==================== block 1
==> block_1/pdn.png <==
Scale bar: 20 um. Pins as bars on the die edge.
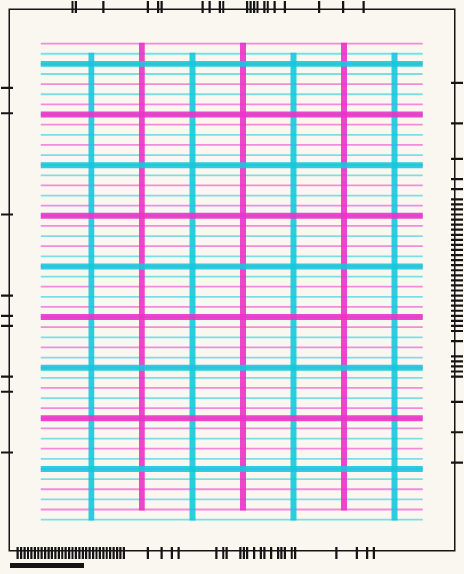
==> block_1/met2.png <==
Scale bar: 20 um.
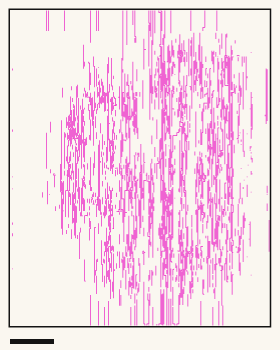
==> block_1/metal_stack.png <==
Scale bar: 20 um. Two of the layers only.
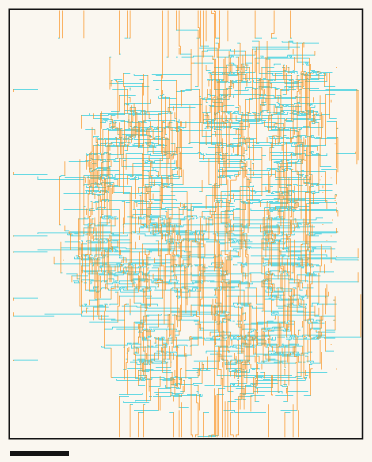
===== src/rtl/des_pkg.sv =====
// Shared definitions for the DES key schedule.
//   ks_state_e          : schedule controller states (IDLE / GEN)
//   SHIFT2_MASK_DEFAULT : bit (16-r) set -> round r rotates C/D by 2, else by 1
//   PC1_TAB / PC2_TAB   : standard DES permuted-choice tables, 1-based,
//                         entry i gives the source bit for output bit i
//                         (bit 1 = leftmost/MSB, as in the DES standard)
package des_pkg;

  typedef enum logic {
    ST_IDLE = 1'b0,
    ST_GEN  = 1'b1
  } ks_state_e;

  localparam logic [15:0] SHIFT2_MASK_DEFAULT = 16'b0011_1111_0111_1110;

  localparam int unsigned PC1_TAB [56] = '{
    57, 49, 41, 33, 25, 17,  9,
     1, 58, 50, 42, 34, 26, 18,
    10,  2, 59, 51, 43, 35, 27,
    19, 11,  3, 60, 52, 44, 36,
    63, 55, 47, 39, 31, 23, 15,
     7, 62, 54, 46, 38, 30, 22,
    14,  6, 61, 53, 45, 37, 29,
    21, 13,  5, 28, 20, 12,  4
  };

  localparam int unsigned PC2_TAB [48] = '{
    14, 17, 11, 24,  1,  5,
     3, 28, 15,  6, 21, 10,
    23, 19, 12,  4, 26,  8,
    16,  7, 27, 20, 13,  2,
    41, 52, 31, 37, 47, 55,
    30, 40, 51, 45, 33, 48,
    44, 49, 39, 56, 34, 53,
    46, 42, 50, 36, 29, 32
  };

endpackage


===== src/rtl/des_pc1_perm.sv =====
// PC-1 permutation: 64-bit DES key -> 56-bit C||D (parity bits dropped).
// Ports:
//   key_in [0:63] : DES key, bit 0 = DES bit 1 (MSB)
//   cd_out [0:55] : C in [0:27], D in [28:55]
module des_pc1_perm
  import des_pkg::*;
(
  input  logic [0:63] key_in,
  output logic [0:55] cd_out
);

  always_comb begin
    // NOTE: every always_comb output gets a default first so no path can
    // leave it unassigned and infer a latch.
    cd_out = '0;
    for (int i = 0; i < 56; i++) begin
      cd_out[6'(i)] = key_in[6'(PC1_TAB[6'(i)] - 1)];
    end
  end

endmodule


===== src/rtl/des_key_schedule.sv =====
// DES round-key generator. Accepts a key, then streams the 16 round keys
// (K1..K16 for encrypt, K16..K1 for decrypt) over a valid/ready interface.
// Ports:
//   clk, rst            : clock, asynchronous active-high reset
//   key_in, key_valid   : key (parity bits ignored) and its valid strobe
//   key_ready           : high when a key can be accepted
//   decrypt             : key order select, sampled with the key
//   flush               : abort the running schedule / block acceptance
//   rk_out, rk_valid    : current round key (PC-2 of C||D) and valid
//   rk_ready            : consumer accepts rk_out
//   rk_round, rk_last   : emission index 0..15, high on the 16th key
//   busy                : a schedule is in progress
module des_key_schedule
  import des_pkg::*;
#(
  parameter logic [15:0] SHIFT2_MASK = SHIFT2_MASK_DEFAULT
) (
  input  logic        clk,
  input  logic        rst,
  input  logic [0:63] key_in,
  input  logic        key_valid,
  output logic        key_ready,
  input  logic        decrypt,
  input  logic        flush,
  output logic [0:47] rk_out,
  output logic        rk_valid,
  input  logic        rk_ready,
  output logic [3:0]  rk_round,
  output logic        rk_last,
  output logic        busy
);

  ks_state_e   state, state_nxt;
  logic [0:27] c_q, d_q;
  logic        dec_q;
  logic [0:55] pc1_cd;
  logic [0:55] cd_cur;
  logic        key_accept;
  logic        rk_fire;
  logic [3:0]  enc_idx;

  des_pc1_perm u_pc1 (
    .key_in (key_in),
    .cd_out (pc1_cd)
  );

  // DES "left" moves bits toward index 0 (the MSB end).
  function automatic logic [0:27] rol28(input logic [0:27] v, input logic by2);
    return by2 ? {v[2:27], v[0:1]} : {v[1:27], v[0]};
  endfunction

  function automatic logic [0:27] ror28(input logic [0:27] v, input logic by2);
    return by2 ? {v[26:27], v[0:25]} : {v[27], v[0:26]};
  endfunction

  // ---------------------------------------------------------------- state
  always_ff @(posedge clk or posedge rst) begin
    // NOTE: sequential state uses non-blocking assignments so every register
    // samples pre-edge values regardless of process ordering.
    if (rst) state <= ST_IDLE;
    else     state <= state_nxt;
  end

  always_comb begin
    state_nxt = state;
    unique case (state)
      ST_IDLE: if (key_valid && !flush)              state_nxt = ST_GEN;
      ST_GEN:  if (flush || (rk_fire && rk_last))    state_nxt = ST_IDLE;
      default:                                       state_nxt = ST_IDLE;
    endcase
  end

  always_comb begin
    key_ready = (state == ST_IDLE) && !flush;
    rk_valid  = (state == ST_GEN);
    busy      = (state == ST_GEN);
    rk_last   = (state == ST_GEN) && (rk_round == 4'd15);
  end

  assign key_accept = key_valid && key_ready;
  assign rk_fire    = rk_valid && rk_ready;

  // Encrypt: moving from emitted key rk_round to the next one applies the
  // shift of round rk_round+2, i.e. mask bit 16-(rk_round+2).
  assign enc_idx = 4'd14 - rk_round;

  // ------------------------------------------------------------- datapath
  // Encrypt loads C1/D1 directly; decrypt loads C0/D0, which equals C16/D16
  // because the shifts total 28. Decrypt then walks backwards with right
  // rotates by the shift of round 16-rk_round (mask bit rk_round).
  always_ff @(posedge clk or posedge rst) begin
    // NOTE: C/D are reset so rk_out is defined (zero) straight out of reset.
    if (rst) begin
      c_q      <= '0;
      d_q      <= '0;
      dec_q    <= 1'b0;
      rk_round <= '0;
    end else if (key_accept) begin
      dec_q    <= decrypt;
      rk_round <= '0;
      if (decrypt) begin
        c_q <= pc1_cd[0:27];
        d_q <= pc1_cd[28:55];
      end else begin
        c_q <= rol28(pc1_cd[0:27],  SHIFT2_MASK[15]);
        d_q <= rol28(pc1_cd[28:55], SHIFT2_MASK[15]);
      end
    end else if (rk_fire && !rk_last && !flush) begin
      rk_round <= rk_round + 4'd1;
      if (dec_q) begin
        c_q <= ror28(c_q, SHIFT2_MASK[rk_round]);
        d_q <= ror28(d_q, SHIFT2_MASK[rk_round]);
      end else begin
        c_q <= rol28(c_q, SHIFT2_MASK[enc_idx]);
        d_q <= rol28(d_q, SHIFT2_MASK[enc_idx]);
      end
    end
  end

  // ----------------------------------------------------------------- PC-2
  assign cd_cur = {c_q, d_q};

  always_comb begin
    rk_out = '0;
    for (int j = 0; j < 48; j++) begin
      rk_out[6'(j)] = cd_cur[6'(PC2_TAB[6'(j)] - 1)];
    end
  end

endmodule


===== config.mk =====
export PLATFORM = sky130hd
export DESIGN_NAME = des_key_schedule
export DESIGN_NICKNAME = d
export VERILOG_FILES = /design/src/rtl/des_pkg.sv /design/src/rtl/des_pc1_perm.sv /design/src/rtl/des_key_schedule.sv
export SDC_FILE = /design/constraint.sdc
export NUM_CORES = 1
export LEC_CHECK = 0
export ABC_AREA = 1
export ABC_CLOCK_PERIOD_IN_PS = 2200
export CORE_ASPECT_RATIO = 1.25
export CORE_MARGIN = 8
export CORE_UTILIZATION = 40
export DETAILED_ROUTE_END_ITERATION = 8
export PLACE_DENSITY = 0.66
export SLEW_MARGIN = 20
export SYNTH_ARGS = -nofsm -noshare
export SYNTH_HDL_FRONTEND = slang
export SYNTH_SLANG_ARGS = --single-unit

===== constraint.sdc =====
create_clock -name clk -period 2.2 [get_ports clk]
set_input_delay 0.44 -clock clk [delete_from_list [all_inputs] [get_ports clk]]
set_output_delay 0.44 -clock clk [all_outputs]
set_load 0.05 [all_outputs]

==> impl_metrics.json <==
{
  "status": "finished, final reports clean",
  "hp-class": "in -> async",
  "synth_top_flop_cell": "dfrtp_1",
  "pwr_density_cell_nw_per_um2": 1250,
  "slowest_delay_ns": 0.88,
  "area_leaders": "dfrtp_1, nand2_1, buf_4",
  "synthCells": 840,
  "dp.cells": 1030,
  "stdcell_count": 1047,
  "critical_path.startpoint": "c_q[27]$_DFFE_PP0P_",
  "cts_max_path_buffers": 2,
  "yosys_area_um2": 5330,
  "worst_slew_pin_slew_ns": 0.544,
  "yosysTopAreaCell": "dfrtp_1",
  "ant_nets": 0,
  "endpoint_kind": "output port",
  "rows": 47,
  "postSynthSeqShare_pct": 29.1,
  "dp_hpwl_um": 9940,
  "finClkSkew_ns": 0.00798,
  "rrSetupSlack_ns": 0.21,
  "post-place-ws_ns": 0.0623,
  "ys_sh_aoi_pct": 18.7,
  "numSynthFlops": 62,
  "r2r_cells": 13,
  "synthMuxAreaShare_pct": 0,
  "async_flop_share_pct": 100,
  "cts_setup_buffers": 0,
  "io_pins": 126,
  "grtUsageMet1_pct": 21.9,
  "fin_crit_ns": 2.10,
  "most_common_cell": "nand2_1",
  "synth_top_area_share_pct": 29.1,
  "fmax_mhz": 476,
  "logic_area_um2": 2880,
  "drtIter0Drc": 433,
  "cts_hold_repair.buffers": 0,
  "dominant_cells": "combinational gates",
  "reg_top3": "c_q x28, d_q x28, rk_round x4",
  "die_x_um": 119,
  "grt_pass1_wl_um": 24800,
  "finalHoldViolCount": 0,
  "final_core_util_pct": 48.8,
  "clk_share_pct": 4.72,
  "fa_ha_area_share_pct": 0.939,
  "nonClkBufAreaFrac_pct": 17.5,
  "first_global_vias": 4968,
  "logic_family": "simple AND/OR/NAND/NOR gates",
  "worstReg2RegEnd": "c_q[1]$_DFFE_PP0P_",
  "use_met3_pct": 3.57,
  "met1_length_um": 6620,
  "cts_tree": "done",
  "nWellTaps": 171,
  "path_depth": 1,
  "overflow": 0
}
Notes on block_1/pdn.png above:
| net | color |
|---|---|
| VDD | magenta |
| VSS | cyan |
rows: 47
met5 straps: 9
met1 rails: 48
met4 straps: 7
signal pins: 126
core region area: 13,100 um^2
maximum VDD drop: 0.000582 V

Notes on block_1/met2.png above:
longest straight run: 52.0 um
main direction: vertical
nets with wire on the layer: 644
M2 GR Usage: 27.9%
via count: 5,335
DRT Wirelength: 14,800 um

Notes on block_1/metal_stack.png above:
| layer | color | wire length |
|---|---|---|
| met1 | cyan | 6,620 um |
| met2 | orange | 7,280 um |
Routed WL per cell: 14.1 um
gr usage total: 16.9%

==> power by group <==
part / total, mW / internal (mW) / switching (mW)
Clock: 1.46 / 0.933 / 0.530
Combinational: 4.51 / 1.59 / 2.92
Sequential: 2.02 / 1.51 / 0.514
Total: 7.99 / 4.03 / 3.96
==> worst reg2reg max path: cells and delay by family (launching register included) <==
family / cells / cell delay [ns]
AND/OR/NAND/NOR: 7 / 0.64
buffers and inverters: 4 / 0.45
flip-flops: 1 / 0.41
adder cells (fa/ha/maj): 1 / 0.31
AND-OR/OR-AND: 1 / 0.08

==================== block 2
<file path="src/rtl/uart_tx_fifo.sv">
// UART 8N1 transmitter fed by a small circular byte FIFO.
// Start, data and stop bits share one bit timer; a pop in STOP chains frames without an idle gap.
module uart_tx_fifo #(
  parameter int CLKS_PER_TICK = 651,
  parameter int OVERSAMPLE    = 16,
  parameter int FIFO_DEPTH    = 4
) (
  input  logic                          CLK100MHZ,
  input  logic                          SWITCH_RESET,
  input  logic [7:0]                    i_data,
  input  logic                          i_valid,
  output logic                          o_ready,
  output logic [$clog2(FIFO_DEPTH):0]   o_fifo_count,
  output logic                          o_busy,
  output logic                          o_tx_done,
  output logic                          TX_OUTPUT
);

  localparam int BIT_CLKS = CLKS_PER_TICK * OVERSAMPLE;
  localparam int TW       = (BIT_CLKS > 1) ? $clog2(BIT_CLKS) : 1;
  localparam int AW       = $clog2(FIFO_DEPTH);
  localparam logic [TW-1:0] TIMER_LAST = TW'(BIT_CLKS - 1);
  localparam logic [AW:0]   COUNT_FULL = (AW+1)'(FIFO_DEPTH);

  typedef enum logic [1:0] {S_IDLE, S_START, S_DATA, S_STOP} state_t;

  state_t          r_state, w_state_next;
  logic [7:0]      r_mem [FIFO_DEPTH];
  logic [AW-1:0]   r_wr_ptr, r_rd_ptr;
  logic [AW:0]     r_count;
  logic [TW-1:0]   r_timer, w_timer_next;
  logic [7:0]      r_shift, w_shift_next;
  logic [2:0]      r_bit_idx, w_bit_idx_next;
  logic            w_tx_next, w_done_next;
  logic            w_push, w_pop, w_bit_end, w_fifo_empty;

  assign w_fifo_empty = (r_count == '0);
  assign o_ready      = (r_count != COUNT_FULL);
  assign w_push       = i_valid && o_ready;
  assign w_bit_end    = (r_timer == TIMER_LAST);
  assign o_fifo_count = r_count;
  assign o_busy       = (r_state != S_IDLE) || !w_fifo_empty;

  // Storage carries no reset; only pointers and count define the contents.
  always_ff @(posedge CLK100MHZ) begin
    if (w_push) r_mem[r_wr_ptr] <= i_data;
  end

  always_ff @(posedge CLK100MHZ or negedge SWITCH_RESET) begin
    if (!SWITCH_RESET) begin
      r_wr_ptr <= '0;
      r_rd_ptr <= '0;
      r_count  <= '0;
    end else begin
      if (w_push) r_wr_ptr <= r_wr_ptr + 1'b1;
      if (w_pop)  r_rd_ptr <= r_rd_ptr + 1'b1;
      case ({w_push, w_pop})
        2'b10:   r_count <= r_count + 1'b1;
        2'b01:   r_count <= r_count - 1'b1;
        default: r_count <= r_count;
      endcase
    end
  end

  always_ff @(posedge CLK100MHZ or negedge SWITCH_RESET) begin
    if (!SWITCH_RESET) begin
      r_state   <= S_IDLE;
      r_timer   <= '0;
      r_shift   <= '0;
      r_bit_idx <= '0;
      TX_OUTPUT <= 1'b1;
      o_tx_done <= 1'b0;
    end else begin
      r_state   <= w_state_next;
      r_timer   <= w_timer_next;
      r_shift   <= w_shift_next;
      r_bit_idx <= w_bit_idx_next;
      TX_OUTPUT <= w_tx_next;
      o_tx_done <= w_done_next;
    end
  end

  always_comb begin
    w_state_next = r_state;
    w_pop        = 1'b0;
    case (r_state)
      S_IDLE: begin
        if (!w_fifo_empty) begin
          w_state_next = S_START;
          w_pop        = 1'b1;
        end
      end
      S_START: if (w_bit_end) w_state_next = S_DATA;
      S_DATA:  if (w_bit_end && (r_bit_idx == 3'd7)) w_state_next = S_STOP;
      S_STOP: begin
        if (w_bit_end) begin
          if (!w_fifo_empty) begin
            w_state_next = S_START;
            w_pop        = 1'b1;
          end else begin
            w_state_next = S_IDLE;
          end
        end
      end
      default: w_state_next = S_IDLE;
    endcase
  end

  always_comb begin
    w_tx_next      = TX_OUTPUT;
    w_done_next    = 1'b0;
    w_shift_next   = r_shift;
    w_bit_idx_next = r_bit_idx;
    w_timer_next   = (r_state == S_IDLE) ? '0 : r_timer + 1'b1;
    case (r_state)
      S_IDLE: begin
        w_tx_next = 1'b1;
        if (w_pop) begin
          w_shift_next = r_mem[r_rd_ptr];
          w_tx_next    = 1'b0;
        end
      end
      S_START: begin
        if (w_bit_end) begin
          w_timer_next   = '0;
          w_tx_next      = r_shift[0];
          w_bit_idx_next = 3'd0;
        end
      end
      S_DATA: begin
        if (w_bit_end) begin
          w_timer_next = '0;
          if (r_bit_idx == 3'd7) begin
            w_tx_next = 1'b1;
          end else begin
            w_tx_next      = r_shift[1];
            w_shift_next   = r_shift >> 1;
            w_bit_idx_next = r_bit_idx + 3'd1;
          end
        end
      end
      S_STOP: begin
        if (w_bit_end) begin
          w_timer_next = '0;
          w_done_next  = 1'b1;
          if (w_pop) begin
            w_shift_next = r_mem[r_rd_ptr];
            w_tx_next    = 1'b0;
          end else begin
            w_tx_next = 1'b1;
          end
        end
      end
      default: w_tx_next = 1'b1;
    endcase
  end

endmodule

</file>
<file path="config.mk">
export PLATFORM = sky130hd
export DESIGN_NAME = uart_tx_fifo
export DESIGN_NICKNAME = d
export VERILOG_FILES = /design/src/rtl/uart_tx_fifo.sv
export SDC_FILE = /design/constraint.sdc
export NUM_CORES = 1
export LEC_CHECK = 0
export CORE_ASPECT_RATIO = 0.8
export CORE_UTILIZATION = 30
export DETAILED_ROUTE_END_ITERATION = 12
export GPL_TIMING_DRIVEN = 0
export PLACE_DENSITY = 0.54
export SETUP_SLACK_MARGIN = 0.1
export SLEW_MARGIN = 20
export SYNTH_ARGS = -nofsm -noshare
export SYNTH_HDL_FRONTEND = slang
export SYNTH_SLANG_ARGS = --single-unit
</file>
<file path="constraint.sdc">
create_clock -name CLK100MHZ -period 3.14 [get_ports CLK100MHZ]
set_clock_uncertainty 0.15 [all_clocks]
set_input_delay 0.785 -clock CLK100MHZ [delete_from_list [all_inputs] [get_ports CLK100MHZ]]
set_output_delay 0.785 -clock CLK100MHZ [all_outputs]
set_load 0.05 [all_outputs]
</file>
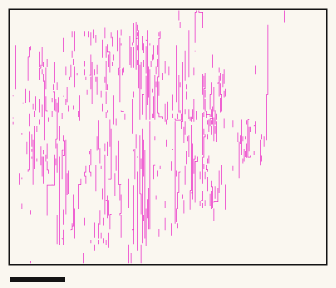
(block_2/met2.png)
Scale bar: 20 um.
main direction: vertical
nets with wire on the layer: 231
M2 GR Usage: 16.9%
DRT Wirelength: 5510 um
via count: 1,859

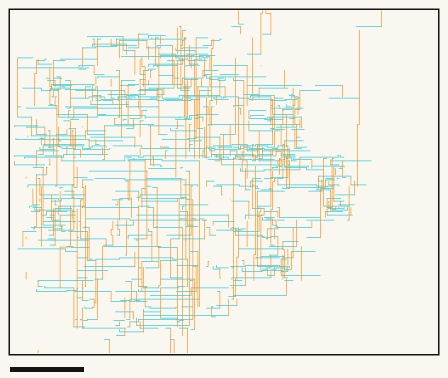
(block_2/metal_stack.png)
Scale bar: 20 um. Two of the layers only.
| layer | color | wire length |
|---|---|---|
| met1 | cyan | 2,830 um |
| met2 | orange | 2,390 um |
Routed WL per cell: 13.6 um
gr usage total: 12.0%

==> impl_metrics.json <==
{
  "status": "finished, final reports clean",
  "finalSetupViolCount": 0,
  "seqPwrFrac_pct": 43.2,
  "critical_path_class": "reg -> reg",
  "postSynthAreaPerCell_um2": 13.2,
  "p_total_mw": 2.58,
  "nets": 290,
  "comb_cells": 152,
  "layout_top_cell": "dfrtp_1",
  "critical_path.startpoint": "r_timer[4]$_DFF_PN0_",
  "pg_comb_uw": 385,
  "cts_tree": "done",
  "dieArea_um2": 10800,
  "area_leaders": "edfxtp_1, dfrtp_1, mux4_2",
  "first_global_vias": 1921,
  "p_seq_mw": 1.11,
  "maxCapViolCount": 0,
  "cp_cell_sequence": "or4b_4 -> nor4_4 -> o21a_2 -> ha_1 -> inv_1 -> fa_1 -> xor2_1 -> nor2_1 -> xor2_1",
  "synth_stat.cells": 236,
  "switching_share_pct": 26.3,
  "post-route-drc-count": 0,
  "clk_pin_slew_ns": 0.06
}
-- sequential cells by signal, indices dropped and copies added (netlist names) --
| name | flops |
|---|---|
| TX_OUTPUT | 1 |
| o_fifo_count | 3 |
| o_tx_done | 1 |
| r_bit_idx | 3 |
| r_mem | 32 |
| r_rd_ptr | 2 |
| r_shift | 8 |
| r_state | 2 |
| r_timer | 14 |
| r_wr_ptr | 2 |
-- metal layers --
metal / share of wire (%) / GRT usage (%) / vias to the layer above
li1: - / - / 920
met1: 51 / 16.2 / 905
met3: 3.3 / 4.28 / 11
met5: 0 / 0 / -
met2: 43 / 16.9 / 23
met4: 2.0 / 5.77 / 0

==================== block 3
**config.mk**
```make
export PLATFORM = sky130hd
export DESIGN_NAME = framebuffer_op_sequencer
export DESIGN_NICKNAME = d
export VERILOG_FILES = /design/src/rtl/framebuffer_op_sequencer.sv
export SDC_FILE = /design/constraint.sdc
export NUM_CORES = 1
export LEC_CHECK = 0
export CAP_MARGIN = 10
export CORE_UTILIZATION = 52
export CTS_CLUSTER_SIZE = 20
export DETAILED_ROUTE_END_ITERATION = 16
export PLACE_DENSITY = 0.89
export SLEW_MARGIN = 20
export SYNTH_ARGS = -nofsm -noshare
export SYNTH_HDL_FRONTEND = slang
export SYNTH_SLANG_ARGS = --single-unit
```
**constraint.sdc**
```tcl
create_clock -name aclk -period 3 [get_ports aclk]
set_input_delay 0.45 -clock aclk [delete_from_list [all_inputs] [get_ports aclk]]
set_output_delay 0.45 -clock aclk [all_outputs]
set_load 0.01 [all_outputs]
```
**src/rtl/framebuffer_op_sequencer.sv**
```systemverilog
// Sequences commit/memset ops onto the colour and depth framebuffers after the pixel pipeline drains.
// Optional FB_SEQ_WATCHDOG_EN adds a per-phase WAIT timeout with a sticky error flag.
module framebuffer_op_sequencer #(
  parameter int DRAIN_QUIET    = 2,
  parameter int TIMEOUT_CYCLES = 65535
) (
  input  logic       aclk,
  input  logic       resetn,
  input  logic       s_op_valid,
  output logic       s_op_ready,
  input  logic [3:0] s_op_data,
  input  logic       rasterizerRunning,
  input  logic       pixelInPipeline,
  output logic       colorBufferApply,
  output logic       colorBufferCmdCommit,
  output logic       colorBufferCmdMemset,
  input  logic       colorBufferApplied,
  output logic       depthBufferApply,
  output logic       depthBufferCmdCommit,
  output logic       depthBufferCmdMemset,
  input  logic       depthBufferApplied,
  output logic       busy,
  output logic       opDone,
  output logic       error
);

  localparam int QW = $clog2(DRAIN_QUIET + 1);

  if (DRAIN_QUIET < 1 || TIMEOUT_CYCLES < 1) begin : gBadParam
    $error("DRAIN_QUIET and TIMEOUT_CYCLES must both be >= 1");
  end

  typedef enum logic [2:0] {IDLE, DRAIN, ISSUE, WAIT, DONE} state_t;

  state_t        state, nextState;
  logic [3:0]    opData;
  logic [QW-1:0] quietCnt;
  logic          phaseMemset;
  logic          colorDone, depthDone;

  logic selColor, selDepth, pipeIdle, quietReached;
  logic colorAck, depthAck, allDone, morePhase, degenerate, timeout;

  assign selColor     = opData[0];
  assign selDepth     = opData[1];
  assign pipeIdle     = !rasterizerRunning && !pixelInPipeline;
  assign quietReached = pipeIdle && (quietCnt == QW'(DRAIN_QUIET - 1));
  // applied only counts while the matching apply is still outstanding
  assign colorAck     = colorBufferApply && colorBufferApplied;
  assign depthAck     = depthBufferApply && depthBufferApplied;
  assign allDone      = (!selColor || colorDone || colorAck) &&
                        (!selDepth || depthDone || depthAck);
  assign morePhase    = !phaseMemset && opData[3];
  assign degenerate   = !(s_op_data[0] || s_op_data[1]) || !(s_op_data[2] || s_op_data[3]);

`ifdef FB_SEQ_WATCHDOG_EN
  localparam int CNT_WIDTH = $clog2(TIMEOUT_CYCLES + 1);
  logic [CNT_WIDTH-1:0] wdCnt;

  assign timeout = (state == WAIT) && (wdCnt == CNT_WIDTH'(TIMEOUT_CYCLES - 1));

  always_ff @(posedge aclk) begin
    if (!resetn) begin
      wdCnt <= '0;
      error <= 1'b0;
    end else begin
      if (state == ISSUE)
        wdCnt <= '0;
      else if (state == WAIT)
        wdCnt <= wdCnt + CNT_WIDTH'(1);
      if (state == IDLE && s_op_valid)
        error <= 1'b0;
      else if (timeout && !allDone)
        error <= 1'b1;
    end
  end
`else
  assign timeout = 1'b0;
  assign error   = 1'b0;
`endif

  always_ff @(posedge aclk) begin
    if (!resetn) state <= IDLE;
    else         state <= nextState;
  end

  always_comb begin
    nextState = state;
    case (state)
      IDLE:  if (s_op_valid) nextState = degenerate ? DONE : DRAIN;
      DRAIN: if (quietReached) nextState = ISSUE;
      ISSUE: nextState = WAIT;
      WAIT: begin
        if (allDone)      nextState = morePhase ? ISSUE : DONE;
        else if (timeout) nextState = DONE;
      end
      DONE:  nextState = IDLE;
      default: nextState = IDLE;
    endcase
  end

  always_comb begin
    s_op_ready = (state == IDLE);
    busy       = (state != IDLE);
    opDone     = (state == DONE);
  end

  always_ff @(posedge aclk) begin
    if (!resetn) begin
      opData               <= '0;
      quietCnt             <= '0;
      phaseMemset          <= 1'b0;
      colorDone            <= 1'b0;
      depthDone            <= 1'b0;
      colorBufferApply     <= 1'b0;
      colorBufferCmdCommit <= 1'b0;
      colorBufferCmdMemset <= 1'b0;
      depthBufferApply     <= 1'b0;
      depthBufferCmdCommit <= 1'b0;
      depthBufferCmdMemset <= 1'b0;
    end else begin
      case (state)
        IDLE: begin
          if (s_op_valid) begin
            opData   <= s_op_data;
            quietCnt <= '0;
          end
        end
        DRAIN: begin
          quietCnt <= pipeIdle ? quietCnt + QW'(1) : '0;
          if (quietReached)
            phaseMemset <= !opData[2];
        end
        ISSUE: begin
          colorDone            <= 1'b0;
          depthDone            <= 1'b0;
          colorBufferApply     <= selColor;
          colorBufferCmdCommit <= selColor && !phaseMemset;
          colorBufferCmdMemset <= selColor && phaseMemset;
          depthBufferApply     <= selDepth;
          depthBufferCmdCommit <= selDepth && !phaseMemset;
          depthBufferCmdMemset <= selDepth && phaseMemset;
        end
        WAIT: begin
          if (colorAck) begin
            colorDone            <= 1'b1;
            colorBufferApply     <= 1'b0;
            colorBufferCmdCommit <= 1'b0;
            colorBufferCmdMemset <= 1'b0;
          end
          if (depthAck) begin
            depthDone            <= 1'b1;
            depthBufferApply     <= 1'b0;
            depthBufferCmdCommit <= 1'b0;
            depthBufferCmdMemset <= 1'b0;
          end
          if (allDone && morePhase)
            phaseMemset <= 1'b1;
          // watchdog abort abandons whatever is still outstanding
          if (timeout && !allDone) begin
            colorBufferApply     <= 1'b0;
            colorBufferCmdCommit <= 1'b0;
            colorBufferCmdMemset <= 1'b0;
            depthBufferApply     <= 1'b0;
            depthBufferCmdCommit <= 1'b0;
            depthBufferCmdMemset <= 1'b0;
          end
        end
        default: ;
      endcase
    end
  end

endmodule

```
==> impl_metrics.json <==
{
  "p_clk_share_pct": 27.7,
  "area_leaders": "dfxtp_1, a21boi_1, nand2_1",
  "dieArea_um2": 1970,
  "grt_max_degree": 18,
  "synth_area_um2": 932,
  "top_layer": "met4",
  "routed_via_density": 5.68,
  "critical_path_class": "reg -> out",
  "initCoreUtil_pct": 58.5,
  "dp_hpwl_um": 1470,
  "wirelength_um": 1940,
  "buffers": 19,
  "antennaDiodeCount": 0,
  "layout_top_cell": "clkdlybuf4s50_1",
  "clock_buffers": 4,
  "final_cell_mix": "clkdlybuf4s50_1, dfxtp_1, nand2_1, nand3_1, a21boi_1",
  "grt_pass1_wl_um": 3260,
  "wire_per_inst_um": 13.2,
  "status": "finished, final reports clean",
  "required_ns": 2.55,
  "clk_share_pct": 3.18,
  "floorplan.nets": 118,
  "pwr_density_cell_nw_per_um2": 500
}
-- logic make-up after synthesis --
group / synth area share, %
AOI/OAI and AO/OA: 19.6
other: 0.402
adders and majority gates: 1.34
DFF: 38.7
and+or+nand+nor: 33.4
buffers and inverters: 6.58
-- through the flow --
stage                     total power [mW]  setup slack [ns]
final                                0.572             0.757
after floorplan                      0.371              1.58
after global placement               0.414              1.13
after detailed placement             0.418              1.04
after CTS                            0.569             0.761
after global routing                 0.595             0.692
-- worst max-delay path, stage by stage (launching register included) --
cell and delay [ns]:
dfxtp_1 0.39, or3_4 0.43, inv_2 0.12, clkdlybuf4s50_1 0.55
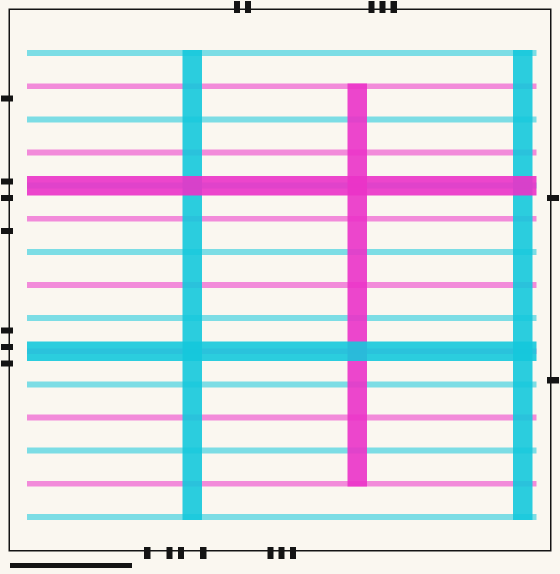
(block_3/pdn.png)
Scale bar: 10 um. Pins as bars on the die edge.
| net | color |
|---|---|
| VDD | magenta |
| VSS | cyan |
met5 straps: 2
met1 rails: 15
signal pins: 21
met4 straps: 3
rows: 14
maximum VDD drop: 0.000318 V
core region area: 1590 um^2
die height: 44.3 um
Die W: 44.3 um


==================== block 4
==> block_4/met2.png <==
Scale bar: 10 um.
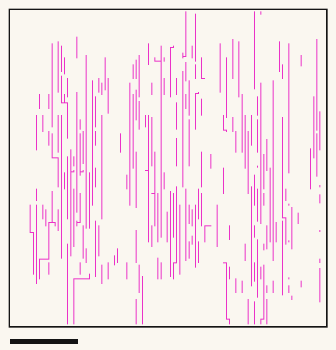
===== src/rtl/fifo_wr_arbiter_if.sv =====
// Requester, FIFO write-port and status signals of fifo_wr_arbiter.
// The master modport is the arbiter side, the slave modport the producer/FIFO side.
interface fifo_wr_arbiter_if #(
    parameter int unsigned NUM_REQ = 4,
    parameter int unsigned DATA_W  = 4
);
    localparam int unsigned ID_W = $clog2(NUM_REQ);

    logic [NUM_REQ-1:0]        req;
    logic [NUM_REQ*DATA_W-1:0] req_data;
    logic                      full;
    logic                      w_en;
    logic [DATA_W-1:0]         w_data;
    logic [NUM_REQ-1:0]        ack;
    logic [ID_W-1:0]           grant_id;
    logic                      busy;

    modport master (
        input  req, req_data, full,
        output w_en, w_data, ack, grant_id, busy
    );

    modport slave (
        output req, req_data, full,
        input  w_en, w_data, ack, grant_id, busy
    );
endinterface


===== src/rtl/fifo_wr_arbiter.sv =====
// Round-robin arbiter sharing the async FIFO write port among NUM_REQ requesters (w_clk domain).
// Define FIFO_ARB_BURST_EN to let a grant hold for up to BURST_LEN accepted words.
module fifo_wr_arbiter #(
    parameter int unsigned NUM_REQ   = 4,
    parameter int unsigned DATA_W    = 4,
    parameter int unsigned BURST_LEN = 4
) (
    input  logic              i_w_clk,
    input  logic              i_w_rst_n,
    fifo_wr_arbiter_if.master io_bus
);
    localparam int unsigned ID_W   = $clog2(NUM_REQ);
    localparam int unsigned BEAT_W = 4;

    if (NUM_REQ < 2 || NUM_REQ > 8) begin : g_bad_num_req
        $error("fifo_wr_arbiter: NUM_REQ must be within 2..8");
    end
    if (BURST_LEN < 1 || BURST_LEN > 15) begin : g_bad_burst_len
        $error("fifo_wr_arbiter: BURST_LEN must be within 1..15");
    end

    typedef enum logic {
        S_IDLE  = 1'b0,
        S_GRANT = 1'b1
    } state_t;

    state_t          r_state;
    state_t          w_state_nxt;
    logic [ID_W-1:0] r_grant_id;
    logic [ID_W-1:0] w_grant_id_nxt;
    logic [ID_W-1:0] r_rr_last;
    logic [ID_W-1:0] w_rr_last_nxt;

    logic            w_req_g;
    logic            w_wr;
    logic            w_last_beat;
    logic            w_end;
    logic            w_pick_vld;
    logic [ID_W-1:0] w_pick_id;
    logic [ID_W-1:0] w_scan_base;

`ifdef FIFO_ARB_BURST_EN
    localparam logic [BEAT_W-1:0] BURST_LIMIT = BEAT_W'(BURST_LEN);

    logic [BEAT_W-1:0] r_beat_cnt;
    logic [BEAT_W-1:0] w_beat_cnt_nxt;
    logic [BEAT_W-1:0] w_beat_inc;
`endif

    // First set bit of vec scanning base+1, base+2, ... modulo NUM_REQ; base itself is visited last.
    function automatic logic [ID_W:0] rr_scan(input logic [ID_W-1:0]    base,
                                              input logic [NUM_REQ-1:0] vec);
        logic            found;
        logic [ID_W-1:0] idx;
        int unsigned     pos;
        found = 1'b0;
        idx   = '0;
        for (int unsigned i = 1; i <= NUM_REQ; i++) begin
            pos = 32'(base) + i;
            if (pos >= NUM_REQ) begin
                pos = pos - NUM_REQ;
            end
            if (!found && vec[ID_W'(pos)]) begin
                found = 1'b1;
                idx   = ID_W'(pos);
            end
        end
        return {found, idx};
    endfunction

    // Write qualifier; reset gates it so a word presented during reset is never acked.
    assign w_req_g = io_bus.req[r_grant_id];
    assign w_wr    = (r_state == S_GRANT) & w_req_g & ~io_bus.full & i_w_rst_n;

`ifdef FIFO_ARB_BURST_EN
    assign w_beat_inc  = r_beat_cnt + BEAT_W'(1);
    assign w_last_beat = w_wr & (w_beat_inc == BURST_LIMIT);
`else
    assign w_last_beat = w_wr;
`endif

    assign w_end = ~w_req_g | w_last_beat;

    // Holder's own bit is scanned last, so it only regains the grant when nobody else asks.
    assign w_scan_base             = (r_state == S_IDLE) ? r_rr_last : r_grant_id;
    assign {w_pick_vld, w_pick_id} = rr_scan(w_scan_base, io_bus.req);

    always_ff @(posedge i_w_clk) begin
        if (!i_w_rst_n) begin
            r_state    <= S_IDLE;
            r_grant_id <= '0;
            r_rr_last  <= ID_W'(NUM_REQ - 1);
`ifdef FIFO_ARB_BURST_EN
            r_beat_cnt <= '0;
`endif
        end else begin
            r_state    <= w_state_nxt;
            r_grant_id <= w_grant_id_nxt;
            r_rr_last  <= w_rr_last_nxt;
`ifdef FIFO_ARB_BURST_EN
            r_beat_cnt <= w_beat_cnt_nxt;
`endif
        end
    end

    // Next state: arbitrate from IDLE, or re-arbitrate in the same edge a grant ends.
    always_comb begin
        w_state_nxt    = r_state;
        w_grant_id_nxt = r_grant_id;
        w_rr_last_nxt  = r_rr_last;
`ifdef FIFO_ARB_BURST_EN
        w_beat_cnt_nxt = r_beat_cnt;
`endif
        case (r_state)
            S_IDLE: begin
                if (w_pick_vld) begin
                    w_state_nxt    = S_GRANT;
                    w_grant_id_nxt = w_pick_id;
                    w_rr_last_nxt  = w_pick_id;
`ifdef FIFO_ARB_BURST_EN
                    w_beat_cnt_nxt = '0;
`endif
                end
            end
            S_GRANT: begin
                if (w_end) begin
                    if (w_pick_vld) begin
                        w_grant_id_nxt = w_pick_id;
                        w_rr_last_nxt  = w_pick_id;
`ifdef FIFO_ARB_BURST_EN
                        w_beat_cnt_nxt = '0;
`endif
                    end else begin
                        w_state_nxt = S_IDLE;
                    end
                end
`ifdef FIFO_ARB_BURST_EN
                else if (w_wr) begin
                    w_beat_cnt_nxt = w_beat_inc;
                end
`endif
            end
            default: begin
                w_state_nxt = S_IDLE;
            end
        endcase
    end

    // Write-data mux: granted requester's word in GRANT, zero in IDLE.
    always_comb begin
        io_bus.w_data = '0;
        if (r_state == S_GRANT) begin
            for (int unsigned i = 0; i < NUM_REQ; i++) begin
                if (r_grant_id == ID_W'(i)) begin
                    io_bus.w_data = io_bus.req_data[i*DATA_W +: DATA_W];
                end
            end
        end
    end

    always_comb begin
        io_bus.ack             = '0;
        io_bus.ack[r_grant_id] = w_wr;
    end

    assign io_bus.w_en     = w_wr;
    assign io_bus.grant_id = r_grant_id;
    assign io_bus.busy     = (r_state == S_GRANT);

endmodule


===== src/flat_wrapper.sv =====
// flat-port wrapper written by rule: the top's interface ports become plain ports
module fifo_wr_arbiter_flat 
#(
    parameter int unsigned NUM_REQ   = 4,
    parameter int unsigned DATA_W    = 4,
    parameter int unsigned BURST_LEN = 4
)
  (i_w_clk, i_w_rst_n, io_bus_req, io_bus_req_data, io_bus_full, io_bus_w_en, io_bus_w_data, io_bus_ack, io_bus_grant_id, io_bus_busy);
  fifo_wr_arbiter_if #(.NUM_REQ(NUM_REQ), .DATA_W(DATA_W)) io_bus_i ();
  input  logic i_w_clk;
  input  logic i_w_rst_n;
  input wire logic [$bits(io_bus_i.req)-1:0] io_bus_req;
  input wire logic [$bits(io_bus_i.req_data)-1:0] io_bus_req_data;
  input wire logic [$bits(io_bus_i.full)-1:0] io_bus_full;
  output wire logic [$bits(io_bus_i.w_en)-1:0] io_bus_w_en;
  output wire logic [$bits(io_bus_i.w_data)-1:0] io_bus_w_data;
  output wire logic [$bits(io_bus_i.ack)-1:0] io_bus_ack;
  output wire logic [$bits(io_bus_i.grant_id)-1:0] io_bus_grant_id;
  output wire logic [$bits(io_bus_i.busy)-1:0] io_bus_busy;
  assign io_bus_i.req = io_bus_req;
  assign io_bus_i.req_data = io_bus_req_data;
  assign io_bus_i.full = io_bus_full;
  assign io_bus_w_en = io_bus_i.w_en;
  assign io_bus_w_data = io_bus_i.w_data;
  assign io_bus_ack = io_bus_i.ack;
  assign io_bus_grant_id = io_bus_i.grant_id;
  assign io_bus_busy = io_bus_i.busy;
  fifo_wr_arbiter #(.NUM_REQ(NUM_REQ), .DATA_W(DATA_W), .BURST_LEN(BURST_LEN)) u_core (.i_w_clk(i_w_clk), .i_w_rst_n(i_w_rst_n), .io_bus(io_bus_i));
endmodule

===== config.mk =====
export PLATFORM = sky130hd
export DESIGN_NAME = fifo_wr_arbiter_flat
export DESIGN_NICKNAME = d
export VERILOG_FILES = /design/src/rtl/fifo_wr_arbiter_if.sv /design/src/rtl/fifo_wr_arbiter.sv /design/src/flat_wrapper.sv
export SDC_FILE = /design/constraint.sdc
export NUM_CORES = 1
export LEC_CHECK = 0
export ABC_AREA = 1
export ABC_CLOCK_PERIOD_IN_PS = 1600
export CORE_MARGIN = 2
export CORE_UTILIZATION = 40
export DETAILED_ROUTE_END_ITERATION = 7
export DONT_BUFFER_PORTS = 1
export GPL_ROUTABILITY_DRIVEN = 0
export PLACE_DENSITY = 0.51
export RECOVER_POWER = 25
export SLEW_MARGIN = 25
export SYNTH_ARGS = -nofsm -noshare
export SYNTH_HDL_FRONTEND = slang
export SYNTH_SLANG_ARGS = --single-unit
export TNS_END_PERCENT = 20

===== constraint.sdc =====
create_clock -name i_w_clk -period 1.6 [get_ports i_w_clk]
set_input_delay 0.24 -clock i_w_clk [delete_from_list [all_inputs] [get_ports i_w_clk]]
set_output_delay 0.24 -clock i_w_clk [all_outputs]
set_load 0.05 [all_outputs]

==> impl_metrics.json <==
{
  "finalSetupViolCount": 11,
  "area_delta_synth_final_pct": 51.2,
  "drive_gt1_share_pct": 48.0,
  "intPower_uw": 818,
  "floorplan.nets": 148,
  "required_ns": 1.36,
  "p_seq_uw": 287,
  "initCoreUtil_pct": 42.2,
  "clk-power_uw": 146,
  "warnings": 31,
  "die_x_um": 46.7,
  "violations": "negative setup slack",
  "first_global_vias": 788,
  "grt_pass1_wl_um": 3300,
  "cts_hold_repair.buffers": 0,
  "cts_max_path_buffers": 2,
  "comb-cell-share_pct": 58.4,
  "dominant_cells": "combinational gates",
  "peakVddDrop_v": 0.00118,
  "final_core_util_pct": 63.8,
  "yosysTopAreaCell": "nand2_1",
  "finClkSkew_ns": 0.000636,
  "synth.distinct_cells": 25,
  "antennaDiodeCount": 0,
  "dp_hpwl_um": 1750,
  "comb_cells": 102,
  "nonClkBufAreaFrac_pct": 19.9,
  "clock_buffers": 4,
  "endpoint_kind": "output port",
  "setup_tns_ns": -0.887,
  "critical_path_class": "reg -> out",
  "top_usage_layer": "met2",
  "leakage_nw": 0.515,
  "status": "finished, violations left",
  "fin_ws_ns": -0.148,
  "inverters": 16,
  "fin_crit_ns": 1.75,
  "grt_antenna_before_repair": 0,
  "post-place-ws_ns": -0.0313,
  "p_clk_share_pct": 7.5,
  "postSynthSeqShare_pct": 13.7,
  "switching_share_pct": 58.1,
  "hold_end": "u_core.r_rr_last[0]$_SDFFE_PN1P_",
  "register_area_um2": 111,
  "met1_length_um": 881,
  "clock_latency_ns": 0.24,
  "hp-class": "in -> reg",
  "arrival_ns": 1.51,
  "rsz0062_at_grt": "true",
  "wire_per_inst_um": 12.2,
  "wl_met2_um": 1080,
  "flop-count": 5,
  "ys_top_cells_by_count": "nand2_1, nor2_1, inv_1",
  "pwr_density_cell_nw_per_um2": 1780,
  "drv_slew": 0,
  "cts_setup_buffers": 4
}
## Picture notes: block_4/met2.png
main direction: vertical
wire length on this layer: 1,080 um
nets with wire on the layer: 139
longest straight run: 28.2 um
share of all routed wire: 51%
via count: 871
M2 GR Usage: 38.3%
DRT Wirelength: 2110 um

-- critical path, cell delays in order (launching register included) --
cell,delay [ns]
dfxtp_4,0.41
nand2_4,0.06
nor2_2,0.08
a31oi_1,0.05
nand2_1,0.08
nand2_2,0.07
nor3_4,0.17
inv_4,0.09
nor2_4,0.11
buf_12,0.14
-- logic make-up (layout without fill, tap and decap cells) --
kind of cell	count (synthesis)	in the layout	share of synthesized area, %
DFF	5	5	13.7
buffers and inverters	18	41	11.5
and+or+nand+nor	85	85	59.4
AOI/OAI and AO/OA	17	17	15.3

==================== block 5
$ cat src/rtl/fp16_accum.sv
// fp16_accum: sums a stream of FP16 products into an FP16 accumulator.
// It emits the sum after every N_TERMS absorbed terms.
// The arithmetic uses IEEE half format with truncation. Overflow saturates
// to infinity and sets a sticky flag. Subnormals are flushed to zero.
// Each term takes 4 cycles (IDLE accept, ALIGN, ADD, NORM). The producer is
// throttled with a ready/valid handshake.
//
// Ports:
//   CLK, RST      clock (rising edge), synchronous active-high reset
//   in_valid      product word valid
//   in_ready      block accepts a product this cycle (high only in IDLE)
//   in_data       FP16 product
//   in_ovf        product overflowed upstream: force infinity
//   in_sub        product underflowed upstream: treat as zero
//   out_valid     one-cycle pulse; out_data/out_overflow hold the result
//   out_data      FP16 accumulated sum (held until the next result)
//   out_overflow  sticky overflow of that sum
//   term_cnt      terms absorbed into the current sum
module fp16_accum #(
  parameter int N_TERMS = 4,
  parameter int CNT_W   = 8
) (
  input  logic             CLK,
  input  logic             RST,
  input  logic             in_valid,
  output logic             in_ready,
  input  logic [15:0]      in_data,
  input  logic             in_ovf,
  input  logic             in_sub,
  output logic             out_valid,
  output logic [15:0]      out_data,
  output logic             out_overflow,
  output logic [CNT_W-1:0] term_cnt
);

  typedef enum logic [2:0] {S_IDLE, S_ALIGN, S_ADD, S_NORM, S_DONE} state_t;

  state_t           state_q, state_d;
  logic [CNT_W-1:0] cnt_q, cnt_d;
  logic             sticky_q, sticky_d;
  logic [15:0]      acc_q, acc_d;
  logic             out_valid_q, out_valid_d;
  logic [15:0]      out_data_q, out_data_d;
  logic             out_ovf_q, out_ovf_d;

  logic [15:0]       b_p0_q;
  logic              bovf_p0_q, bsub_p0_q;
  logic              s_p1_q, sub_p1_q;
  logic signed [6:0] e_p1_q;
  logic [10:0]       ma_p1_q, mb_p1_q;
  logic              s_p2_q;
  logic signed [6:0] e_p2_q;
  logic [11:0]       sum_p2_q;

  // Leading-zero count of an 11-bit mantissa (11 when all zero).
  function automatic logic [3:0] lzc11(input logic [10:0] m);
    logic [3:0] n;
    n = 4'd11;
    for (int i = 0; i < 11; i++)
      if (m[i]) n = 4'(10 - i);
    return n;
  endfunction

  // Normalizes a 12-bit raw sum with truncation and packs it to FP16.
  // Results that underflow are flushed to zero. Results that overflow
  // saturate to infinity. Bit 16 of the result flags the overflow.
  function automatic logic [16:0] norm_pack(input logic s,
                                            input logic signed [6:0] e,
                                            input logic [11:0] m);
    logic [11:0]       mm;
    logic signed [6:0] ee;
    logic [3:0]        lz;
    mm = m;
    ee = e;
    lz = 4'd0;
    if (m == 12'd0) return 17'h0;
    if (m[11]) begin
      mm = m >> 1;
      ee = e + 7'sd1;
    end else begin
      lz = lzc11(m[10:0]);
      mm = m << lz;
      ee = e - $signed({3'b000, lz});
    end
    if (ee <= 7'sd0)  return 17'h0;
    if (ee >= 7'sd31) return {1'b1, s, 15'h7C00};
    return {1'b0, s, ee[4:0], mm[9:0]};
  endfunction

  // ALIGN: unpack, order by magnitude, truncate-shift the smaller operand.
  logic        a_zero, b_zero, swap, big_s, sml_s;
  logic [14:0] a_mag, b_mag;
  logic [10:0] a_m, b_m, big_m, sml_m, sml_sh;
  logic [4:0]  big_e, sml_e, diff;

  always_comb begin
    a_zero = (acc_q[14:10] == 5'd0);
    b_zero = (b_p0_q[14:10] == 5'd0) || bsub_p0_q;
    a_mag  = a_zero ? 15'd0 : acc_q[14:0];
    b_mag  = b_zero ? 15'd0 : b_p0_q[14:0];
    a_m    = a_zero ? 11'd0 : {1'b1, acc_q[9:0]};
    b_m    = b_zero ? 11'd0 : {1'b1, b_p0_q[9:0]};
    swap   = (b_mag > a_mag);
    big_s  = swap ? b_p0_q[15] : acc_q[15];
    sml_s  = swap ? acc_q[15] : b_p0_q[15];
    big_e  = swap ? b_mag[14:10] : a_mag[14:10];
    sml_e  = swap ? a_mag[14:10] : b_mag[14:10];
    big_m  = swap ? b_m : a_m;
    sml_m  = swap ? a_m : b_m;
    diff   = big_e - sml_e;
    sml_sh = (diff >= 5'd11) ? 11'd0 : (sml_m >> diff);
  end

  // ADD: magnitude add or subtract. The larger operand is always in A,
  // so subtraction never goes negative.
  logic [11:0] sum_d;
  always_comb begin
    sum_d = sub_p1_q ? ({1'b0, ma_p1_q} - {1'b0, mb_p1_q})
                     : ({1'b0, ma_p1_q} + {1'b0, mb_p1_q});
  end

  // NORM: pack the result. An overflowed or infinite/NaN product replaces
  // the sum with a signed infinity.
  logic [16:0] np;
  logic        force_inf;
  always_comb begin
    np        = norm_pack(s_p2_q, e_p2_q, sum_p2_q);
    force_inf = bovf_p0_q || (b_p0_q[14:10] == 5'h1F);
  end

  always_ff @(posedge CLK) begin
    // p0: operand capture on transfer
    if (state_q == S_IDLE && in_valid) begin
      b_p0_q    <= in_data;
      bovf_p0_q <= in_ovf;
      bsub_p0_q <= in_sub;
    end
    // p1: aligned operands
    if (state_q == S_ALIGN) begin
      s_p1_q   <= big_s;
      sub_p1_q <= big_s ^ sml_s;
      e_p1_q   <= $signed({2'b00, big_e});
      ma_p1_q  <= big_m;
      mb_p1_q  <= sml_sh;
    end
    // p2: raw sum
    if (state_q == S_ADD) begin
      s_p2_q   <= s_p1_q;
      e_p2_q   <= e_p1_q;
      sum_p2_q <= sum_d;
    end
  end

  always_comb begin
    state_d     = state_q;
    cnt_d       = cnt_q;
    sticky_d    = sticky_q;
    acc_d       = acc_q;
    out_valid_d = 1'b0;
    out_data_d  = out_data_q;
    out_ovf_d   = out_ovf_q;
    case (state_q)
      S_IDLE:  if (in_valid) state_d = S_ALIGN;
      S_ALIGN: state_d = S_ADD;
      S_ADD:   state_d = S_NORM;
      S_NORM: begin
        cnt_d = cnt_q + 1'b1;
        // Once saturated the sum holds its infinity; terms are only counted.
        if (!sticky_q) begin
          if (force_inf) begin
            acc_d    = {b_p0_q[15], 15'h7C00};
            sticky_d = 1'b1;
          end else begin
            acc_d    = np[15:0];
            sticky_d = np[16];
          end
        end
        if (cnt_d == CNT_W'(N_TERMS)) begin
          state_d     = S_DONE;
          out_valid_d = 1'b1;
          out_data_d  = acc_d;
          out_ovf_d   = sticky_d;
        end else begin
          state_d = S_IDLE;
        end
      end
      S_DONE: begin
        acc_d    = 16'h0000;
        cnt_d    = '0;
        sticky_d = 1'b0;
        state_d  = S_IDLE;
      end
      default: state_d = S_IDLE;
    endcase
  end

  always_ff @(posedge CLK) begin
    if (RST) begin
      state_q     <= S_IDLE;
      cnt_q       <= '0;
      sticky_q    <= 1'b0;
      acc_q       <= 16'h0000;
      out_valid_q <= 1'b0;
      out_data_q  <= 16'h0000;
      out_ovf_q   <= 1'b0;
    end else begin
      state_q     <= state_d;
      cnt_q       <= cnt_d;
      sticky_q    <= sticky_d;
      acc_q       <= acc_d;
      out_valid_q <= out_valid_d;
      out_data_q  <= out_data_d;
      out_ovf_q   <= out_ovf_d;
    end
  end

  assign in_ready     = (state_q == S_IDLE);
  assign out_valid    = out_valid_q;
  assign out_data     = out_data_q;
  assign out_overflow = out_ovf_q;
  assign term_cnt     = cnt_q;

endmodule

$ cat config.mk
export PLATFORM = sky130hd
export DESIGN_NAME = fp16_accum
export DESIGN_NICKNAME = d
export VERILOG_FILES = /design/src/rtl/fp16_accum.sv
export SDC_FILE = /design/constraint.sdc
export NUM_CORES = 1
export LEC_CHECK = 0
export ABC_CLOCK_PERIOD_IN_PS = 9100
export CAP_MARGIN = 20
export CORE_ASPECT_RATIO = 0.5
export CORE_MARGIN = 2
export CORE_UTILIZATION = 60
export CTS_CLUSTER_SIZE = 20
export DETAILED_ROUTE_END_ITERATION = 6
export PLACE_DENSITY_LB_ADDON = 0.3
export SETUP_SLACK_MARGIN = 0.4
export SLEW_MARGIN = 20
export SYNTH_ARGS = -nofsm -noshare
export SYNTH_HDL_FRONTEND = slang
export SYNTH_SLANG_ARGS = --single-unit
$ cat constraint.sdc
create_clock -name CLK -period 9.1 [get_ports CLK]
set_input_delay 2.275 -clock CLK [delete_from_list [all_inputs] [get_ports CLK]]
set_output_delay 2.275 -clock CLK [all_outputs]
set_load 0.005 [all_outputs]
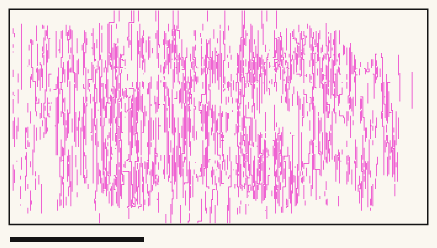
(block_5/met2.png)
Scale bar: 50 um.
longest straight run: 32.0 um
nets with wire on the layer: 688
share of all routed wire: 45%
wire length on this layer: 7,240 um
via count: 5,569
M2 GR Usage: 43.2%
DRT Wirelength: 16,300 um

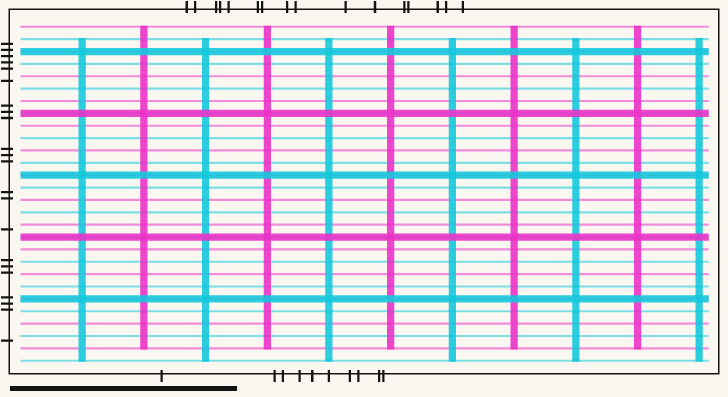
(block_5/pdn.png)
Scale bar: 50 um. Pins as bars on the die edge.
| net | color |
|---|---|
| VDD | magenta |
| VSS | cyan |
met1 rails: 28
rows: 27
die height: 79.9 um
Die W: 156 um
maximum VDD drop: 0.0000953 V
core region area: 11,100 um^2

==> impl_metrics.json <==
{
  "wire_per_inst_um": 18.0,
  "cts_max_path_buffers": 2,
  "fin_ws_ns": 4.08,
  "numCtsBuffers": 9,
  "endpoint_kind": "flop",
  "initCoreUtil_pct": 62.1,
  "worstPathMaxFanout": 13,
  "area_delta_synth_final_pct": 12.4,
  "nWellTaps": 145,
  "async_flop_share_pct": 0,
  "cts_tree": "done",
  "min_path_cells": 0,
  "simple_gate_area_share_pct": 18.2,
  "ys_top_cells_by_count": "nand2_1, nor2_1, edfxtp_1",
  "slowest_stage": "a21oi_1",
  "rows": 27,
  "io_buffer_count": 47,
  "grtUsageTotal_pct": 27.4,
  "drv_slew": 0,
  "synth-xor-area-share_pct": 3.53,
  "dp_hpwl_um": 12200,
  "clk_pin_slew_ns": 0.07,
  "holdWs_ns": 0.425,
  "dieArea_um2": 12400,
  "cp_num_buf_inv": 2,
  "buffers": 56,
  "synth_stat.cells": 719,
  "logic_area_um2": 3720,
  "dp.cells": 887,
  "numSynthFlops": 111,
  "slew_headroom_pct": 28.2,
  "hold_end": "e_p2_q[4]$_DFFE_PP_",
  "worstReg2RegEnd": "mb_p1_q[1]$_SDFFCE_PP0P_",
  "status": "finished, final reports clean",
  "routed_via_density": 6.17,
  "synth.distinct_cells": 75,
  "slowest_delay_ns": 0.81,
  "synthCells": 719,
  "root_buffer": "clkbuf_16",
  "num-fill-cells": 841,
  "maxCapViolCount": 0,
  "hp-class": "reg -> reg",
  "required_ns": 9.28,
  "finalSetupViolCount": 0,
  "path_depth": 16,
  "arrival_ns": 5.20,
  "most_common_cell": "nand2_1",
  "overflow": 0,
  "grt_max_degree": 45,
  "rrSetupSlack_ns": 4.08,
  "pwr_density_cell_nw_per_um2": 180,
  "stdcell_count": 903,
  "top_layer": "met4",
  "gp_congestion": 0.937,
  "detailed_place.area_um2": 7470,
  "finalHoldViolCount": 0
}
[routing by layer]
layer	GRT usage, %	vias up
met3	7.27	27
met1	37.8	2634
met2	43.2	227
li1	-	2681
met5	0	-
met4	7.34	0
[report_power, final]
part	leakage [nW]	internal, mW	total [mW]	switching [mW]
combinational	1.81	0.163	0.396	0.232
clock	0.146	0.205	0.392	0.187
sequential	0.985	0.577	0.609	0.0313
[state kept, by name, summed over array words and instances, names as in the netlist, 3 cells and up]
register,count
ma_p1_q,11
e_p1_q,5
out_data,16
acc_q,16
mb_p1_q,11
term_cnt,8
e_p2_q,5
state_q,3
sum_p2_q,12
b_p0_q,16

==================== block 6
--- src/rtl/csa_stream_accum.sv ---
// Streaming carry-save accumulator: redundant S/C running total, chunked multi-cycle final add.
// Optional build macro CSA_SAT_EN clamps out_sum to all ones on overflow.
module csa_stream_accum #(
  parameter int WIDTH = 4,
  parameter int ACC_W = 8,
  parameter int CHUNK = 4,
  parameter int CNT_W = 8
) (
  input  logic             clk,
  input  logic             rst_n,
  input  logic             in_valid,
  output logic             in_ready,
  input  logic [WIDTH-1:0] in_data,
  input  logic             in_last,
  output logic             out_valid,
  input  logic             out_ready,
  output logic [ACC_W-1:0] out_sum,
  output logic             out_ovf,
  output logic [CNT_W-1:0] out_cnt
);

  localparam int N     = ACC_W / CHUNK;
  localparam int IDX_W = (N > 1) ? $clog2(N) : 1;

  typedef enum logic [1:0] {IDLE, ACCUM, RESOLVE, OUTPUT} state_t;

  state_t             state_q;
  logic [ACC_W-1:0]   s_q, c_q, res_q, out_sum_q;
  logic               carry_q, ovf_q, out_ovf_q, in_ready_q, out_valid_q;
  logic [CNT_W-1:0]   cnt_q, out_cnt_q;
  logic [IDX_W-1:0]   idx_q;

  logic               accept;
  logic [ACC_W-1:0]   x_ext, maj, s_acc_d, c_acc_d, res_d, sum_d;
  logic [CHUNK:0]     chunk_sum;
  logic [CNT_W-1:0]   cnt_inc_d;
  logic               ovf_d, last_chunk;

  always_comb begin
    accept     = in_valid && in_ready_q;
    x_ext      = ACC_W'(in_data);
    maj        = (s_q & c_q) | (s_q & x_ext) | (c_q & x_ext);
    s_acc_d    = s_q ^ c_q ^ x_ext;
    c_acc_d    = maj << 1;
    cnt_inc_d  = (cnt_q == {CNT_W{1'b1}}) ? cnt_q : cnt_q + 1'b1;
    // S and C are shifted down each resolve cycle, so the active chunk is always the low one.
    chunk_sum  = {1'b0, s_q[CHUNK-1:0]} + {1'b0, c_q[CHUNK-1:0]} + {{CHUNK{1'b0}}, carry_q};
    res_d      = (res_q >> CHUNK) | (ACC_W'(chunk_sum[CHUNK-1:0]) << (ACC_W - CHUNK));
    ovf_d      = ovf_q | chunk_sum[CHUNK];
    last_chunk = (idx_q == IDX_W'(N - 1));
`ifdef CSA_SAT_EN
    sum_d      = ovf_d ? {ACC_W{1'b1}} : res_d;
`else
    sum_d      = res_d;
`endif
  end

  always_ff @(posedge clk or negedge rst_n) begin
    if (!rst_n) begin
      state_q     <= IDLE;
      s_q         <= '0;
      c_q         <= '0;
      res_q       <= '0;
      carry_q     <= 1'b0;
      ovf_q       <= 1'b0;
      cnt_q       <= '0;
      idx_q       <= '0;
      in_ready_q  <= 1'b1;
      out_valid_q <= 1'b0;
      out_sum_q   <= '0;
      out_ovf_q   <= 1'b0;
      out_cnt_q   <= '0;
    end else begin
      case (state_q)
        IDLE, ACCUM: begin
          if (accept) begin
            if (state_q == IDLE) begin
              s_q   <= x_ext;
              c_q   <= '0;
              ovf_q <= 1'b0;
              cnt_q <= CNT_W'(1);
            end else begin
              s_q   <= s_acc_d;
              c_q   <= c_acc_d;
              ovf_q <= ovf_q | maj[ACC_W-1];
              cnt_q <= cnt_inc_d;
            end
            carry_q <= 1'b0;
            idx_q   <= '0;
            if (in_last) begin
              state_q    <= RESOLVE;
              in_ready_q <= 1'b0;
            end else begin
              state_q    <= ACCUM;
            end
          end
        end
        RESOLVE: begin
          s_q     <= s_q >> CHUNK;
          c_q     <= c_q >> CHUNK;
          carry_q <= chunk_sum[CHUNK];
          res_q   <= res_d;
          idx_q   <= idx_q + 1'b1;
          if (last_chunk) begin
            ovf_q       <= ovf_d;
            out_sum_q   <= sum_d;
            out_ovf_q   <= ovf_d;
            out_cnt_q   <= cnt_q;
            out_valid_q <= 1'b1;
            state_q     <= OUTPUT;
          end
        end
        OUTPUT: begin
          if (out_ready) begin
            out_valid_q <= 1'b0;
            in_ready_q  <= 1'b1;
            state_q     <= IDLE;
          end
        end
        default: state_q <= IDLE;
      endcase
    end
  end

  assign in_ready  = in_ready_q;
  assign out_valid = out_valid_q;
  assign out_sum   = out_sum_q;
  assign out_ovf   = out_ovf_q;
  assign out_cnt   = out_cnt_q;

endmodule
--- config.mk ---
export PLATFORM = sky130hd
export DESIGN_NAME = csa_stream_accum
export DESIGN_NICKNAME = d
export VERILOG_FILES = /design/src/rtl/csa_stream_accum.sv
export SDC_FILE = /design/constraint.sdc
export NUM_CORES = 1
export LEC_CHECK = 0
export ABC_AREA = 0
export CAP_MARGIN = 30
export CORE_MARGIN = 2
export CORE_UTILIZATION = 55
export DETAILED_ROUTE_END_ITERATION = 10
export GPL_TIMING_DRIVEN = 0
export MAX_ROUTING_LAYER = met4
export PLACE_DENSITY = 0.75
export SLEW_MARGIN = 20
export SYNTH_ARGS = -nofsm -noshare
export SYNTH_HDL_FRONTEND = slang
export SYNTH_SLANG_ARGS = --single-unit
--- constraint.sdc ---
create_clock -name clk -period 2.3 [get_ports clk]
set_clock_uncertainty 0.15 [all_clocks]
set_input_delay 0.46 -clock clk [delete_from_list [all_inputs] [get_ports clk]]
set_output_delay 0.46 -clock clk [all_outputs]
set_load 0.02 [all_outputs]
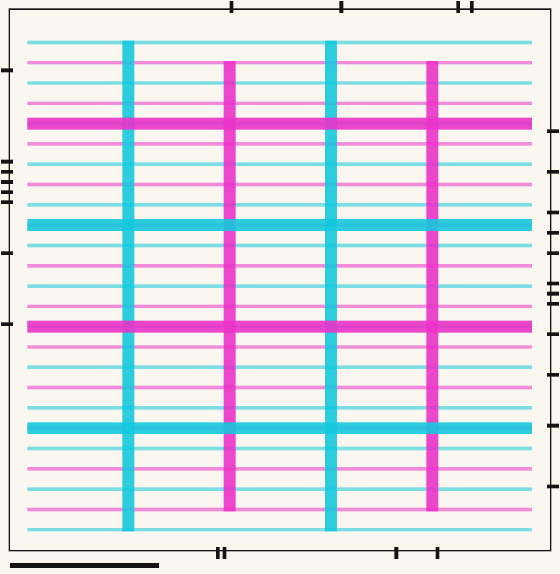
(block_6/pdn.png)
Scale bar: 20 um. Pins as bars on the die edge.
| net | color |
|---|---|
| VDD | magenta |
| VSS | cyan |
met5 straps: 4
met4 straps: 4
met1 rails: 25
rows: 24
Die W: 72.3 um
die height: 72.3 um
maximum VDD drop: 0.000309 V
core region area: 4410 um^2

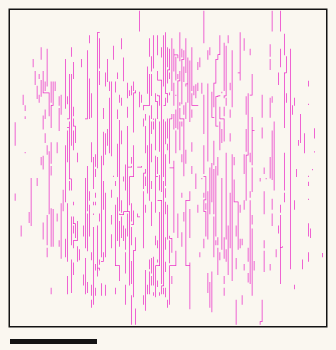
(block_6/met2.png)
Scale bar: 20 um.
nets with wire on the layer: 264
main direction: vertical
longest straight run: 50.3 um
M2 GR Usage: 33.6%
DRT Wirelength: 5020 um
via count: 1,965

==> impl_metrics.json <==
{
  "status": "finished, final reports clean",
  "nets": 318,
  "cts_tree": "done",
  "p_switching_uw": 322,
  "required_ns": 2.32,
  "synth-xor-area-share_pct": 1.02,
  "clock_buffers": 6,
  "dieArea_um2": 5230,
  "slowest_stage": "fa_1",
  "logic_area_um2": 1150,
  "cp_cell_sequence": "fa_1 -> fa_1 -> a21o_1 -> a21oi_1 -> nor2b_4 -> o21ai_0",
  "grt_antenna_before_repair": 0,
  "root_buffer": "clkbuf_8",
  "comb-cell-share_pct": 37.8,
  "clk_share_pct": 4.00,
  "postSynthAreaPerCell_um2": 9.88,
  "buffers": 42,
  "rows": 24,
  "gp_congestion": 0.878,
  "arrival_ns": 2.23,
  "fin_ws_ns": 0.0949,
  "wire_per_inst_um": 14.4,
  "flop-count": 52,
  "dp_hpwl_um": 3580,
  "post-route-drc-count": 0,
  "antennaDiodeCount": 0,
  "synth_stat.cells": 260,
  "clk_pin_slew_ns": 0.09,
  "dp.cells": 339,
  "numSynthFlops": 52,
  "seq-cell-share_pct": 42.9,
  "fin_area_um2": 3040,
  "hp-class": "in -> async",
  "grtUsageMet1_pct": 33.1,
  "critical_path_class": "reg -> reg",
  "drtIter0Drc": 126,
  "synth_top_flop_cell": "dfrtp_1",
  "p_clk_share_pct": 40.5,
  "critical_path.startpoint": "s_q[0]$_DFFE_PN0P_",
  "ant_nets": 0,
  "crit_family": "adder cells",
  "endpoint_kind": "flop",
  "seqPwrFrac_pct": 56.8
}
## layer usage
metal | part of all wire, % | routed length [um] | vias up
li1 | - | - | 963
met1 | 48 | 2400 | 950
met2 | 47 | 2360 | 50
met3 | 4.6 | 233 | 2
met4 | 0.54 | 27 | 0
met5 | 0 | 0 | -
## power groups by stage
stage	clock (mW)	combinational [mW]	sequential, mW
after floorplan	0	0.0102	0.932
after global placement	0	0.0447	0.932
after detailed placement	0	0.0446	0.932
after CTS	0.667	0.0447	0.913
after global routing	0.699	0.0515	0.914
final	0.651	0.0433	0.913

==================== block 7
==> block_7/final_clocks.png <==
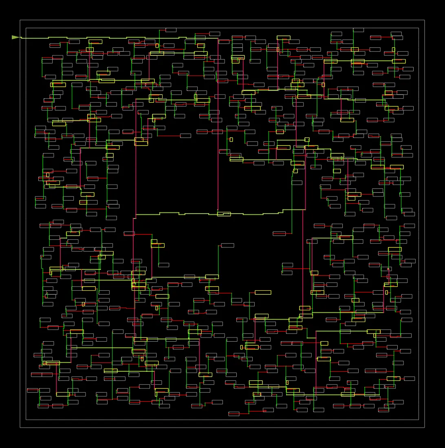
[src/rtl/cacheline_adaptor.sv]
// rtl/cacheline_adaptor.sv - cache line to 4-beat memory burst adaptor
module cacheline_adaptor #(
    parameter int s_line    = 256,
    parameter int s_burst   = 64,
    parameter int num_beats = s_line / s_burst,
    parameter int s_offset  = 5
) (
    input  logic                clk,
    input  logic                rst,
    input  logic [s_line-1:0]   line_i,
    output logic [s_line-1:0]   line_o,
    input  logic [31:0]         address_i,
    input  logic                read_i,
    input  logic                write_i,
    output logic                resp_o,
    input  logic [s_burst-1:0]  burst_i,
    output logic [s_burst-1:0]  burst_o,
    output logic [31:0]         address_o,
    output logic                read_o,
    output logic                write_o,
    input  logic                resp_i
);

    typedef enum logic [1:0] {
        IDLE  = 2'd0,
        READ  = 2'd1,
        WRITE = 2'd2,
        DONE  = 2'd3
    } state_t;

    localparam logic [1:0] LAST_BEAT = 2'(num_beats - 1);

    state_t              r_state;
    logic [1:0]          r_count;
    logic [s_line-1:0]   r_wbuf;
    logic                w_unused_addr_bits;

    // Offset bits are cleared in the burst address, so they are never consumed.
    assign w_unused_addr_bits = ^address_i[s_offset-1:0];

    // Write data is selected straight from the counter so beat 0 is valid in the first WRITE cycle.
    assign burst_o = r_wbuf[s_burst*r_count +: s_burst];

    // Request capture, beat sequencing and registered handshake outputs.
    always_ff @(posedge clk) begin
        if (rst) begin
            r_state   <= IDLE;
            r_count   <= 2'd0;
            r_wbuf    <= '0;
            resp_o    <= 1'b0;
            read_o    <= 1'b0;
            write_o   <= 1'b0;
            address_o <= 32'd0;
            line_o    <= '0;
        end else begin
            resp_o <= 1'b0;
            case (r_state)
                IDLE: begin
                    r_count <= 2'd0;
                    if (write_i) begin
                        // Write wins when both requests arrive together.
                        address_o <= {address_i[31:s_offset], {s_offset{1'b0}}};
                        r_wbuf    <= line_i;
                        write_o   <= 1'b1;
                        r_state   <= WRITE;
                    end else if (read_i) begin
                        address_o <= {address_i[31:s_offset], {s_offset{1'b0}}};
                        read_o    <= 1'b1;
                        r_state   <= READ;
                    end
                end
                READ: begin
                    if (resp_i) begin
                        line_o[s_burst*r_count +: s_burst] <= burst_i;
                        r_count <= r_count + 2'd1;
                        if (r_count == LAST_BEAT) begin
                            read_o  <= 1'b0;
                            resp_o  <= 1'b1;
                            r_state <= DONE;
                        end
                    end
                end
                WRITE: begin
                    if (resp_i) begin
                        r_count <= r_count + 2'd1;
                        if (r_count == LAST_BEAT) begin
                            write_o <= 1'b0;
                            resp_o  <= 1'b1;
                            r_state <= DONE;
                        end
                    end
                end
                DONE: begin
                    // The cache drops its request after seeing resp_o, so never re-capture here.
                    r_state <= IDLE;
                end
                default: r_state <= IDLE;
            endcase
        end
    end

endmodule

[config.mk]
export PLATFORM = sky130hd
export DESIGN_NAME = cacheline_adaptor
export DESIGN_NICKNAME = d
export VERILOG_FILES = /design/src/rtl/cacheline_adaptor.sv
export SDC_FILE = /design/constraint.sdc
export NUM_CORES = 1
export LEC_CHECK = 0
export ABC_AREA = 1
export CORE_AREA = 4 4 277 279
export CTS_CLUSTER_DIAMETER = 80
export DETAILED_ROUTE_END_ITERATION = 10
export DIE_AREA = 0 0 281 283
export MAX_ROUTING_LAYER = met4
export PLACE_DENSITY_LB_ADDON = 0.12
export SYNTH_ARGS = -nofsm -noshare
export SYNTH_HDL_FRONTEND = slang
export SYNTH_SLANG_ARGS = --single-unit
[constraint.sdc]
create_clock -name clk -period 2.4 [get_ports clk]
set_input_delay 0.48 -clock clk [delete_from_list [all_inputs] [get_ports clk]]
set_output_delay 0.48 -clock clk [all_outputs]
set_load 0.01 [all_outputs]
==> impl_metrics.json <==
{
  "status": "finished, violations left",
  "violations": "negative setup slack",
  "fa_ha_area_share_pct": 0.697,
  "cts_setup_buffers": 10,
  "synthMuxAreaShare_pct": 0,
  "path_depth": 6,
  "critical_path.startpoint": "r_count[0]$_SDFFE_PP0P_",
  "fp.dieH_um": 283,
  "fin_ws_ns": -0.0547,
  "die_x_um": 281,
  "finalHoldViolCount": 0,
  "drive_gt1_share_pct": 9.49,
  "slew_headroom_pct": 56.3,
  "cts_resized": 318,
  "top_layer": "met4",
  "clock_buffers": 100,
  "vias": 21900,
  "wire_per_inst_um": 20.0,
  "logic_area_um2": 9430,
  "post-place-ws_ns": 0.100,
  "io_buffer_count": 701,
  "area_delta_synth_final_pct": 52.4,
  "crit_family": "buffers and inverters",
  "nets": 3967,
  "drtIter0Drc": 1289,
  "holdWs_ns": 0.338,
  "clk-power_mw": 10.4,
  "first_global_vias": 21000,
  "peakVddDrop_v": 0.000430,
  "slowest_stage": "dfxtp_4",
  "simple_gate_area_share_pct": 21.4,
  "p_total_mw": 34.7,
  "grt_pass1_wl_um": 133000,
  "cp-endpoint": "burst_o[48]",
  "yosysTopAreaCell": "dfxtp_1",
  "synth_top_area_share_pct": 50.7,
  "finClkSkew_ns": 0.0212,
  "hold_end": "resp_o$_SDFF_PP0_",
  "post-route-drc-count": 0,
  "root_buffer": "clkbuf_16",
  "clk_pin_slew_ns": 0.06,
  "num-fill-cells": 7672,
  "clk_share_pct": 6.87,
  "comb-cell-share_pct": 28.7,
  "ys_sh_aoi_pct": 20.5,
  "r2r_start": "r_count[1]$_SDFFE_PP0P_",
  "drv_slew": 0,
  "finalSetupViolCount": 4,
  "ys_top_cells_by_count": "nor2_1, dfxtp_1, o21ai_0",
  "antennaDiodeCount": 16,
  "fin_crit_ns": 2.45,
  "dominant_cells": "flip-flops and latches",
  "gr-usage-met2_pct": 37.5,
  "grt_max_degree": 130,
  "yosys_area_um2": 21600,
  "detailed_place.area_um2": 29700,
  "cts_tree": "done",
  "min_path_cells": 4,
  "synth_top_flop_cell": "dfxtp_1",
  "switching_share_pct": 35.4,
  "gp_congestion": 0.812
}
About block_7/final_clocks.png:
clk latency late pin: 0.60 ns
Num Clock Sinks: 546

[cells in the final DEF (no fill, tap or decap), types with 11 or more instances in the layout]
master and n:
o21ai_2 16, buf_4 59, nor2_4 11, a21oi_1 258
inv_1 78, buf_16 11, nand3_1 71, o22ai_1 51
clkdlybuf4s50_1 636, clkbuf_16 80, clkbuf_1 12, dfxtp_1 544
o21ai_1 22, nor2_1 757, o21ai_0 507, buf_12 42
clkbuf_8 17, nand2_1 344, o22ai_2 13, ha_1 12
buf_2 46, diode_2 16

==================== block 8
==> block_8/final_clocks.png <==
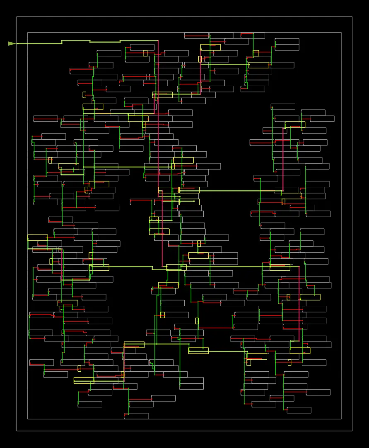
==> block_8/met3.png <==
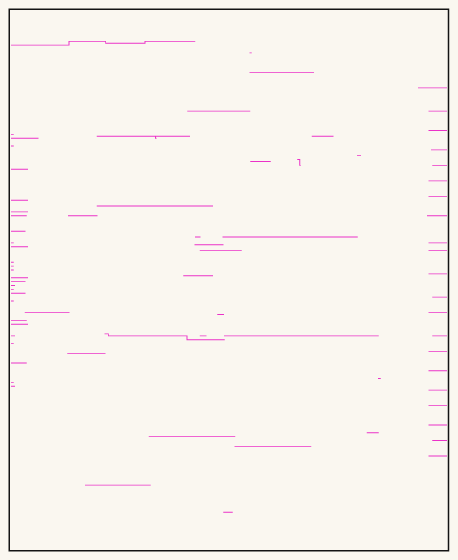
==> block_8/hierarchy.png <==
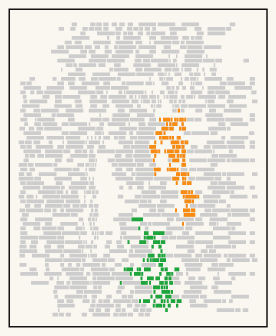
<file path="src/rtl/pipe_subtractor_v_pkg.sv">
// Shared defaults and elaboration helpers for the pipelined subtractor.
// The chunk width is derived here so every file splits the word identically.
package pipe_subtractor_v_pkg;

  localparam int DEF_W = 32;
  localparam int DEF_S = 4;

  function automatic int chunk_width(input int w, input int s);
    return w / s;
  endfunction

  function automatic bit split_ok(input int w, input int s);
    return (s > 0) && (w % s == 0);
  endfunction

endpackage

</file>
<file path="src/rtl/pipe_subtractor_v_sub.sv">
// Combinational C-bit chunk subtract with borrow in/out.
// Borrow out is the sign bit of the (C+1)-bit zero-extended difference.
module simple_subtractor_v
  import pipe_subtractor_v_pkg::*;
#(
  parameter int C = chunk_width(DEF_W, DEF_S)
) (
  input  logic         b_in,
  input  logic [C-1:0] x_0,
  input  logic [C-1:0] x_1,
  output logic [C-1:0] y,
  output logic         b_out
);

  logic [C:0] diff_w;

  assign diff_w     = {1'b0, x_0} - {1'b0, x_1} - {{C{1'b0}}, b_in};
  assign {b_out, y} = diff_w;

endmodule

</file>
<file path="src/rtl/pipe_subtractor_v.sv">
// W-bit subtractor with borrow, split into S chunks, one chunk per pipeline stage.
// Level 0 registers the operands; level k+1 holds the result of chunk k.
module pipe_subtractor_v
  import pipe_subtractor_v_pkg::*;
#(
  parameter int W = DEF_W,
  parameter int S = DEF_S
) (
  input  logic         clk,
  input  logic         rst,
  input  logic         in_valid,
  output logic         in_ready,
  input  logic         b_in,
  input  logic [W-1:0] x_0,
  input  logic [W-1:0] x_1,
  output logic         out_valid,
  input  logic         out_ready,
  output logic [W-1:0] y,
  output logic         b_out
);

  localparam int C = chunk_width(W, S);

  if (!split_ok(W, S)) begin : g_bad_split
    $error("pipe_subtractor_v: W must be a non-zero multiple of S");
  end

  logic         en;
  logic         vld_q [0:S];
  logic         brw_q [0:S];
  // Low chunks hold finished differences, high chunks the unused minuend.
  logic [W-1:0] acc_q [0:S];
  logic [W-1:0] sub_q [0:S-1];

  assign en        = !vld_q[S] || out_ready;
  assign in_ready  = en;
  assign out_valid = vld_q[S];
  assign y         = acc_q[S];
  assign b_out     = brw_q[S];

  always_ff @(posedge clk) begin
    if (rst) begin
      vld_q[0] <= 1'b0;
      brw_q[0] <= 1'b0;
      acc_q[0] <= '0;
      sub_q[0] <= '0;
    end else if (en) begin
      vld_q[0] <= in_valid;
      brw_q[0] <= b_in;
      acc_q[0] <= x_0;
      sub_q[0] <= x_1;
    end
  end

  for (genvar gi = 0; gi < S; gi++) begin : g_stage
    logic [C-1:0] diff_d;
    logic         bo_d;
    logic [W-1:0] acc_d;

    simple_subtractor_v #(.C(C)) u_sub (
      .b_in (brw_q[gi]),
      .x_0  (acc_q[gi][gi*C +: C]),
      .x_1  (sub_q[gi][gi*C +: C]),
      .y    (diff_d),
      .b_out(bo_d)
    );

    always_comb begin
      acc_d              = acc_q[gi];
      acc_d[gi*C +: C]   = diff_d;
    end

    always_ff @(posedge clk) begin
      if (rst) begin
        vld_q[gi+1] <= 1'b0;
        brw_q[gi+1] <= 1'b0;
        acc_q[gi+1] <= '0;
      end else if (en) begin
        vld_q[gi+1] <= vld_q[gi];
        brw_q[gi+1] <= bo_d;
        acc_q[gi+1] <= acc_d;
      end
    end

    // The subtrahend is only needed up to the last stage.
    if (gi < S - 1) begin : g_skew
      always_ff @(posedge clk) begin
        if (rst) begin
          sub_q[gi+1] <= '0;
        end else if (en) begin
          sub_q[gi+1] <= sub_q[gi];
        end
      end
    end
  end

endmodule

</file>
<file path="config.mk">
export PLATFORM = sky130hd
export DESIGN_NAME = pipe_subtractor_v
export DESIGN_NICKNAME = d
export VERILOG_FILES = /design/src/rtl/pipe_subtractor_v_pkg.sv /design/src/rtl/pipe_subtractor_v_sub.sv /design/src/rtl/pipe_subtractor_v.sv
export SDC_FILE = /design/constraint.sdc
export NUM_CORES = 1
export LEC_CHECK = 0
export CORE_ASPECT_RATIO = 1.25
export CORE_MARGIN = 5
export CORE_UTILIZATION = 50
export CTS_CLUSTER_SIZE = 40
export DETAILED_ROUTE_END_ITERATION = 6
export HOLD_SLACK_MARGIN = 0.05
export PLACE_DENSITY = 0.7
export SLEW_MARGIN = 0
export SYNTH_ARGS = -nofsm -noshare
export SYNTH_HDL_FRONTEND = slang
export SYNTH_HIERARCHICAL = 1
export SYNTH_SLANG_ARGS = --single-unit
</file>
<file path="constraint.sdc">
create_clock -name clk -period 11.78 [get_ports clk]
set_input_delay 1.767 -clock clk [delete_from_list [all_inputs] [get_ports clk]]
set_output_delay 1.767 -clock clk [all_outputs]
set_load 0.02 [all_outputs]
</file>
==> impl_metrics.json <==
{
  "postSynthSeqShare_pct": 58.3,
  "seq-cell-share_pct": 50.8,
  "fin_crit_ns": 5.40,
  "intPower_mw": 1.64,
  "io_buffer_count": 103,
  "ys_top_cells_by_count": "edfxtp_1, nor3b_2, inv_1",
  "yosysWarnings": 6,
  "setup_tns_ns": 0,
  "holdWs_ns": 0.555,
  "comb_cells": 459,
  "yosysTopAreaCell": "edfxtp_1",
  "io_pins": 104,
  "synth.distinct_cells": 41,
  "synth_top_area_share_pct": 58.3,
  "final_cell_mix": "edfxtp_1, nor3b_2, clkdlybuf4s50_1, inv_1, nor3b_1",
  "p_seq_mw": 1.07,
  "grt_pass1_wl_um": 32300,
  "area_delta_synth_final_pct": 14.8,
  "worstPathMaxFanout": 54,
  "ant_nets": 0,
  "synth_top_flop_cell": "edfxtp_1",
  "clk_pin_slew_ns": 0.06,
  "fp.coreArea_um2": 25400,
  "status": "finished, final reports clean",
  "cp-endpoint": "in_ready",
  "min_path_cells": 1,
  "drive_gt1_share_pct": 25.8,
  "rsz0062_at_grt": "false",
  "clk_share_pct": 5.19,
  "postSynthAreaPerCell_um2": 15.0,
  "finClkSkew_ns": 0.0142,
  "wl_met3_um": 726,
  "synthCells": 860,
  "fin_area_um2": 14800,
  "p_total_mw": 2.11,
  "cts_hold_repair.buffers": 0,
  "hold_end": "sub_q[1][12]$_SDFFCE_PN0P_",
  "async_flop_share_pct": 0,
  "drv_slew": 0,
  "rows": 65,
  "firstDrtPassIters": 4,
  "maxCapViolCount": 0,
  "gp_congestion": 0.759,
  "nets": 1078,
  "antennaDiodeCount": 0,
  "cts_resized": 0,
  "critical_path.startpoint": "out_ready",
  "detailed_place.area_um2": 14000,
  "layout_top_cell": "edfxtp_1",
  "r2r_start": "vld_q[4]$_SDFFCE_PN0P_",
  "wire_per_inst_um": 14.9,
  "buffers": 113,
  "register_area_um2": 7510,
  "cp_cell_sequence": "clkdlybuf4s50_1 -> nor2b_4 -> buf_4 -> inv_1 -> clkdlybuf4s50_1",
  "grt_antenna_before_repair": 0,
  "maxPowerGroup": "registers",
  "logic_area_um2": 4630
}
Notes on block_8/final_clocks.png above:
sequential cells: 250
CTS Buf Count: 26
clock buffer count: 34
Power Clock: 734 uW
clk latency late pin: 0.52 ns

Notes on block_8/met3.png above:
wire length on this layer: 727 um
share of all routed wire: 3.8%
M3 GR Usage: 2.22%
via count: 6,554
DRT Wirelength: 19,300 um

Notes on block_8/hierarchy.png above:
| instance | color | cells |
|---|---|---|
| g_stage[1].u_sub | orange | 76 |
| g_stage[0].u_sub | green | 73 |
not colored: 815
final core occ: 58.3%
Layout Cells excl Fill: 1,299

cell families after synthesis:
group	Yosys count	share of synthesized area, %
AND/OR/NAND/NOR	324	24.5
flip-flops	250	58.3
buffers and inverters	151	5.95
adder cells (fa/ha/maj)	64	6.68
AND-OR/OR-AND	48	2.99
XOR/XNOR	20	1.36
multiplexers	3	0.233
per-layer routing:
metal	track usage [%]	vias to the layer above
met5	0	-
li1	-	3294
met1	17.6	3149
met4	3.13	0
met3	2.22	21
met2	22.6	90

==================== block 9
==> block_9/met3.png <==
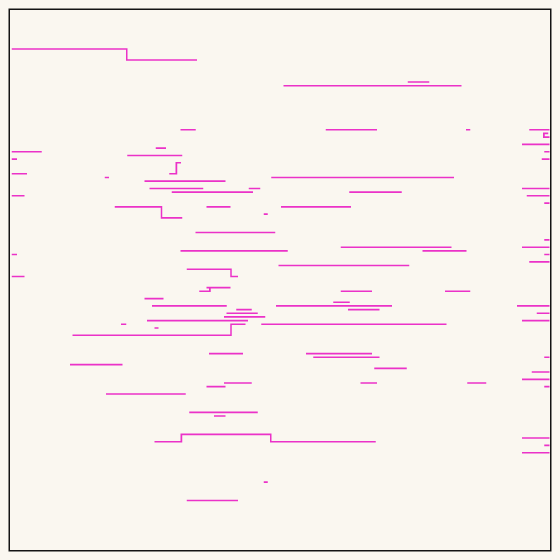
==> block_9/met2.png <==
Scale bar: 20 um.
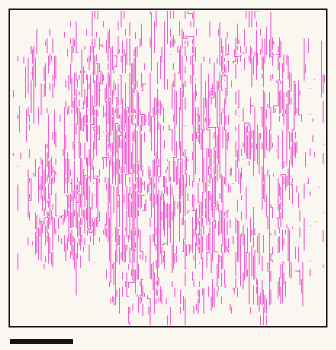
==> block_9/final_clocks.png <==
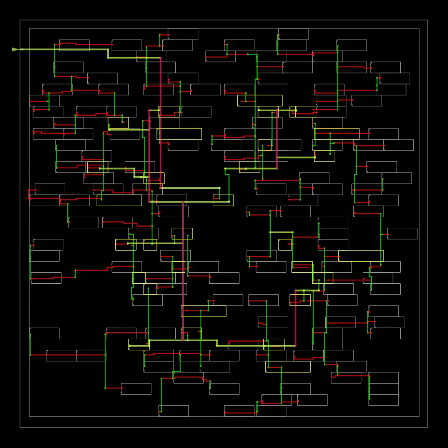
--- src/rtl/i2s_rx.sv ---
// I2S receiver: brings the asynchronous bck/lrck/i2s_data pins into the mck
// domain, tracks left/right word slots and presents complete stereo frames.
// Words of WIDTH bits are taken MSB first after the one-bit I2S delay slot.
// Extra bits in a slot are ignored. Slots that end early are reported.
module i2s_rx #(
    parameter int WIDTH       = 24,
    parameter int SYNC_STAGES = 2     // legal range 2..3
) (
    input  logic             mck,
    input  logic             rst,
    input  logic             bck,
    input  logic             lrck,
    input  logic             i2s_data,
    output logic [WIDTH-1:0] left_data,
    output logic [WIDTH-1:0] right_data,
    output logic             frame_valid,
    output logic             err_short
);

    // The index counts the delay slot (0), data bits 1..WIDTH and saturates at WIDTH+1.
    localparam int IDX_W = $clog2(WIDTH + 2);
    localparam logic [IDX_W-1:0] IDX_ZERO = '0;
    localparam logic [IDX_W-1:0] IDX_ONE  = IDX_W'(1);
    localparam logic [IDX_W-1:0] IDX_LAST = IDX_W'(WIDTH);
    localparam logic [IDX_W-1:0] IDX_SAT  = IDX_W'(WIDTH + 1);

    typedef enum logic [1:0] {
        IDLE  = 2'd0,
        LEFT  = 2'd1,
        RIGHT = 2'd2
    } state_t;

    logic [SYNC_STAGES-1:0] bck_sync_reg;
    logic [SYNC_STAGES-1:0] lrck_sync_reg;
    logic [SYNC_STAGES-1:0] data_sync_reg;
    logic                   bck_dly_reg;
    logic                   lrck_dly_reg;

    logic bck_s;
    logic lrck_s;
    logic data_s;
    logic bck_rise;
    logic lrck_edge;

    state_t state_reg;
    state_t state_next;

    logic [IDX_W-1:0] idx_reg;
    logic [WIDTH-1:0] shift_reg;
    logic [WIDTH-1:0] shift_next;
    logic [WIDTH-1:0] left_hold_reg;
    logic [WIDTH-1:0] right_hold_reg;
    logic             left_ok_reg;
    logic             done_reg;

    logic in_slot;
    logic in_left;
    logic slot_start;
    logic short_word;

    // Synchronizer chains plus one delay flop on bck and lrck for edge detection.
    always_ff @(posedge mck) begin
        if (rst) begin
            bck_sync_reg  <= '0;
            lrck_sync_reg <= '0;
            data_sync_reg <= '0;
            bck_dly_reg   <= 1'b0;
            lrck_dly_reg  <= 1'b0;
        end else begin
            bck_sync_reg  <= {bck_sync_reg[SYNC_STAGES-2:0], bck};
            lrck_sync_reg <= {lrck_sync_reg[SYNC_STAGES-2:0], lrck};
            data_sync_reg <= {data_sync_reg[SYNC_STAGES-2:0], i2s_data};
            bck_dly_reg   <= bck_sync_reg[SYNC_STAGES-1];
            lrck_dly_reg  <= lrck_sync_reg[SYNC_STAGES-1];
        end
    end

    // Data travels through the same number of stages as bck, so it lines up with the rise event.
    assign bck_s      = bck_sync_reg[SYNC_STAGES-1];
    assign lrck_s     = lrck_sync_reg[SYNC_STAGES-1];
    assign data_s     = data_sync_reg[SYNC_STAGES-1];
    assign bck_rise   = bck_s & ~bck_dly_reg;
    assign lrck_edge  = lrck_s ^ lrck_dly_reg;
    assign shift_next = {shift_reg[WIDTH-2:0], data_s};

    // FSM state register.
    always_ff @(posedge mck) begin
        if (rst) begin
            state_reg <= IDLE;
        end else begin
            state_reg <= state_next;
        end
    end

    // FSM next state: only a falling lrck leaves IDLE, so the first slot is always a left one.
    always_comb begin
        state_next = state_reg;
        case (state_reg)
            IDLE:    if (lrck_edge && !lrck_s) state_next = LEFT;
            LEFT:    if (lrck_edge &&  lrck_s) state_next = RIGHT;
            RIGHT:   if (lrck_edge && !lrck_s) state_next = LEFT;
            default: state_next = IDLE;
        endcase
    end

    // FSM outputs: slot decode, slot start and short-word detection.
    always_comb begin
        in_slot    = (state_reg != IDLE);
        in_left    = (state_reg == LEFT);
        slot_start = lrck_edge && (in_slot || !lrck_s);
        short_word = lrck_edge && in_slot && (idx_reg != IDX_ZERO) && (idx_reg < IDX_SAT);
    end

    // Bit collection, word hand-off and the registered output pulses.
    always_ff @(posedge mck) begin
        if (rst) begin
            idx_reg        <= '0;
            shift_reg      <= '0;
            left_hold_reg  <= '0;
            right_hold_reg <= '0;
            left_ok_reg    <= 1'b0;
            done_reg       <= 1'b0;
            left_data      <= '0;
            right_data     <= '0;
            frame_valid    <= 1'b0;
            err_short      <= 1'b0;
        end else begin
            done_reg    <= 1'b0;
            frame_valid <= done_reg;
            err_short   <= short_word;

            // Publish the pair one cycle after the right LSB arrives.
            if (done_reg) begin
                left_data   <= left_hold_reg;
                right_data  <= right_hold_reg;
                left_ok_reg <= 1'b0;
            end

            if (slot_start) begin
                // A bck rise landing with the lrck edge is consumed as the delay slot.
                idx_reg   <= bck_rise ? IDX_ONE : IDX_ZERO;
                shift_reg <= '0;
                if (short_word && in_left) begin
                    left_ok_reg <= 1'b0;
                end
            end else if (in_slot && bck_rise) begin
                if (idx_reg == IDX_ZERO) begin
                    idx_reg <= IDX_ONE;
                end else if (idx_reg <= IDX_LAST) begin
                    shift_reg <= shift_next;
                    idx_reg   <= idx_reg + IDX_ONE;
                    if (idx_reg == IDX_LAST) begin
                        if (in_left) begin
                            left_hold_reg <= shift_next;
                            left_ok_reg   <= 1'b1;
                        end else if (left_ok_reg) begin
                            right_hold_reg <= shift_next;
                            done_reg       <= 1'b1;
                        end
                    end
                end
            end
        end
    end

endmodule

--- config.mk ---
export PLATFORM = sky130hd
export DESIGN_NAME = i2s_rx
export DESIGN_NICKNAME = d
export VERILOG_FILES = /design/src/rtl/i2s_rx.sv
export SDC_FILE = /design/constraint.sdc
export NUM_CORES = 1
export LEC_CHECK = 0
export ABC_AREA = 1
export CAP_MARGIN = 20
export CORE_MARGIN = 2
export CORE_UTILIZATION = 59
export CTS_BUF_LIST = sky130_fd_sc_hd__clkbuf_8
export DETAILED_ROUTE_END_ITERATION = 10
export GPL_TIMING_DRIVEN = 0
export PLACE_DENSITY = 0.82
export SLEW_MARGIN = 20
export SYNTH_ARGS = -nofsm -noshare
export SYNTH_HDL_FRONTEND = slang
export SYNTH_SLANG_ARGS = --single-unit
export TNS_END_PERCENT = 20
--- constraint.sdc ---
create_clock -name mck -period 1.9 [get_ports mck]
set_input_delay 0.475 -clock mck [delete_from_list [all_inputs] [get_ports mck]]
set_output_delay 0.475 -clock mck [all_outputs]
set_load 0.01 [all_outputs]
==> impl_metrics.json <==
{
  "hp-class": "reg -> reg",
  "area_delta_synth_final_pct": 22.3,
  "cts_setup_buffers": 0,
  "finalClockPeriodUsage_pct": 94.7,
  "most_common_cell": "nor2_1",
  "r2r_cells": 5,
  "worstPathMaxFanout": 2,
  "root_buffer": "clkbuf_8",
  "post-place-ws_ns": -0.462,
  "p_switching_mw": 1.33,
  "floorplan.nets": 730,
  "cts_max_path_buffers": 2,
  "synth.distinct_cells": 24,
  "seqPwrFrac_pct": 47.6,
  "grtUsageTotal_pct": 26.3,
  "crit_family": "buffers and inverters",
  "status": "finished, final reports clean",
  "io_buffer_count": 54,
  "first_global_vias": 4604,
  "yosysWarnings": 0,
  "cts.sinks": 138,
  "finalSetupViolCount": 0,
  "cts_tree": "done",
  "synthCells": 721,
  "cts_hold_repair.buffers": 0,
  "initCoreUtil_pct": 59.8,
  "fin_crit_ns": 1.80,
  "fmax_mhz": 556,
  "holdWs_ns": 0.420,
  "maxCapViolCount": 0,
  "peakVddDrop_v": 0.000610,
  "arrival_ns": 1.33
}
About block_9/met3.png:
longest straight run: 34.0 um
wire length on this layer: 694 um
main direction: horizontal
M3 GR Usage: 5.57%
via count: 4,907
DRT Wirelength: 12,500 um

About block_9/met2.png:
longest straight run: 51.3 um
wire length on this layer: 6,180 um
main direction: vertical
M2 GR Usage: 46.4%

About block_9/final_clocks.png:
Power Clock: 2.99 mW
sequential cells: 138

==> cell type report <==
cell class	instances	area [um^2]	share of cell area (%)
buffer	44	253	3.80
timing repair buffer	54	541	8.12
tap	111	139	2.09
clock inverter	14	267	4.00
multi-input combinational	486	2260	34.0
clock buffer	17	234	3.52
inverter	52	195	2.93
sequential	138	2760	41.5
==> layer usage <==
metal / up-vias / routed length (um) / track usage, %
met5: - / 0 / 0
met4: 0 / 290 / 9.69
met3: 26 / 694 / 5.57
met2: 132 / 6180 / 46.4
met1: 2308 / 5380 / 31.5
li1: 2441 / - / -

==================== block 10
`config.mk`:
```
export PLATFORM = sky130hd
export DESIGN_NAME = regbus_arb
export DESIGN_NICKNAME = d
export VERILOG_FILES = /design/src/rtl/regbus_pkg.sv /design/src/rtl/rr_arb2.sv /design/src/rtl/regbus_arb.sv
export SDC_FILE = /design/constraint.sdc
export NUM_CORES = 1
export LEC_CHECK = 0
export ABC_AREA = 1
export CORE_MARGIN = 10
export CORE_UTILIZATION = 43
export CTS_CLUSTER_DIAMETER = 150
export DETAILED_ROUTE_END_ITERATION = 6
export GPL_TIMING_DRIVEN = 0
export HOLD_SLACK_MARGIN = 0.08
export PLACE_DENSITY = 0.89
export SYNTH_ARGS = -nofsm -noshare
export SYNTH_HDL_FRONTEND = slang
export SYNTH_HIERARCHICAL = 1
export SYNTH_SLANG_ARGS = --single-unit
```
`constraint.sdc`:
```
create_clock -name aclk -period 3.18 [get_ports aclk]
set_clock_uncertainty 0.05 [all_clocks]
set_input_delay 0.477 -clock aclk [delete_from_list [all_inputs] [get_ports aclk]]
set_output_delay 0.477 -clock aclk [all_outputs]
set_load 0.05 [all_outputs]
```
`src/rtl/regbus_pkg.sv`:
```
// Shared response codes, FSM states and small helpers for the register-bus arbiter.
package regbus_pkg;

  localparam logic [1:0] RESP_OKAY   = 2'b00;
  localparam logic [1:0] RESP_EXOKAY = 2'b01;
  localparam logic [1:0] RESP_SLVERR = 2'b10;
  localparam logic [1:0] RESP_DECERR = 2'b11;

  typedef enum logic [1:0] {
    S_IDLE  = 2'd0,
    S_ISSUE = 2'd1,
    S_WAIT  = 2'd2,
    S_DONE  = 2'd3
  } state_e;

  // One-hot requester mask from a 1-bit requester index.
  function automatic logic [1:0] onehot2(input logic idx);
    return idx ? 2'b10 : 2'b01;
  endfunction

endpackage

```
`src/rtl/rr_arb2.sv`:
```
// Two-way round-robin grant; the last-grant pointer only moves when a grant is accepted.
module rr_arb2 (
  input  logic       clk,
  input  logic       rst_n,
  input  logic [1:0] req,
  input  logic       accept,
  output logic       gnt_valid_c,
  output logic       gnt_idx_c
);

  logic last_q;
  logic last_d;

  // On a tie the requester that did not win last time takes the grant.
  always_comb begin
    gnt_valid_c = |req;
    gnt_idx_c   = 1'b0;
    last_d      = last_q;
    if (req == 2'b11) begin
      gnt_idx_c = ~last_q;
    end else begin
      gnt_idx_c = req[1];
    end
    if (accept && gnt_valid_c) begin
      last_d = gnt_idx_c;
    end
  end

  // Pointer resets to requester 1 so requester 0 wins the first tie.
  always_ff @(posedge clk or negedge rst_n) begin
    if (!rst_n) begin
      last_q <= 1'b1;
    end else begin
      last_q <= last_d;
    end
  end

endmodule

```
`src/rtl/regbus_arb.sv`:
```
// Two-requester arbiter in front of a single register-decode backend with ack timeout.
module regbus_arb
  import regbus_pkg::*;
#(
  parameter int unsigned C_ADDR_WIDTH = 12,
  parameter int unsigned C_DATA_WIDTH = 32,
  parameter int unsigned C_TIMEOUT    = 16
) (
  input  logic                                       aclk,
  input  logic                                       aresetn,
  input  logic [1:0]                                 req_valid,
  input  logic [1:0]                                 req_we,
  input  logic [1:0][C_ADDR_WIDTH-3:0]               req_addr,
  input  logic [1:0][C_DATA_WIDTH-1:0]               req_wdata,
  input  logic [1:0][C_DATA_WIDTH/8-1:0]             req_be,
  output logic [1:0]                                 req_done,
  output logic [1:0]                                 req_resp,
  output logic [C_DATA_WIDTH-1:0]                    req_rdata,
  output logic                                       reg_req,
  output logic                                       reg_we,
  output logic [C_ADDR_WIDTH-3:0]                    reg_addr,
  output logic [C_DATA_WIDTH-1:0]                    reg_wdata,
  output logic [C_DATA_WIDTH/8-1:0]                  reg_be,
  input  logic                                       reg_ack,
  input  logic [C_DATA_WIDTH-1:0]                    reg_rdata
);

  localparam int unsigned WA_W  = C_ADDR_WIDTH - 2;
  localparam int unsigned BE_W  = C_DATA_WIDTH / 8;
  localparam int unsigned CNT_W = $clog2(C_TIMEOUT + 1);

  state_e                 state_q, state_d;
  logic [CNT_W-1:0]       cnt_q, cnt_d;
  logic                   grant_q, grant_d;
  logic                   reg_req_q, reg_req_d;
  logic                   reg_we_q, reg_we_d;
  logic [WA_W-1:0]        reg_addr_q, reg_addr_d;
  logic [C_DATA_WIDTH-1:0] reg_wdata_q, reg_wdata_d;
  logic [BE_W-1:0]        reg_be_q, reg_be_d;
  logic [1:0]             req_done_q, req_done_d;
  logic [1:0]             req_resp_q, req_resp_d;
  logic [C_DATA_WIDTH-1:0] req_rdata_q, req_rdata_d;

  logic gnt_valid_c;
  logic gnt_idx_c;

  rr_arb2 u_rr_arb2 (
    .clk         (aclk),
    .rst_n       (aresetn),
    .req         (req_valid),
    .accept      (state_q == S_IDLE),
    .gnt_valid_c (gnt_valid_c),
    .gnt_idx_c   (gnt_idx_c)
  );

  // Next-state and registered-output logic.
  always_comb begin
    state_d     = state_q;
    cnt_d       = cnt_q;
    grant_d     = grant_q;
    reg_req_d   = 1'b0;
    reg_we_d    = reg_we_q;
    reg_addr_d  = reg_addr_q;
    reg_wdata_d = reg_wdata_q;
    reg_be_d    = reg_be_q;
    req_done_d  = 2'b00;
    req_resp_d  = req_resp_q;
    req_rdata_d = req_rdata_q;

    case (state_q)
      S_IDLE: begin
        if (gnt_valid_c) begin
          grant_d     = gnt_idx_c;
          reg_we_d    = req_we[gnt_idx_c];
          reg_addr_d  = req_addr[gnt_idx_c];
          reg_wdata_d = req_wdata[gnt_idx_c];
          reg_be_d    = req_be[gnt_idx_c];
          reg_req_d   = 1'b1;
          state_d     = S_ISSUE;
        end
      end
      S_ISSUE: begin
        cnt_d   = '0;
        state_d = S_WAIT;
      end
      S_WAIT: begin
        // An ack on the final timeout cycle still completes as OKAY.
        if (reg_ack) begin
          req_rdata_d = reg_we_q ? '0 : reg_rdata;
          req_resp_d  = RESP_OKAY;
          req_done_d  = onehot2(grant_q);
          state_d     = S_DONE;
        end else if (cnt_q == CNT_W'(C_TIMEOUT - 1)) begin
          req_rdata_d = '0;
          req_resp_d  = RESP_SLVERR;
          req_done_d  = onehot2(grant_q);
          state_d     = S_DONE;
        end else begin
          cnt_d = cnt_q + CNT_W'(1);
        end
      end
      S_DONE: begin
        state_d = S_IDLE;
      end
      default: begin
        state_d = S_IDLE;
      end
    endcase
  end

  always_ff @(posedge aclk or negedge aresetn) begin
    if (!aresetn) begin
      state_q     <= S_IDLE;
      cnt_q       <= '0;
      grant_q     <= 1'b0;
      reg_req_q   <= 1'b0;
      reg_we_q    <= 1'b0;
      reg_addr_q  <= '0;
      reg_wdata_q <= '0;
      reg_be_q    <= '0;
      req_done_q  <= 2'b00;
      req_resp_q  <= 2'b00;
      req_rdata_q <= '0;
    end else begin
      state_q     <= state_d;
      cnt_q       <= cnt_d;
      grant_q     <= grant_d;
      reg_req_q   <= reg_req_d;
      reg_we_q    <= reg_we_d;
      reg_addr_q  <= reg_addr_d;
      reg_wdata_q <= reg_wdata_d;
      reg_be_q    <= reg_be_d;
      req_done_q  <= req_done_d;
      req_resp_q  <= req_resp_d;
      req_rdata_q <= req_rdata_d;
    end
  end

  assign req_done  = req_done_q;
  assign req_resp  = req_resp_q;
  assign req_rdata = req_rdata_q;
  assign reg_req   = reg_req_q;
  assign reg_we    = reg_we_q;
  assign reg_addr  = reg_addr_q;
  assign reg_wdata = reg_wdata_q;
  assign reg_be    = reg_be_q;

endmodule

```
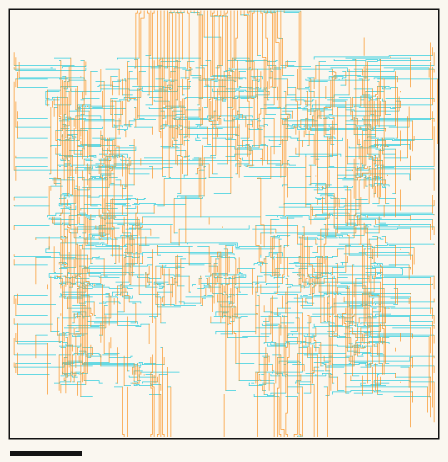
(block_10/metal_stack.png)
Scale bar: 20 um. Two of the layers only.
| layer | color | wire length |
|---|---|---|
| met2 | orange | 7,250 um |
| met1 | cyan | 6,100 um |
Routed WL per cell: 18.0 um
DRT Wirelength: 14,900 um
gr usage total: 21.0%

==> impl_metrics.json <==
{
  "logic_area_um2": 1470,
  "numCtsBuffers": 9,
  "hold_end": "req_done[0]$_DFF_PN0_",
  "flop-count": 92,
  "nonClkBufAreaFrac_pct": 35.2,
  "post-place-ws_ns": 0.996,
  "gr-usage-met2_pct": 35.8,
  "slew_headroom_pct": 61.5,
  "grt_pass1_wl_um": 23900,
  "endpoint_kind": "output port",
  "slowest_stage": "clkdlybuf4s50_1",
  "synth_area_um2": 4140,
  "root_buffer": "clkbuf_8",
  "worstPathMaxFanout": 2,
  "peakVddDrop_v": 0.000601,
  "cts.sinks": 92,
  "maxPowerGroup": "combinational logic",
  "grtUsageMet1_pct": 24.9,
  "drtIter0Drc": 268,
  "first_global_vias": 4430,
  "worstReg2RegEnd": "reg_addr[1]$_DFFE_PN0P_",
  "routed_via_density": 4.94,
  "p_clk_share_pct": 12.7,
  "nets": 832,
  "num-fill-cells": 710,
  "antennaDiodeCount": 0,
  "comb-cell-share_pct": 21.9,
  "finalClockPeriodUsage_pct": 66.3,
  "intPower_mw": 3.57,
  "min_from": "grant_q$_DFFE_PN0P_",
  "maxCapViolCount": 0,
  "yosysTopAreaCell": "dfrtp_1",
  "pg_comb_mw": 4.23,
  "edf_count": 0,
  "synthCells": 469,
  "final_cell_mix": "clkdlybuf4s50_1, nand2_1, dfrtp_1, a21oi_1, nor2_1",
  "clk-power_uw": 901,
  "synth_top_area_share_pct": 55.0,
  "status": "finished, final reports clean",
  "cp_cell_sequence": "clkdlybuf4s50_1",
  "clk_share_pct": 3.47,
  "rows": 35,
  "cts_setup_buffers": 0,
  "yosysWarnings": 6,
  "leakage_nw": 3.00,
  "dp.cells": 812,
  "fp.coreArea_um2": 9330
}
## kinds of logic (layout without fill, tap and decap cells)
| family | after synthesis | count (layout) | synth area share (%) |
|---|---|---|---|
| xor+xnor | 1 | 1 | 0.211 |
| other cells | 1 | 1 | 0.0905 |
| simple gates | 160 | 160 | 15.1 |
| flops | 92 | 92 | 55.6 |
| buf+inv | 74 | 305 | 8.94 |
| fa+ha+maj | 6 | 6 | 1.81 |
| compound gates | 135 | 135 | 18.3 |
## per-layer routing
layer / up-vias / wire, um
met5: - / 0
met4: 0 / 104
met3: 7 / 1440
met2: 187 / 7250
met1: 1960 / 6100
li1: 1945 / -

==================== block 11
--- config.mk ---
export PLATFORM = sky130hd
export DESIGN_NAME = nfc_cmd_sequencer
export DESIGN_NICKNAME = d
export VERILOG_FILES = /design/src/rtl/nfc_pkg.sv /design/src/rtl/nfc_req_fifo.sv /design/src/rtl/nfc_cmd_sequencer.sv
export SDC_FILE = /design/constraint.sdc
export NUM_CORES = 1
export LEC_CHECK = 0
export ABC_CLOCK_PERIOD_IN_PS = 2700
export CORE_MARGIN = 3
export CORE_UTILIZATION = 50
export DETAILED_ROUTE_END_ITERATION = 7
export PLACE_DENSITY = 0.72
export SETUP_SLACK_MARGIN = 0.2
export SLEW_MARGIN = 0
export SYNTH_ARGS = -nofsm -noshare
export SYNTH_HDL_FRONTEND = slang
export SYNTH_SLANG_ARGS = --single-unit
--- constraint.sdc ---
create_clock -name clk -period 2.7 [get_ports clk]
set_input_delay 0.54 -clock clk [delete_from_list [all_inputs] [get_ports clk]]
set_output_delay 0.54 -clock clk [all_outputs]
set_load 0.02 [all_outputs]
--- src/rtl/nfc_pkg.sv ---
// nfc_pkg: shared definitions for the NFC command sequencer.
//   - cmd word layout: {rw, faddr[17:0], maddr[6:0], len[6:0]}
//   - sequencer FSM state type
//   - request length check and cmd packing helpers
package nfc_pkg;

   localparam int CMD_W     = 33;
   localparam int RW_BIT    = 32;
   localparam int FADDR_MSB = 31;
   localparam int FADDR_LSB = 14;
   localparam int MADDR_MSB = 13;
   localparam int MADDR_LSB = 7;
   localparam int LEN_MSB   = 6;
   localparam int LEN_LSB   = 0;
   localparam int MAX_LEN   = 128;

   typedef enum logic [1:0] {
      S_HOLD   = 2'd0,
      S_LAUNCH = 2'd1,
      S_RUN    = 2'd2,
      S_ERR    = 2'd3
   } nfc_state_t;

   typedef struct packed {
      logic        rw;
      logic [17:0] faddr;
      logic [6:0]  maddr;
      logic [6:0]  len;
   } nfc_cmd_t;

   function automatic logic len_ok(input logic [7:0] len);
      return (len != 8'd0) && (len <= 8'(MAX_LEN));
   endfunction

   // A length of 128 has no 7-bit representation; it is carried as 0.
   function automatic nfc_cmd_t pack_cmd(input logic        rw,
                                         input logic [17:0] faddr,
                                         input logic [6:0]  maddr,
                                         input logic [6:0]  len7);
      logic [CMD_W-1:0] w;
      w                        = '0;
      w[RW_BIT]                = rw;
      w[FADDR_MSB:FADDR_LSB]   = faddr;
      w[MADDR_MSB:MADDR_LSB]   = maddr;
      w[LEN_MSB:LEN_LSB]       = len7;
      return nfc_cmd_t'(w);
   endfunction

endpackage

--- src/rtl/nfc_req_fifo.sv ---
// nfc_req_fifo: synchronous request FIFO, show-ahead read (dout is the head).
//   clk, rst (async, active low)
//   push/din  : write, ignored when full
//   pop/dout  : read, ignored when empty
//   full, empty, count (0..DEPTH)
module nfc_req_fifo #(
   parameter int WIDTH = 33,
   parameter int DEPTH = 4
) (
   input  logic                     clk,
   input  logic                     rst,
   input  logic                     push,
   input  logic                     pop,
   input  logic [WIDTH-1:0]         din,
   output logic [WIDTH-1:0]         dout,
   output logic                     full,
   output logic                     empty,
   output logic [$clog2(DEPTH):0]   count
);
   localparam int AW = $clog2(DEPTH);
   localparam int CW = AW + 1;

   logic [WIDTH-1:0] mem [DEPTH];
   logic [AW-1:0]    wr_ptr;
   logic [AW-1:0]    rd_ptr;
   logic             do_push;
   logic             do_pop;

   assign full    = (count == CW'(DEPTH));
   assign empty   = (count == '0);
   assign do_push = push && !full;
   assign do_pop  = pop && !empty;
   assign dout    = mem[rd_ptr];

   always_ff @(posedge clk) begin
      if (do_push) mem[wr_ptr] <= din;
   end

   // DEPTH is a power of two, so the pointers wrap naturally.
   always_ff @(posedge clk or negedge rst) begin
      if (!rst) begin
         wr_ptr <= '0;
         rd_ptr <= '0;
         count  <= '0;
      end else begin
         if (do_push) wr_ptr <= wr_ptr + AW'(1);
         if (do_pop)  rd_ptr <= rd_ptr + AW'(1);
         count <= count + CW'(do_push) - CW'(do_pop);
      end
   end

endmodule

--- src/rtl/nfc_cmd_sequencer.sv ---
// nfc_cmd_sequencer: queues host transfer requests and feeds them to the NFC,
// owning the NFC reset so the NFC only runs while there is work.
//   host side : req_valid/req_ready, req_rw, req_faddr, req_maddr, req_len, bad_len
//   NFC side  : nfc_cmd, nfc_rst (active high), nfc_done
//   status    : cmp_valid, cmp_rw, busy, err, err_clr
//
// state    | meaning
// ---------+-----------------------------------------------------------
// S_HOLD   | NFC held in reset, waiting for a queued request
// S_LAUNCH | reset released, waiting for NFC's first done (RST->IDLE)
// S_RUN    | cmd held until done; done completes it and loads the next
// S_ERR    | watchdog fired, NFC held in reset until err_clr
module nfc_cmd_sequencer
   import nfc_pkg::*;
#(
   parameter int DEPTH   = 4,
   parameter int TO_W    = 16,
   parameter int TIMEOUT = 50000
) (
   input  logic             clk,
   input  logic             rst,
   input  logic             req_valid,
   output logic             req_ready,
   input  logic             req_rw,
   input  logic [17:0]      req_faddr,
   input  logic [6:0]       req_maddr,
   input  logic [7:0]       req_len,
   output logic             bad_len,
   output logic [CMD_W-1:0] nfc_cmd,
   output logic             nfc_rst,
   input  logic             nfc_done,
   output logic             cmp_valid,
   output logic             cmp_rw,
   output logic             busy,
   output logic             err,
   input  logic             err_clr
);
   localparam int              CW      = $clog2(DEPTH) + 1;
   localparam logic [TO_W-1:0] TO_LAST = TO_W'(TIMEOUT - 1);

   nfc_state_t       state;
   nfc_cmd_t         cmd_q;
   logic [TO_W-1:0]  wd_cnt;
   logic [CMD_W-1:0] req_word;
   logic [CMD_W-1:0] fifo_dout;
   logic             fifo_full;
   logic             fifo_empty;
   logic [CW-1:0]    fifo_count;
   logic [CW-1:0]    cnt_nxt;
   logic             accept;
   logic             push;
   logic             pop;

   assign req_ready = !fifo_full;
   assign accept    = req_valid && req_ready;
   assign push      = accept && len_ok(req_len);
   assign pop       = !fifo_empty &&
                      ((state == S_HOLD) || (state == S_RUN && nfc_done));
   // FIFO occupancy after this edge; busy is registered from it.
   assign cnt_nxt   = fifo_count + CW'(push) - CW'(pop);
   assign req_word  = pack_cmd(req_rw, req_faddr, req_maddr, req_len[LEN_MSB:0]);
   assign nfc_cmd   = cmd_q;

   nfc_req_fifo #(
      .WIDTH (CMD_W),
      .DEPTH (DEPTH)
   ) u_fifo (
      .clk   (clk),
      .rst   (rst),
      .push  (push),
      .pop   (pop),
      .din   (req_word),
      .dout  (fifo_dout),
      .full  (fifo_full),
      .empty (fifo_empty),
      .count (fifo_count)
   );

   always_ff @(posedge clk or negedge rst) begin
      if (!rst) begin
         state     <= S_HOLD;
         cmd_q     <= '0;
         nfc_rst   <= 1'b1;
         bad_len   <= 1'b0;
         cmp_valid <= 1'b0;
         cmp_rw    <= 1'b0;
         err       <= 1'b0;
         busy      <= 1'b0;
         wd_cnt    <= '0;
      end else begin
         bad_len   <= accept && !len_ok(req_len);
         cmp_valid <= 1'b0;
         busy      <= 1'b1;
         case (state)
            S_HOLD: begin
               wd_cnt <= '0;
               if (!fifo_empty) begin
                  cmd_q   <= nfc_cmd_t'(fifo_dout);
                  nfc_rst <= 1'b0;
                  state   <= S_LAUNCH;
               end else begin
                  busy <= (cnt_nxt != '0);
               end
            end
            S_LAUNCH, S_RUN: begin
               if (nfc_done) begin
                  wd_cnt <= '0;
                  if (state == S_LAUNCH) begin
                     state <= S_RUN;
                  end else begin
                     cmp_valid <= 1'b1;
                     cmp_rw    <= cmd_q.rw;
                     // The NFC samples cmd one cycle later in WAIT_CMD.
                     if (!fifo_empty) begin
                        cmd_q <= nfc_cmd_t'(fifo_dout);
                     end else begin
                        nfc_rst <= 1'b1;
                        state   <= S_HOLD;
                        busy    <= (cnt_nxt != '0);
                     end
                  end
               end else if (wd_cnt == TO_LAST) begin
                  wd_cnt  <= '0;
                  err     <= 1'b1;
                  nfc_rst <= 1'b1;
                  state   <= S_ERR;
               end else begin
                  wd_cnt <= wd_cnt + TO_W'(1);
               end
            end
            S_ERR: begin
               nfc_rst <= 1'b1;
               if (err_clr) begin
                  err   <= 1'b0;
                  state <= S_HOLD;
                  busy  <= (cnt_nxt != '0);
               end
            end
            default: state <= S_HOLD;
         endcase
      end
   end

endmodule

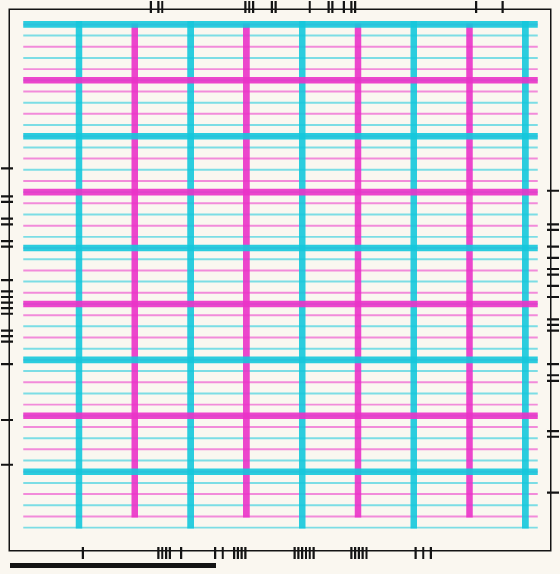
(block_11/pdn.png)
Scale bar: 50 um. Pins as bars on the die edge.
| net | color |
|---|---|
| VSS | cyan |
| VDD | magenta |
rows: 45
signal pins: 79
die height: 131 um
maximum VDD drop: 0.000518 V

==> impl_metrics.json <==
{
  "logic_area_um2": 2240,
  "synthCells": 433,
  "nWellTaps": 211,
  "rows": 45,
  "maxPowerGroup": "registers",
  "root_buffer": "clkbuf_16",
  "fin_area_um2": 9810,
  "floorplan.nets": 489,
  "gp_congestion": 0.799,
  "clk-power_mw": 2.32,
  "drtIter0Drc": 298,
  "pwr_density_cell_nw_per_um2": 1060,
  "required_ns": 3.01,
  "arrival_ns": 2.77,
  "slowest_stage": "clkdlybuf4s50_1",
  "cts.sinks": 196,
  "firstDrtPassIters": 4,
  "postSynthSeqShare_pct": 70.9,
  "intPower_mw": 7.11,
  "final_core_util_pct": 64.1,
  "area_delta_synth_final_pct": 24.9,
  "status": "finished, final reports clean",
  "yosys_area_um2": 7860,
  "nonClkBufAreaFrac_pct": 11.5,
  "slowest_delay_ns": 0.53,
  "startpoint_type": "primary input",
  "critical_path.startpoint": "req_len[3]",
  "register_area_um2": 5570,
  "seqPwrFrac_pct": 40.5,
  "top_layer": "met5",
  "hp-class": "in -> async",
  "cts_setup_buffers": 2,
  "wl_met3_um": 648,
  "numCtsBuffers": 17,
  "grt_pass1_wl_um": 24400,
  "finalClockPeriodUsage_pct": 91.0,
  "yosysWarnings": 0,
  "p_switching_mw": 3.30,
  "comb-cell-share_pct": 22.9,
  "r2r_start": "state[1]$_DFFE_PN0P_",
  "worstReg2RegEnd": "busy$_DFF_PN0_",
  "edf_count": 132,
  "clock_buffers": 20,
  "r2r_cells": 11,
  "area_leaders": "edfxtp_1, dfrtp_1, mux4_2",
  "clk_share_pct": 5.56,
  "yosysTopAreaCell": "edfxtp_1",
  "worst_slew_pin_slew_ns": 0.616,
  "maxCapViolCount": 0,
  "inverters": 15,
  "post-route-drc-count": 0,
  "rsz0062_at_grt": "true",
  "dp_hpwl_um": 9470,
  "met1_length_um": 6160,
  "flop-count": 196,
  "synth.distinct_cells": 52,
  "stdcell_count": 775,
  "grt_antenna_before_repair": 1,
  "use_met3_pct": 3.83,
  "routed_via_density": 5.53
}
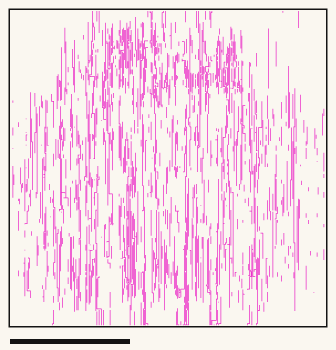
(block_11/met2.png)
Scale bar: 50 um.
share of all routed wire: 52%
nets with wire on the layer: 555
via count: 4,283
DRT Wirelength: 14,800 um
M2 GR Usage: 31.0%

[sequential cells by signal, indices dropped and copies added (netlist names), 2 cells and up]
signal,flops
nfc_cmd,33
state,2
u_fifo.count,3
u_fifo.mem,132
u_fifo.rd_ptr,2
u_fifo.wr_ptr,2
wd_cnt,16
[cell families after synthesis]
group                      count (synthesis)  synth area share, %
and+or+nand+nor                           81                 6.00
muxes                                     69                 14.6
adders and majority gates                 17                 2.90
DFF                                      196                 70.9
AOI/OAI and AO/OA                         30                 2.77
xor gates and xnor gates                  13                 1.45
buffers and inverters                     27                 1.40

==================== block 12
==> block_12/metal_stack.png <==
Scale bar: 20 um. Two of the layers only.
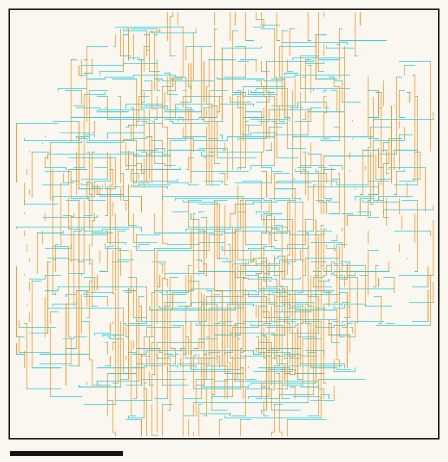
## src/rtl/hazard_pkg.sv

```systemverilog
// Shared types and constants for the pipeline hazard unit.
package hazard_pkg;

    localparam int unsigned CNT_W = 16;
    localparam int unsigned REG_W = 5;

    typedef enum logic [0:0] {
        ST_RUN      = 1'b0,
        ST_MEM_WAIT = 1'b1
    } state_e;

    typedef enum logic [1:0] {
        FWD_REG   = 2'b00,
        FWD_MEMWB = 2'b01,
        FWD_EXMEM = 2'b10
    } fwd_e;

    // Increment that sticks at all-ones.
    function automatic logic [CNT_W-1:0] sat_inc(input logic [CNT_W-1:0] v);
        return (&v) ? v : v + CNT_W'(1);
    endfunction

endpackage

```

## src/rtl/hazard_unit_forward.sv

```systemverilog
// Combinational ALU operand forwarding select; EX/MEM beats MEM/WB, x0 never forwarded.
module forward_unit
    import hazard_pkg::*;
(
    input  logic             exmem_regwrite_i,
    input  logic [REG_W-1:0] exmem_rd_i,
    input  logic             memwb_regwrite_i,
    input  logic [REG_W-1:0] memwb_rd_i,
    input  logic [REG_W-1:0] idex_rs1_i,
    input  logic [REG_W-1:0] idex_rs2_i,
    output logic [1:0]       forward_a_o,
    output logic [1:0]       forward_b_o
);

    function automatic fwd_e fwd_sel(
        input logic             ex_we,
        input logic [REG_W-1:0] ex_rd,
        input logic             wb_we,
        input logic [REG_W-1:0] wb_rd,
        input logic [REG_W-1:0] rs
    );
        if (ex_we && (ex_rd != '0) && (ex_rd == rs)) begin
            return FWD_EXMEM;
        end else if (wb_we && (wb_rd != '0) && (wb_rd == rs)) begin
            return FWD_MEMWB;
        end
        return FWD_REG;
    endfunction

    always_comb begin
        forward_a_o = fwd_sel(exmem_regwrite_i, exmem_rd_i, memwb_regwrite_i, memwb_rd_i, idex_rs1_i);
        forward_b_o = fwd_sel(exmem_regwrite_i, exmem_rd_i, memwb_regwrite_i, memwb_rd_i, idex_rs2_i);
    end

endmodule

```

## src/rtl/hazard_unit.sv

```systemverilog
// Pipeline hazard control: memory-wait FSM, branch flush, load-use stall,
// forwarding selects and saturating stall/flush performance counters.
module hazard_unit
    import hazard_pkg::*;
(
    input  logic             clk,
    input  logic             rst_n,
    input  logic             idex_MemRead,
    input  logic             idex_RegWrite,
    input  logic [REG_W-1:0] idex_rs1,
    input  logic [REG_W-1:0] idex_rs2,
    input  logic [REG_W-1:0] idex_rd,
    input  logic [REG_W-1:0] ifid_rs1,
    input  logic [REG_W-1:0] ifid_rs2,
    input  logic             ifid_uses_rs2,
    input  logic             exmem_RegWrite,
    input  logic             memwb_RegWrite,
    input  logic [REG_W-1:0] exmem_rd,
    input  logic [REG_W-1:0] memwb_rd,
    input  logic             branch_taken,
    input  logic             mem_busy,
    output logic             pc_write,
    output logic             ifid_write,
    output logic             idex_write,
    output logic             idex_bubble,
    output logic             ifid_flush,
    output logic [1:0]       forward_a,
    output logic [1:0]       forward_b,
    output logic [CNT_W-1:0] stall_cnt,
    output logic [CNT_W-1:0] flush_cnt
);

    state_e           state_q, state_d;
    logic [CNT_W-1:0] stall_cnt_q, stall_cnt_d;
    logic [CNT_W-1:0] flush_cnt_q, flush_cnt_d;
    logic             load_use;
    logic [1:0]       fwd_a_c, fwd_b_c;
    logic             unused_inputs;

    // The ID/EX RegWrite field has no bearing on any hazard decision here.
    assign unused_inputs = idex_RegWrite;

    forward_unit u_forward (
        .exmem_regwrite_i (exmem_RegWrite),
        .exmem_rd_i       (exmem_rd),
        .memwb_regwrite_i (memwb_RegWrite),
        .memwb_rd_i       (memwb_rd),
        .idex_rs1_i       (idex_rs1),
        .idex_rs2_i       (idex_rs2),
        .forward_a_o      (fwd_a_c),
        .forward_b_o      (fwd_b_c)
    );

    assign load_use = idex_MemRead && (idex_rd != '0) &&
                      ((idex_rd == ifid_rs1) || (ifid_uses_rs2 && (idex_rd == ifid_rs2)));

    always_comb begin
        state_d     = state_q;
        pc_write    = 1'b1;
        ifid_write  = 1'b1;
        idex_write  = 1'b1;
        idex_bubble = 1'b0;
        ifid_flush  = 1'b0;

        case (state_q)
            ST_RUN:      if (mem_busy)  state_d = ST_MEM_WAIT;
            ST_MEM_WAIT: if (!mem_busy) state_d = ST_RUN;
            default:     state_d = ST_RUN;
        endcase

        // Leaving MEM_WAIT evaluates exactly like RUN, so outputs depend only on inputs.
        if (!rst_n) begin
            state_d     = ST_RUN;
            pc_write    = 1'b0;
            ifid_write  = 1'b0;
            idex_bubble = 1'b1;
        end else if (mem_busy) begin
            pc_write    = 1'b0;
            ifid_write  = 1'b0;
            idex_write  = 1'b0;
        end else if (branch_taken) begin
            ifid_flush  = 1'b1;
            idex_bubble = 1'b1;
        end else if (load_use) begin
            pc_write    = 1'b0;
            ifid_write  = 1'b0;
            idex_bubble = 1'b1;
        end
    end

    always_comb begin
        stall_cnt_d = pc_write   ? stall_cnt_q : sat_inc(stall_cnt_q);
        flush_cnt_d = ifid_flush ? sat_inc(flush_cnt_q) : flush_cnt_q;
    end

    always_ff @(posedge clk) begin
        if (!rst_n) begin
            state_q     <= ST_RUN;
            stall_cnt_q <= '0;
            flush_cnt_q <= '0;
        end else begin
            state_q     <= state_d;
            stall_cnt_q <= stall_cnt_d;
            flush_cnt_q <= flush_cnt_d;
        end
    end

    assign forward_a = rst_n ? fwd_a_c : 2'(FWD_REG);
    assign forward_b = rst_n ? fwd_b_c : 2'(FWD_REG);
    assign stall_cnt = stall_cnt_q;
    assign flush_cnt = flush_cnt_q;

endmodule

```

## config.mk

```make
export PLATFORM = sky130hd
export DESIGN_NAME = hazard_unit
export DESIGN_NICKNAME = d
export VERILOG_FILES = /design/src/rtl/hazard_pkg.sv /design/src/rtl/hazard_unit_forward.sv /design/src/rtl/hazard_unit.sv
export SDC_FILE = /design/constraint.sdc
export NUM_CORES = 1
export LEC_CHECK = 0
export CAP_MARGIN = 20
export CORE_MARGIN = 2
export CORE_UTILIZATION = 39
export CTS_CLUSTER_DIAMETER = 60
export CTS_CLUSTER_SIZE = 24
export DETAILED_ROUTE_END_ITERATION = 10
export MAX_ROUTING_LAYER = met4
export PLACE_DENSITY = 0.82
export REMOVE_ABC_BUFFERS = 1
export SKIP_LAST_GASP = 1
export SYNTH_ARGS = -nofsm -noshare
export SYNTH_HDL_FRONTEND = slang
export SYNTH_SLANG_ARGS = --single-unit
```

## constraint.sdc

```tcl
create_clock -name clk -period 1.8 [get_ports clk]
set_input_delay 0.18 -clock clk [delete_from_list [all_inputs] [get_ports clk]]
set_output_delay 0.18 -clock clk [all_outputs]
set_load 0.02 [all_outputs]
```

==> impl_metrics.json <==
{
  "postSynthAreaPerCell_um2": 8.23,
  "simple_gate_area_share_pct": 30.6,
  "comb_cells": 195,
  "clk_share_pct": 2.13,
  "firstDrtPassIters": 5,
  "antennaDiodeCount": 0,
  "ys_sh_aoi_pct": 10.7,
  "holdWs_ns": 0.477,
  "cp_cell_sequence": "dlygate4sd2_1 -> xor2_1 -> nor3_1 -> a32oi_1 -> o31a_1 -> buf_6 -> buf_8 -> buf_6 -> or3_1 -> a21oi_2",
  "dp.cells": 441,
  "cts_setup_buffers": 9,
  "worstPathMaxFanout": 4,
  "peakVddDrop_v": 0.000271,
  "seq-cell-share_pct": 17.7,
  "finalSetupViolCount": 10,
  "post-place-ws_ns": -0.885,
  "nWellTaps": 70,
  "min_from": "stall_cnt[9]$_SDFFE_PN0P_",
  "min_path_cells": 2,
  "numSynthFlops": 32,
  "fin_crit_ns": 1.87,
  "synth_top_flop_cell": "dfxtp_1",
  "numCtsBuffers": 5,
  "fin_ws_ns": -0.0744,
  "pwr_density_cell_nw_per_um2": 451,
  "inverters": 7,
  "cts_max_path_buffers": 2,
  "buffers": 149,
  "maxPowerGroup": "registers",
  "warnings": 28,
  "required_ns": 2.02,
  "flop-count": 32,
  "dp_hpwl_um": 4670,
  "crit_family": "buffers and inverters",
  "arrival_ns": 2.09,
  "cts_resized": 123,
  "violations": "negative setup slack",
  "postSynthSeqShare_pct": 32.0,
  "nonClkBufAreaFrac_pct": 35.9,
  "yosysWarnings": 0,
  "maxCapViolCount": 0,
  "hp-class": "reg -> reg",
  "grt_max_degree": 26,
  "worstReg2RegEnd": "stall_cnt[14]$_SDFFE_PN0P_",
  "cts_htree_levels": 2,
  "status": "finished, violations left",
  "fin_area_um2": 3640,
  "area_delta_synth_final_pct": 82.2,
  "endpoint_kind": "flop",
  "pg_comb_uw": 400,
  "ant_nets": 0,
  "leakage_nw": 1.49,
  "layout_top_cell": "buf_4",
  "rows": 26,
  "overflow": 0,
  "seqPwrFrac_pct": 43.8,
  "final_cell_mix": "buf_4, clkdlybuf4s50_1, dfxtp_1, nand2_1, xor2_1",
  "clk-power_uw": 523,
  "path_depth": 10,
  "root_buffer": "clkbuf_8",
  "intPower_mw": 1.20,
  "p_switching_uw": 447,
  "rsz0062_at_grt": "true",
  "synth.distinct_cells": 41,
  "slowest_stage": "or3_1"
}
Notes on block_12/metal_stack.png above:
| layer | color | wire length |
|---|---|---|
| met2 | orange | 3,450 um |
| met1 | cyan | 2,680 um |
Routed WL per cell: 14.9 um
DRT Wirelength: 6850 um
via count: 2,434
gr usage total: 24.1%

synth_stat cells, drive strengths merged (8+ instances only):
cell type	count	area (um^2)
mux2i	10	100
xor2	26	228
dfxtp	32	641
o21ai	8	40.0
nand3	15	75.1
xnor2	12	105
nor2	15	56.3
a21oi	10	50.1
or4	9	67.6
nor4	9	68.8
nand2	27	101
flip-flops by register name, summed over array words and instances, names as in the netlist:
signal	cells
flush_cnt	16
stall_cnt	16
routing by layer:
metal	track usage, %	part of all wire [%]
met1	26.6	39
met2	40.9	50
met3	6.75	7.9
met4	9.94	2.7
met5	-	0


==> gallery <==
PDN straps and rails.
(a)
Scale bar: 20 um. Pins as bars on the die edge.
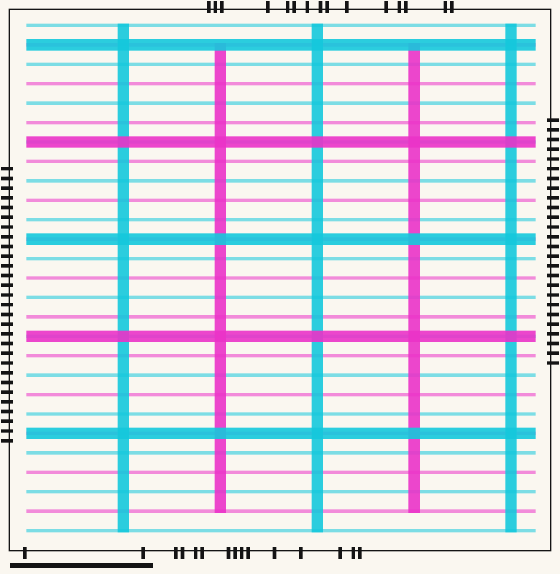
(b)
Scale bar: 20 um. Pins as bars on the die edge.
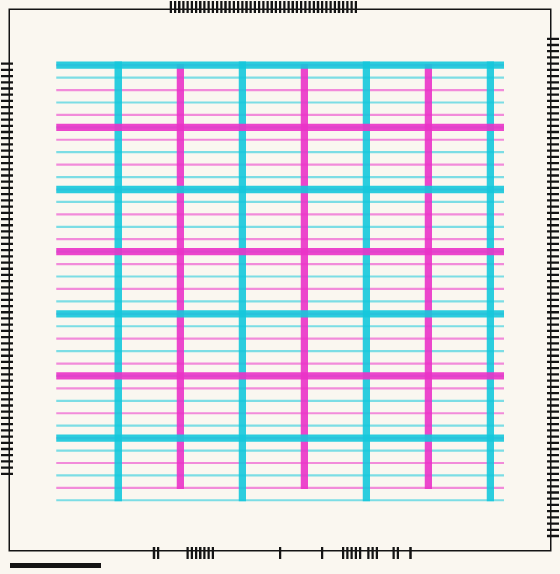
(c)
Scale bar: 20 um. Pins as bars on the die edge.
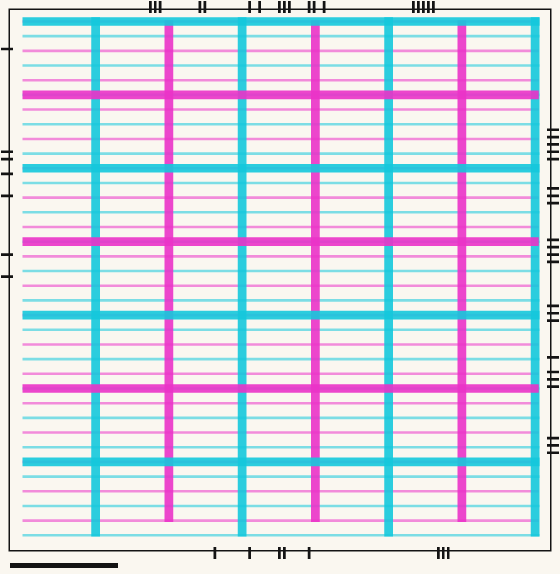
(d)
Scale bar: 50 um. Pins as bars on the die edge.
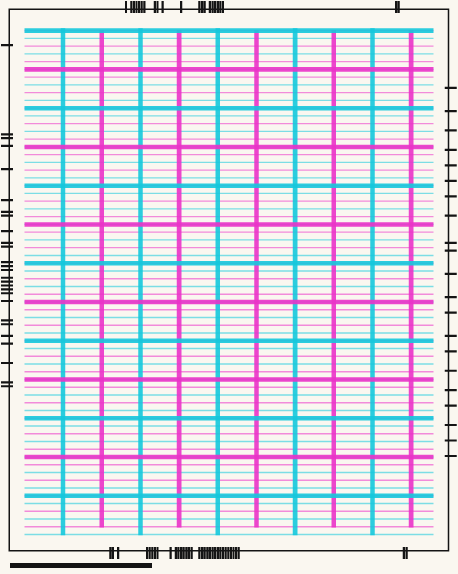
(e)
Scale bar: 20 um. Pins as bars on the die edge.
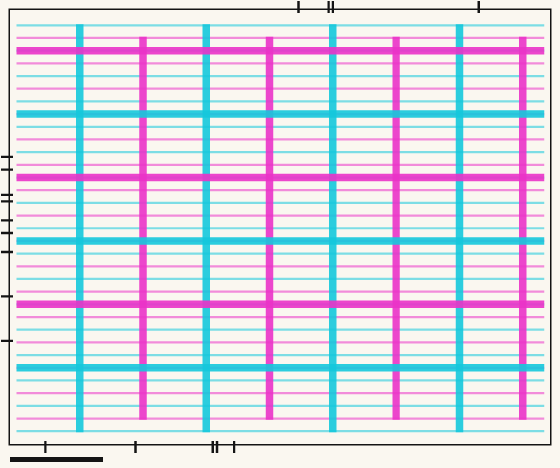
(f)
Scale bar: 10 um. Pins as bars on the die edge.
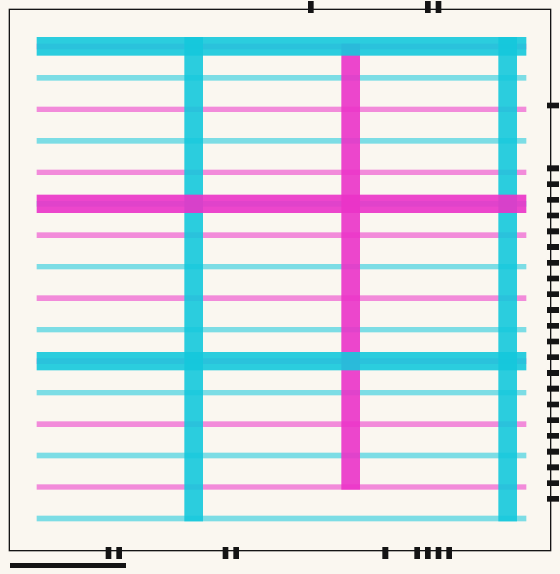
(f): block 4
(b): block 10
(e): block 2
(a): block 12
(c): block 9
(d): block 8
The one with the smallest die is (f).

Key to (c):
| net | color |
|---|---|
| VSS | cyan |
| VDD | magenta |
met5 straps: 7
met4 straps: 7
met1 rails: 36
rows: 35
signal pins: 55


==> gallery <==
Wiring by layer.
shot_01.png
Scale bar: 20 um. Two of the layers only.
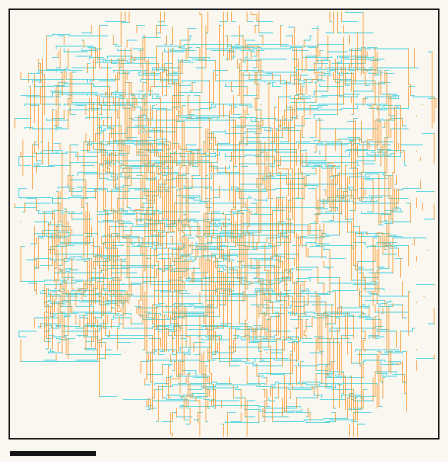
shot_02.png
Scale bar: 10 um. Two of the layers only.
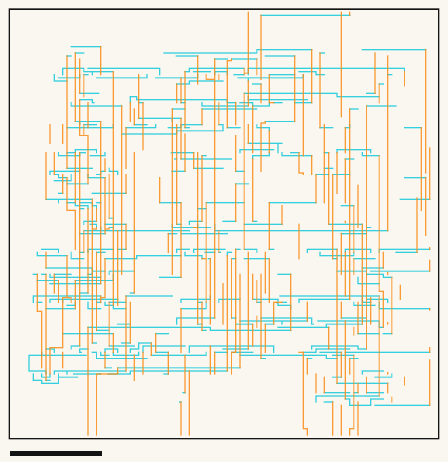
shot_03.png
Scale bar: 50 um. Two of the layers only.
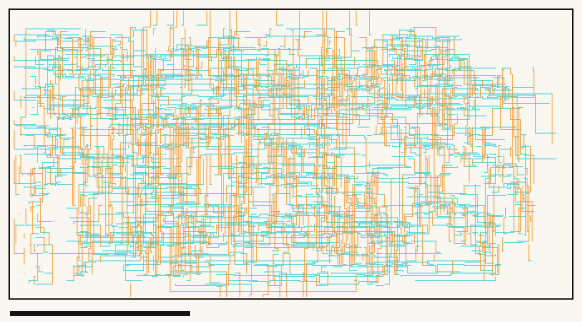
shot_04.png
Scale bar: 50 um. Two of the layers only.
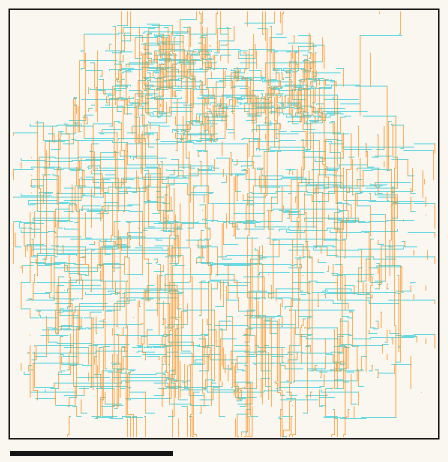
- shot_01.png = block 9
- shot_04.png = block 11
- shot_03.png = block 5
- shot_02.png = block 4
- smallest die: shot_02.png

Key to shot_01.png:
| layer | color | wire length |
|---|---|---|
| met2 | orange | 6,180 um |
| met1 | cyan | 5,380 um |

Power is estimated from default activity; no workload was simulated.
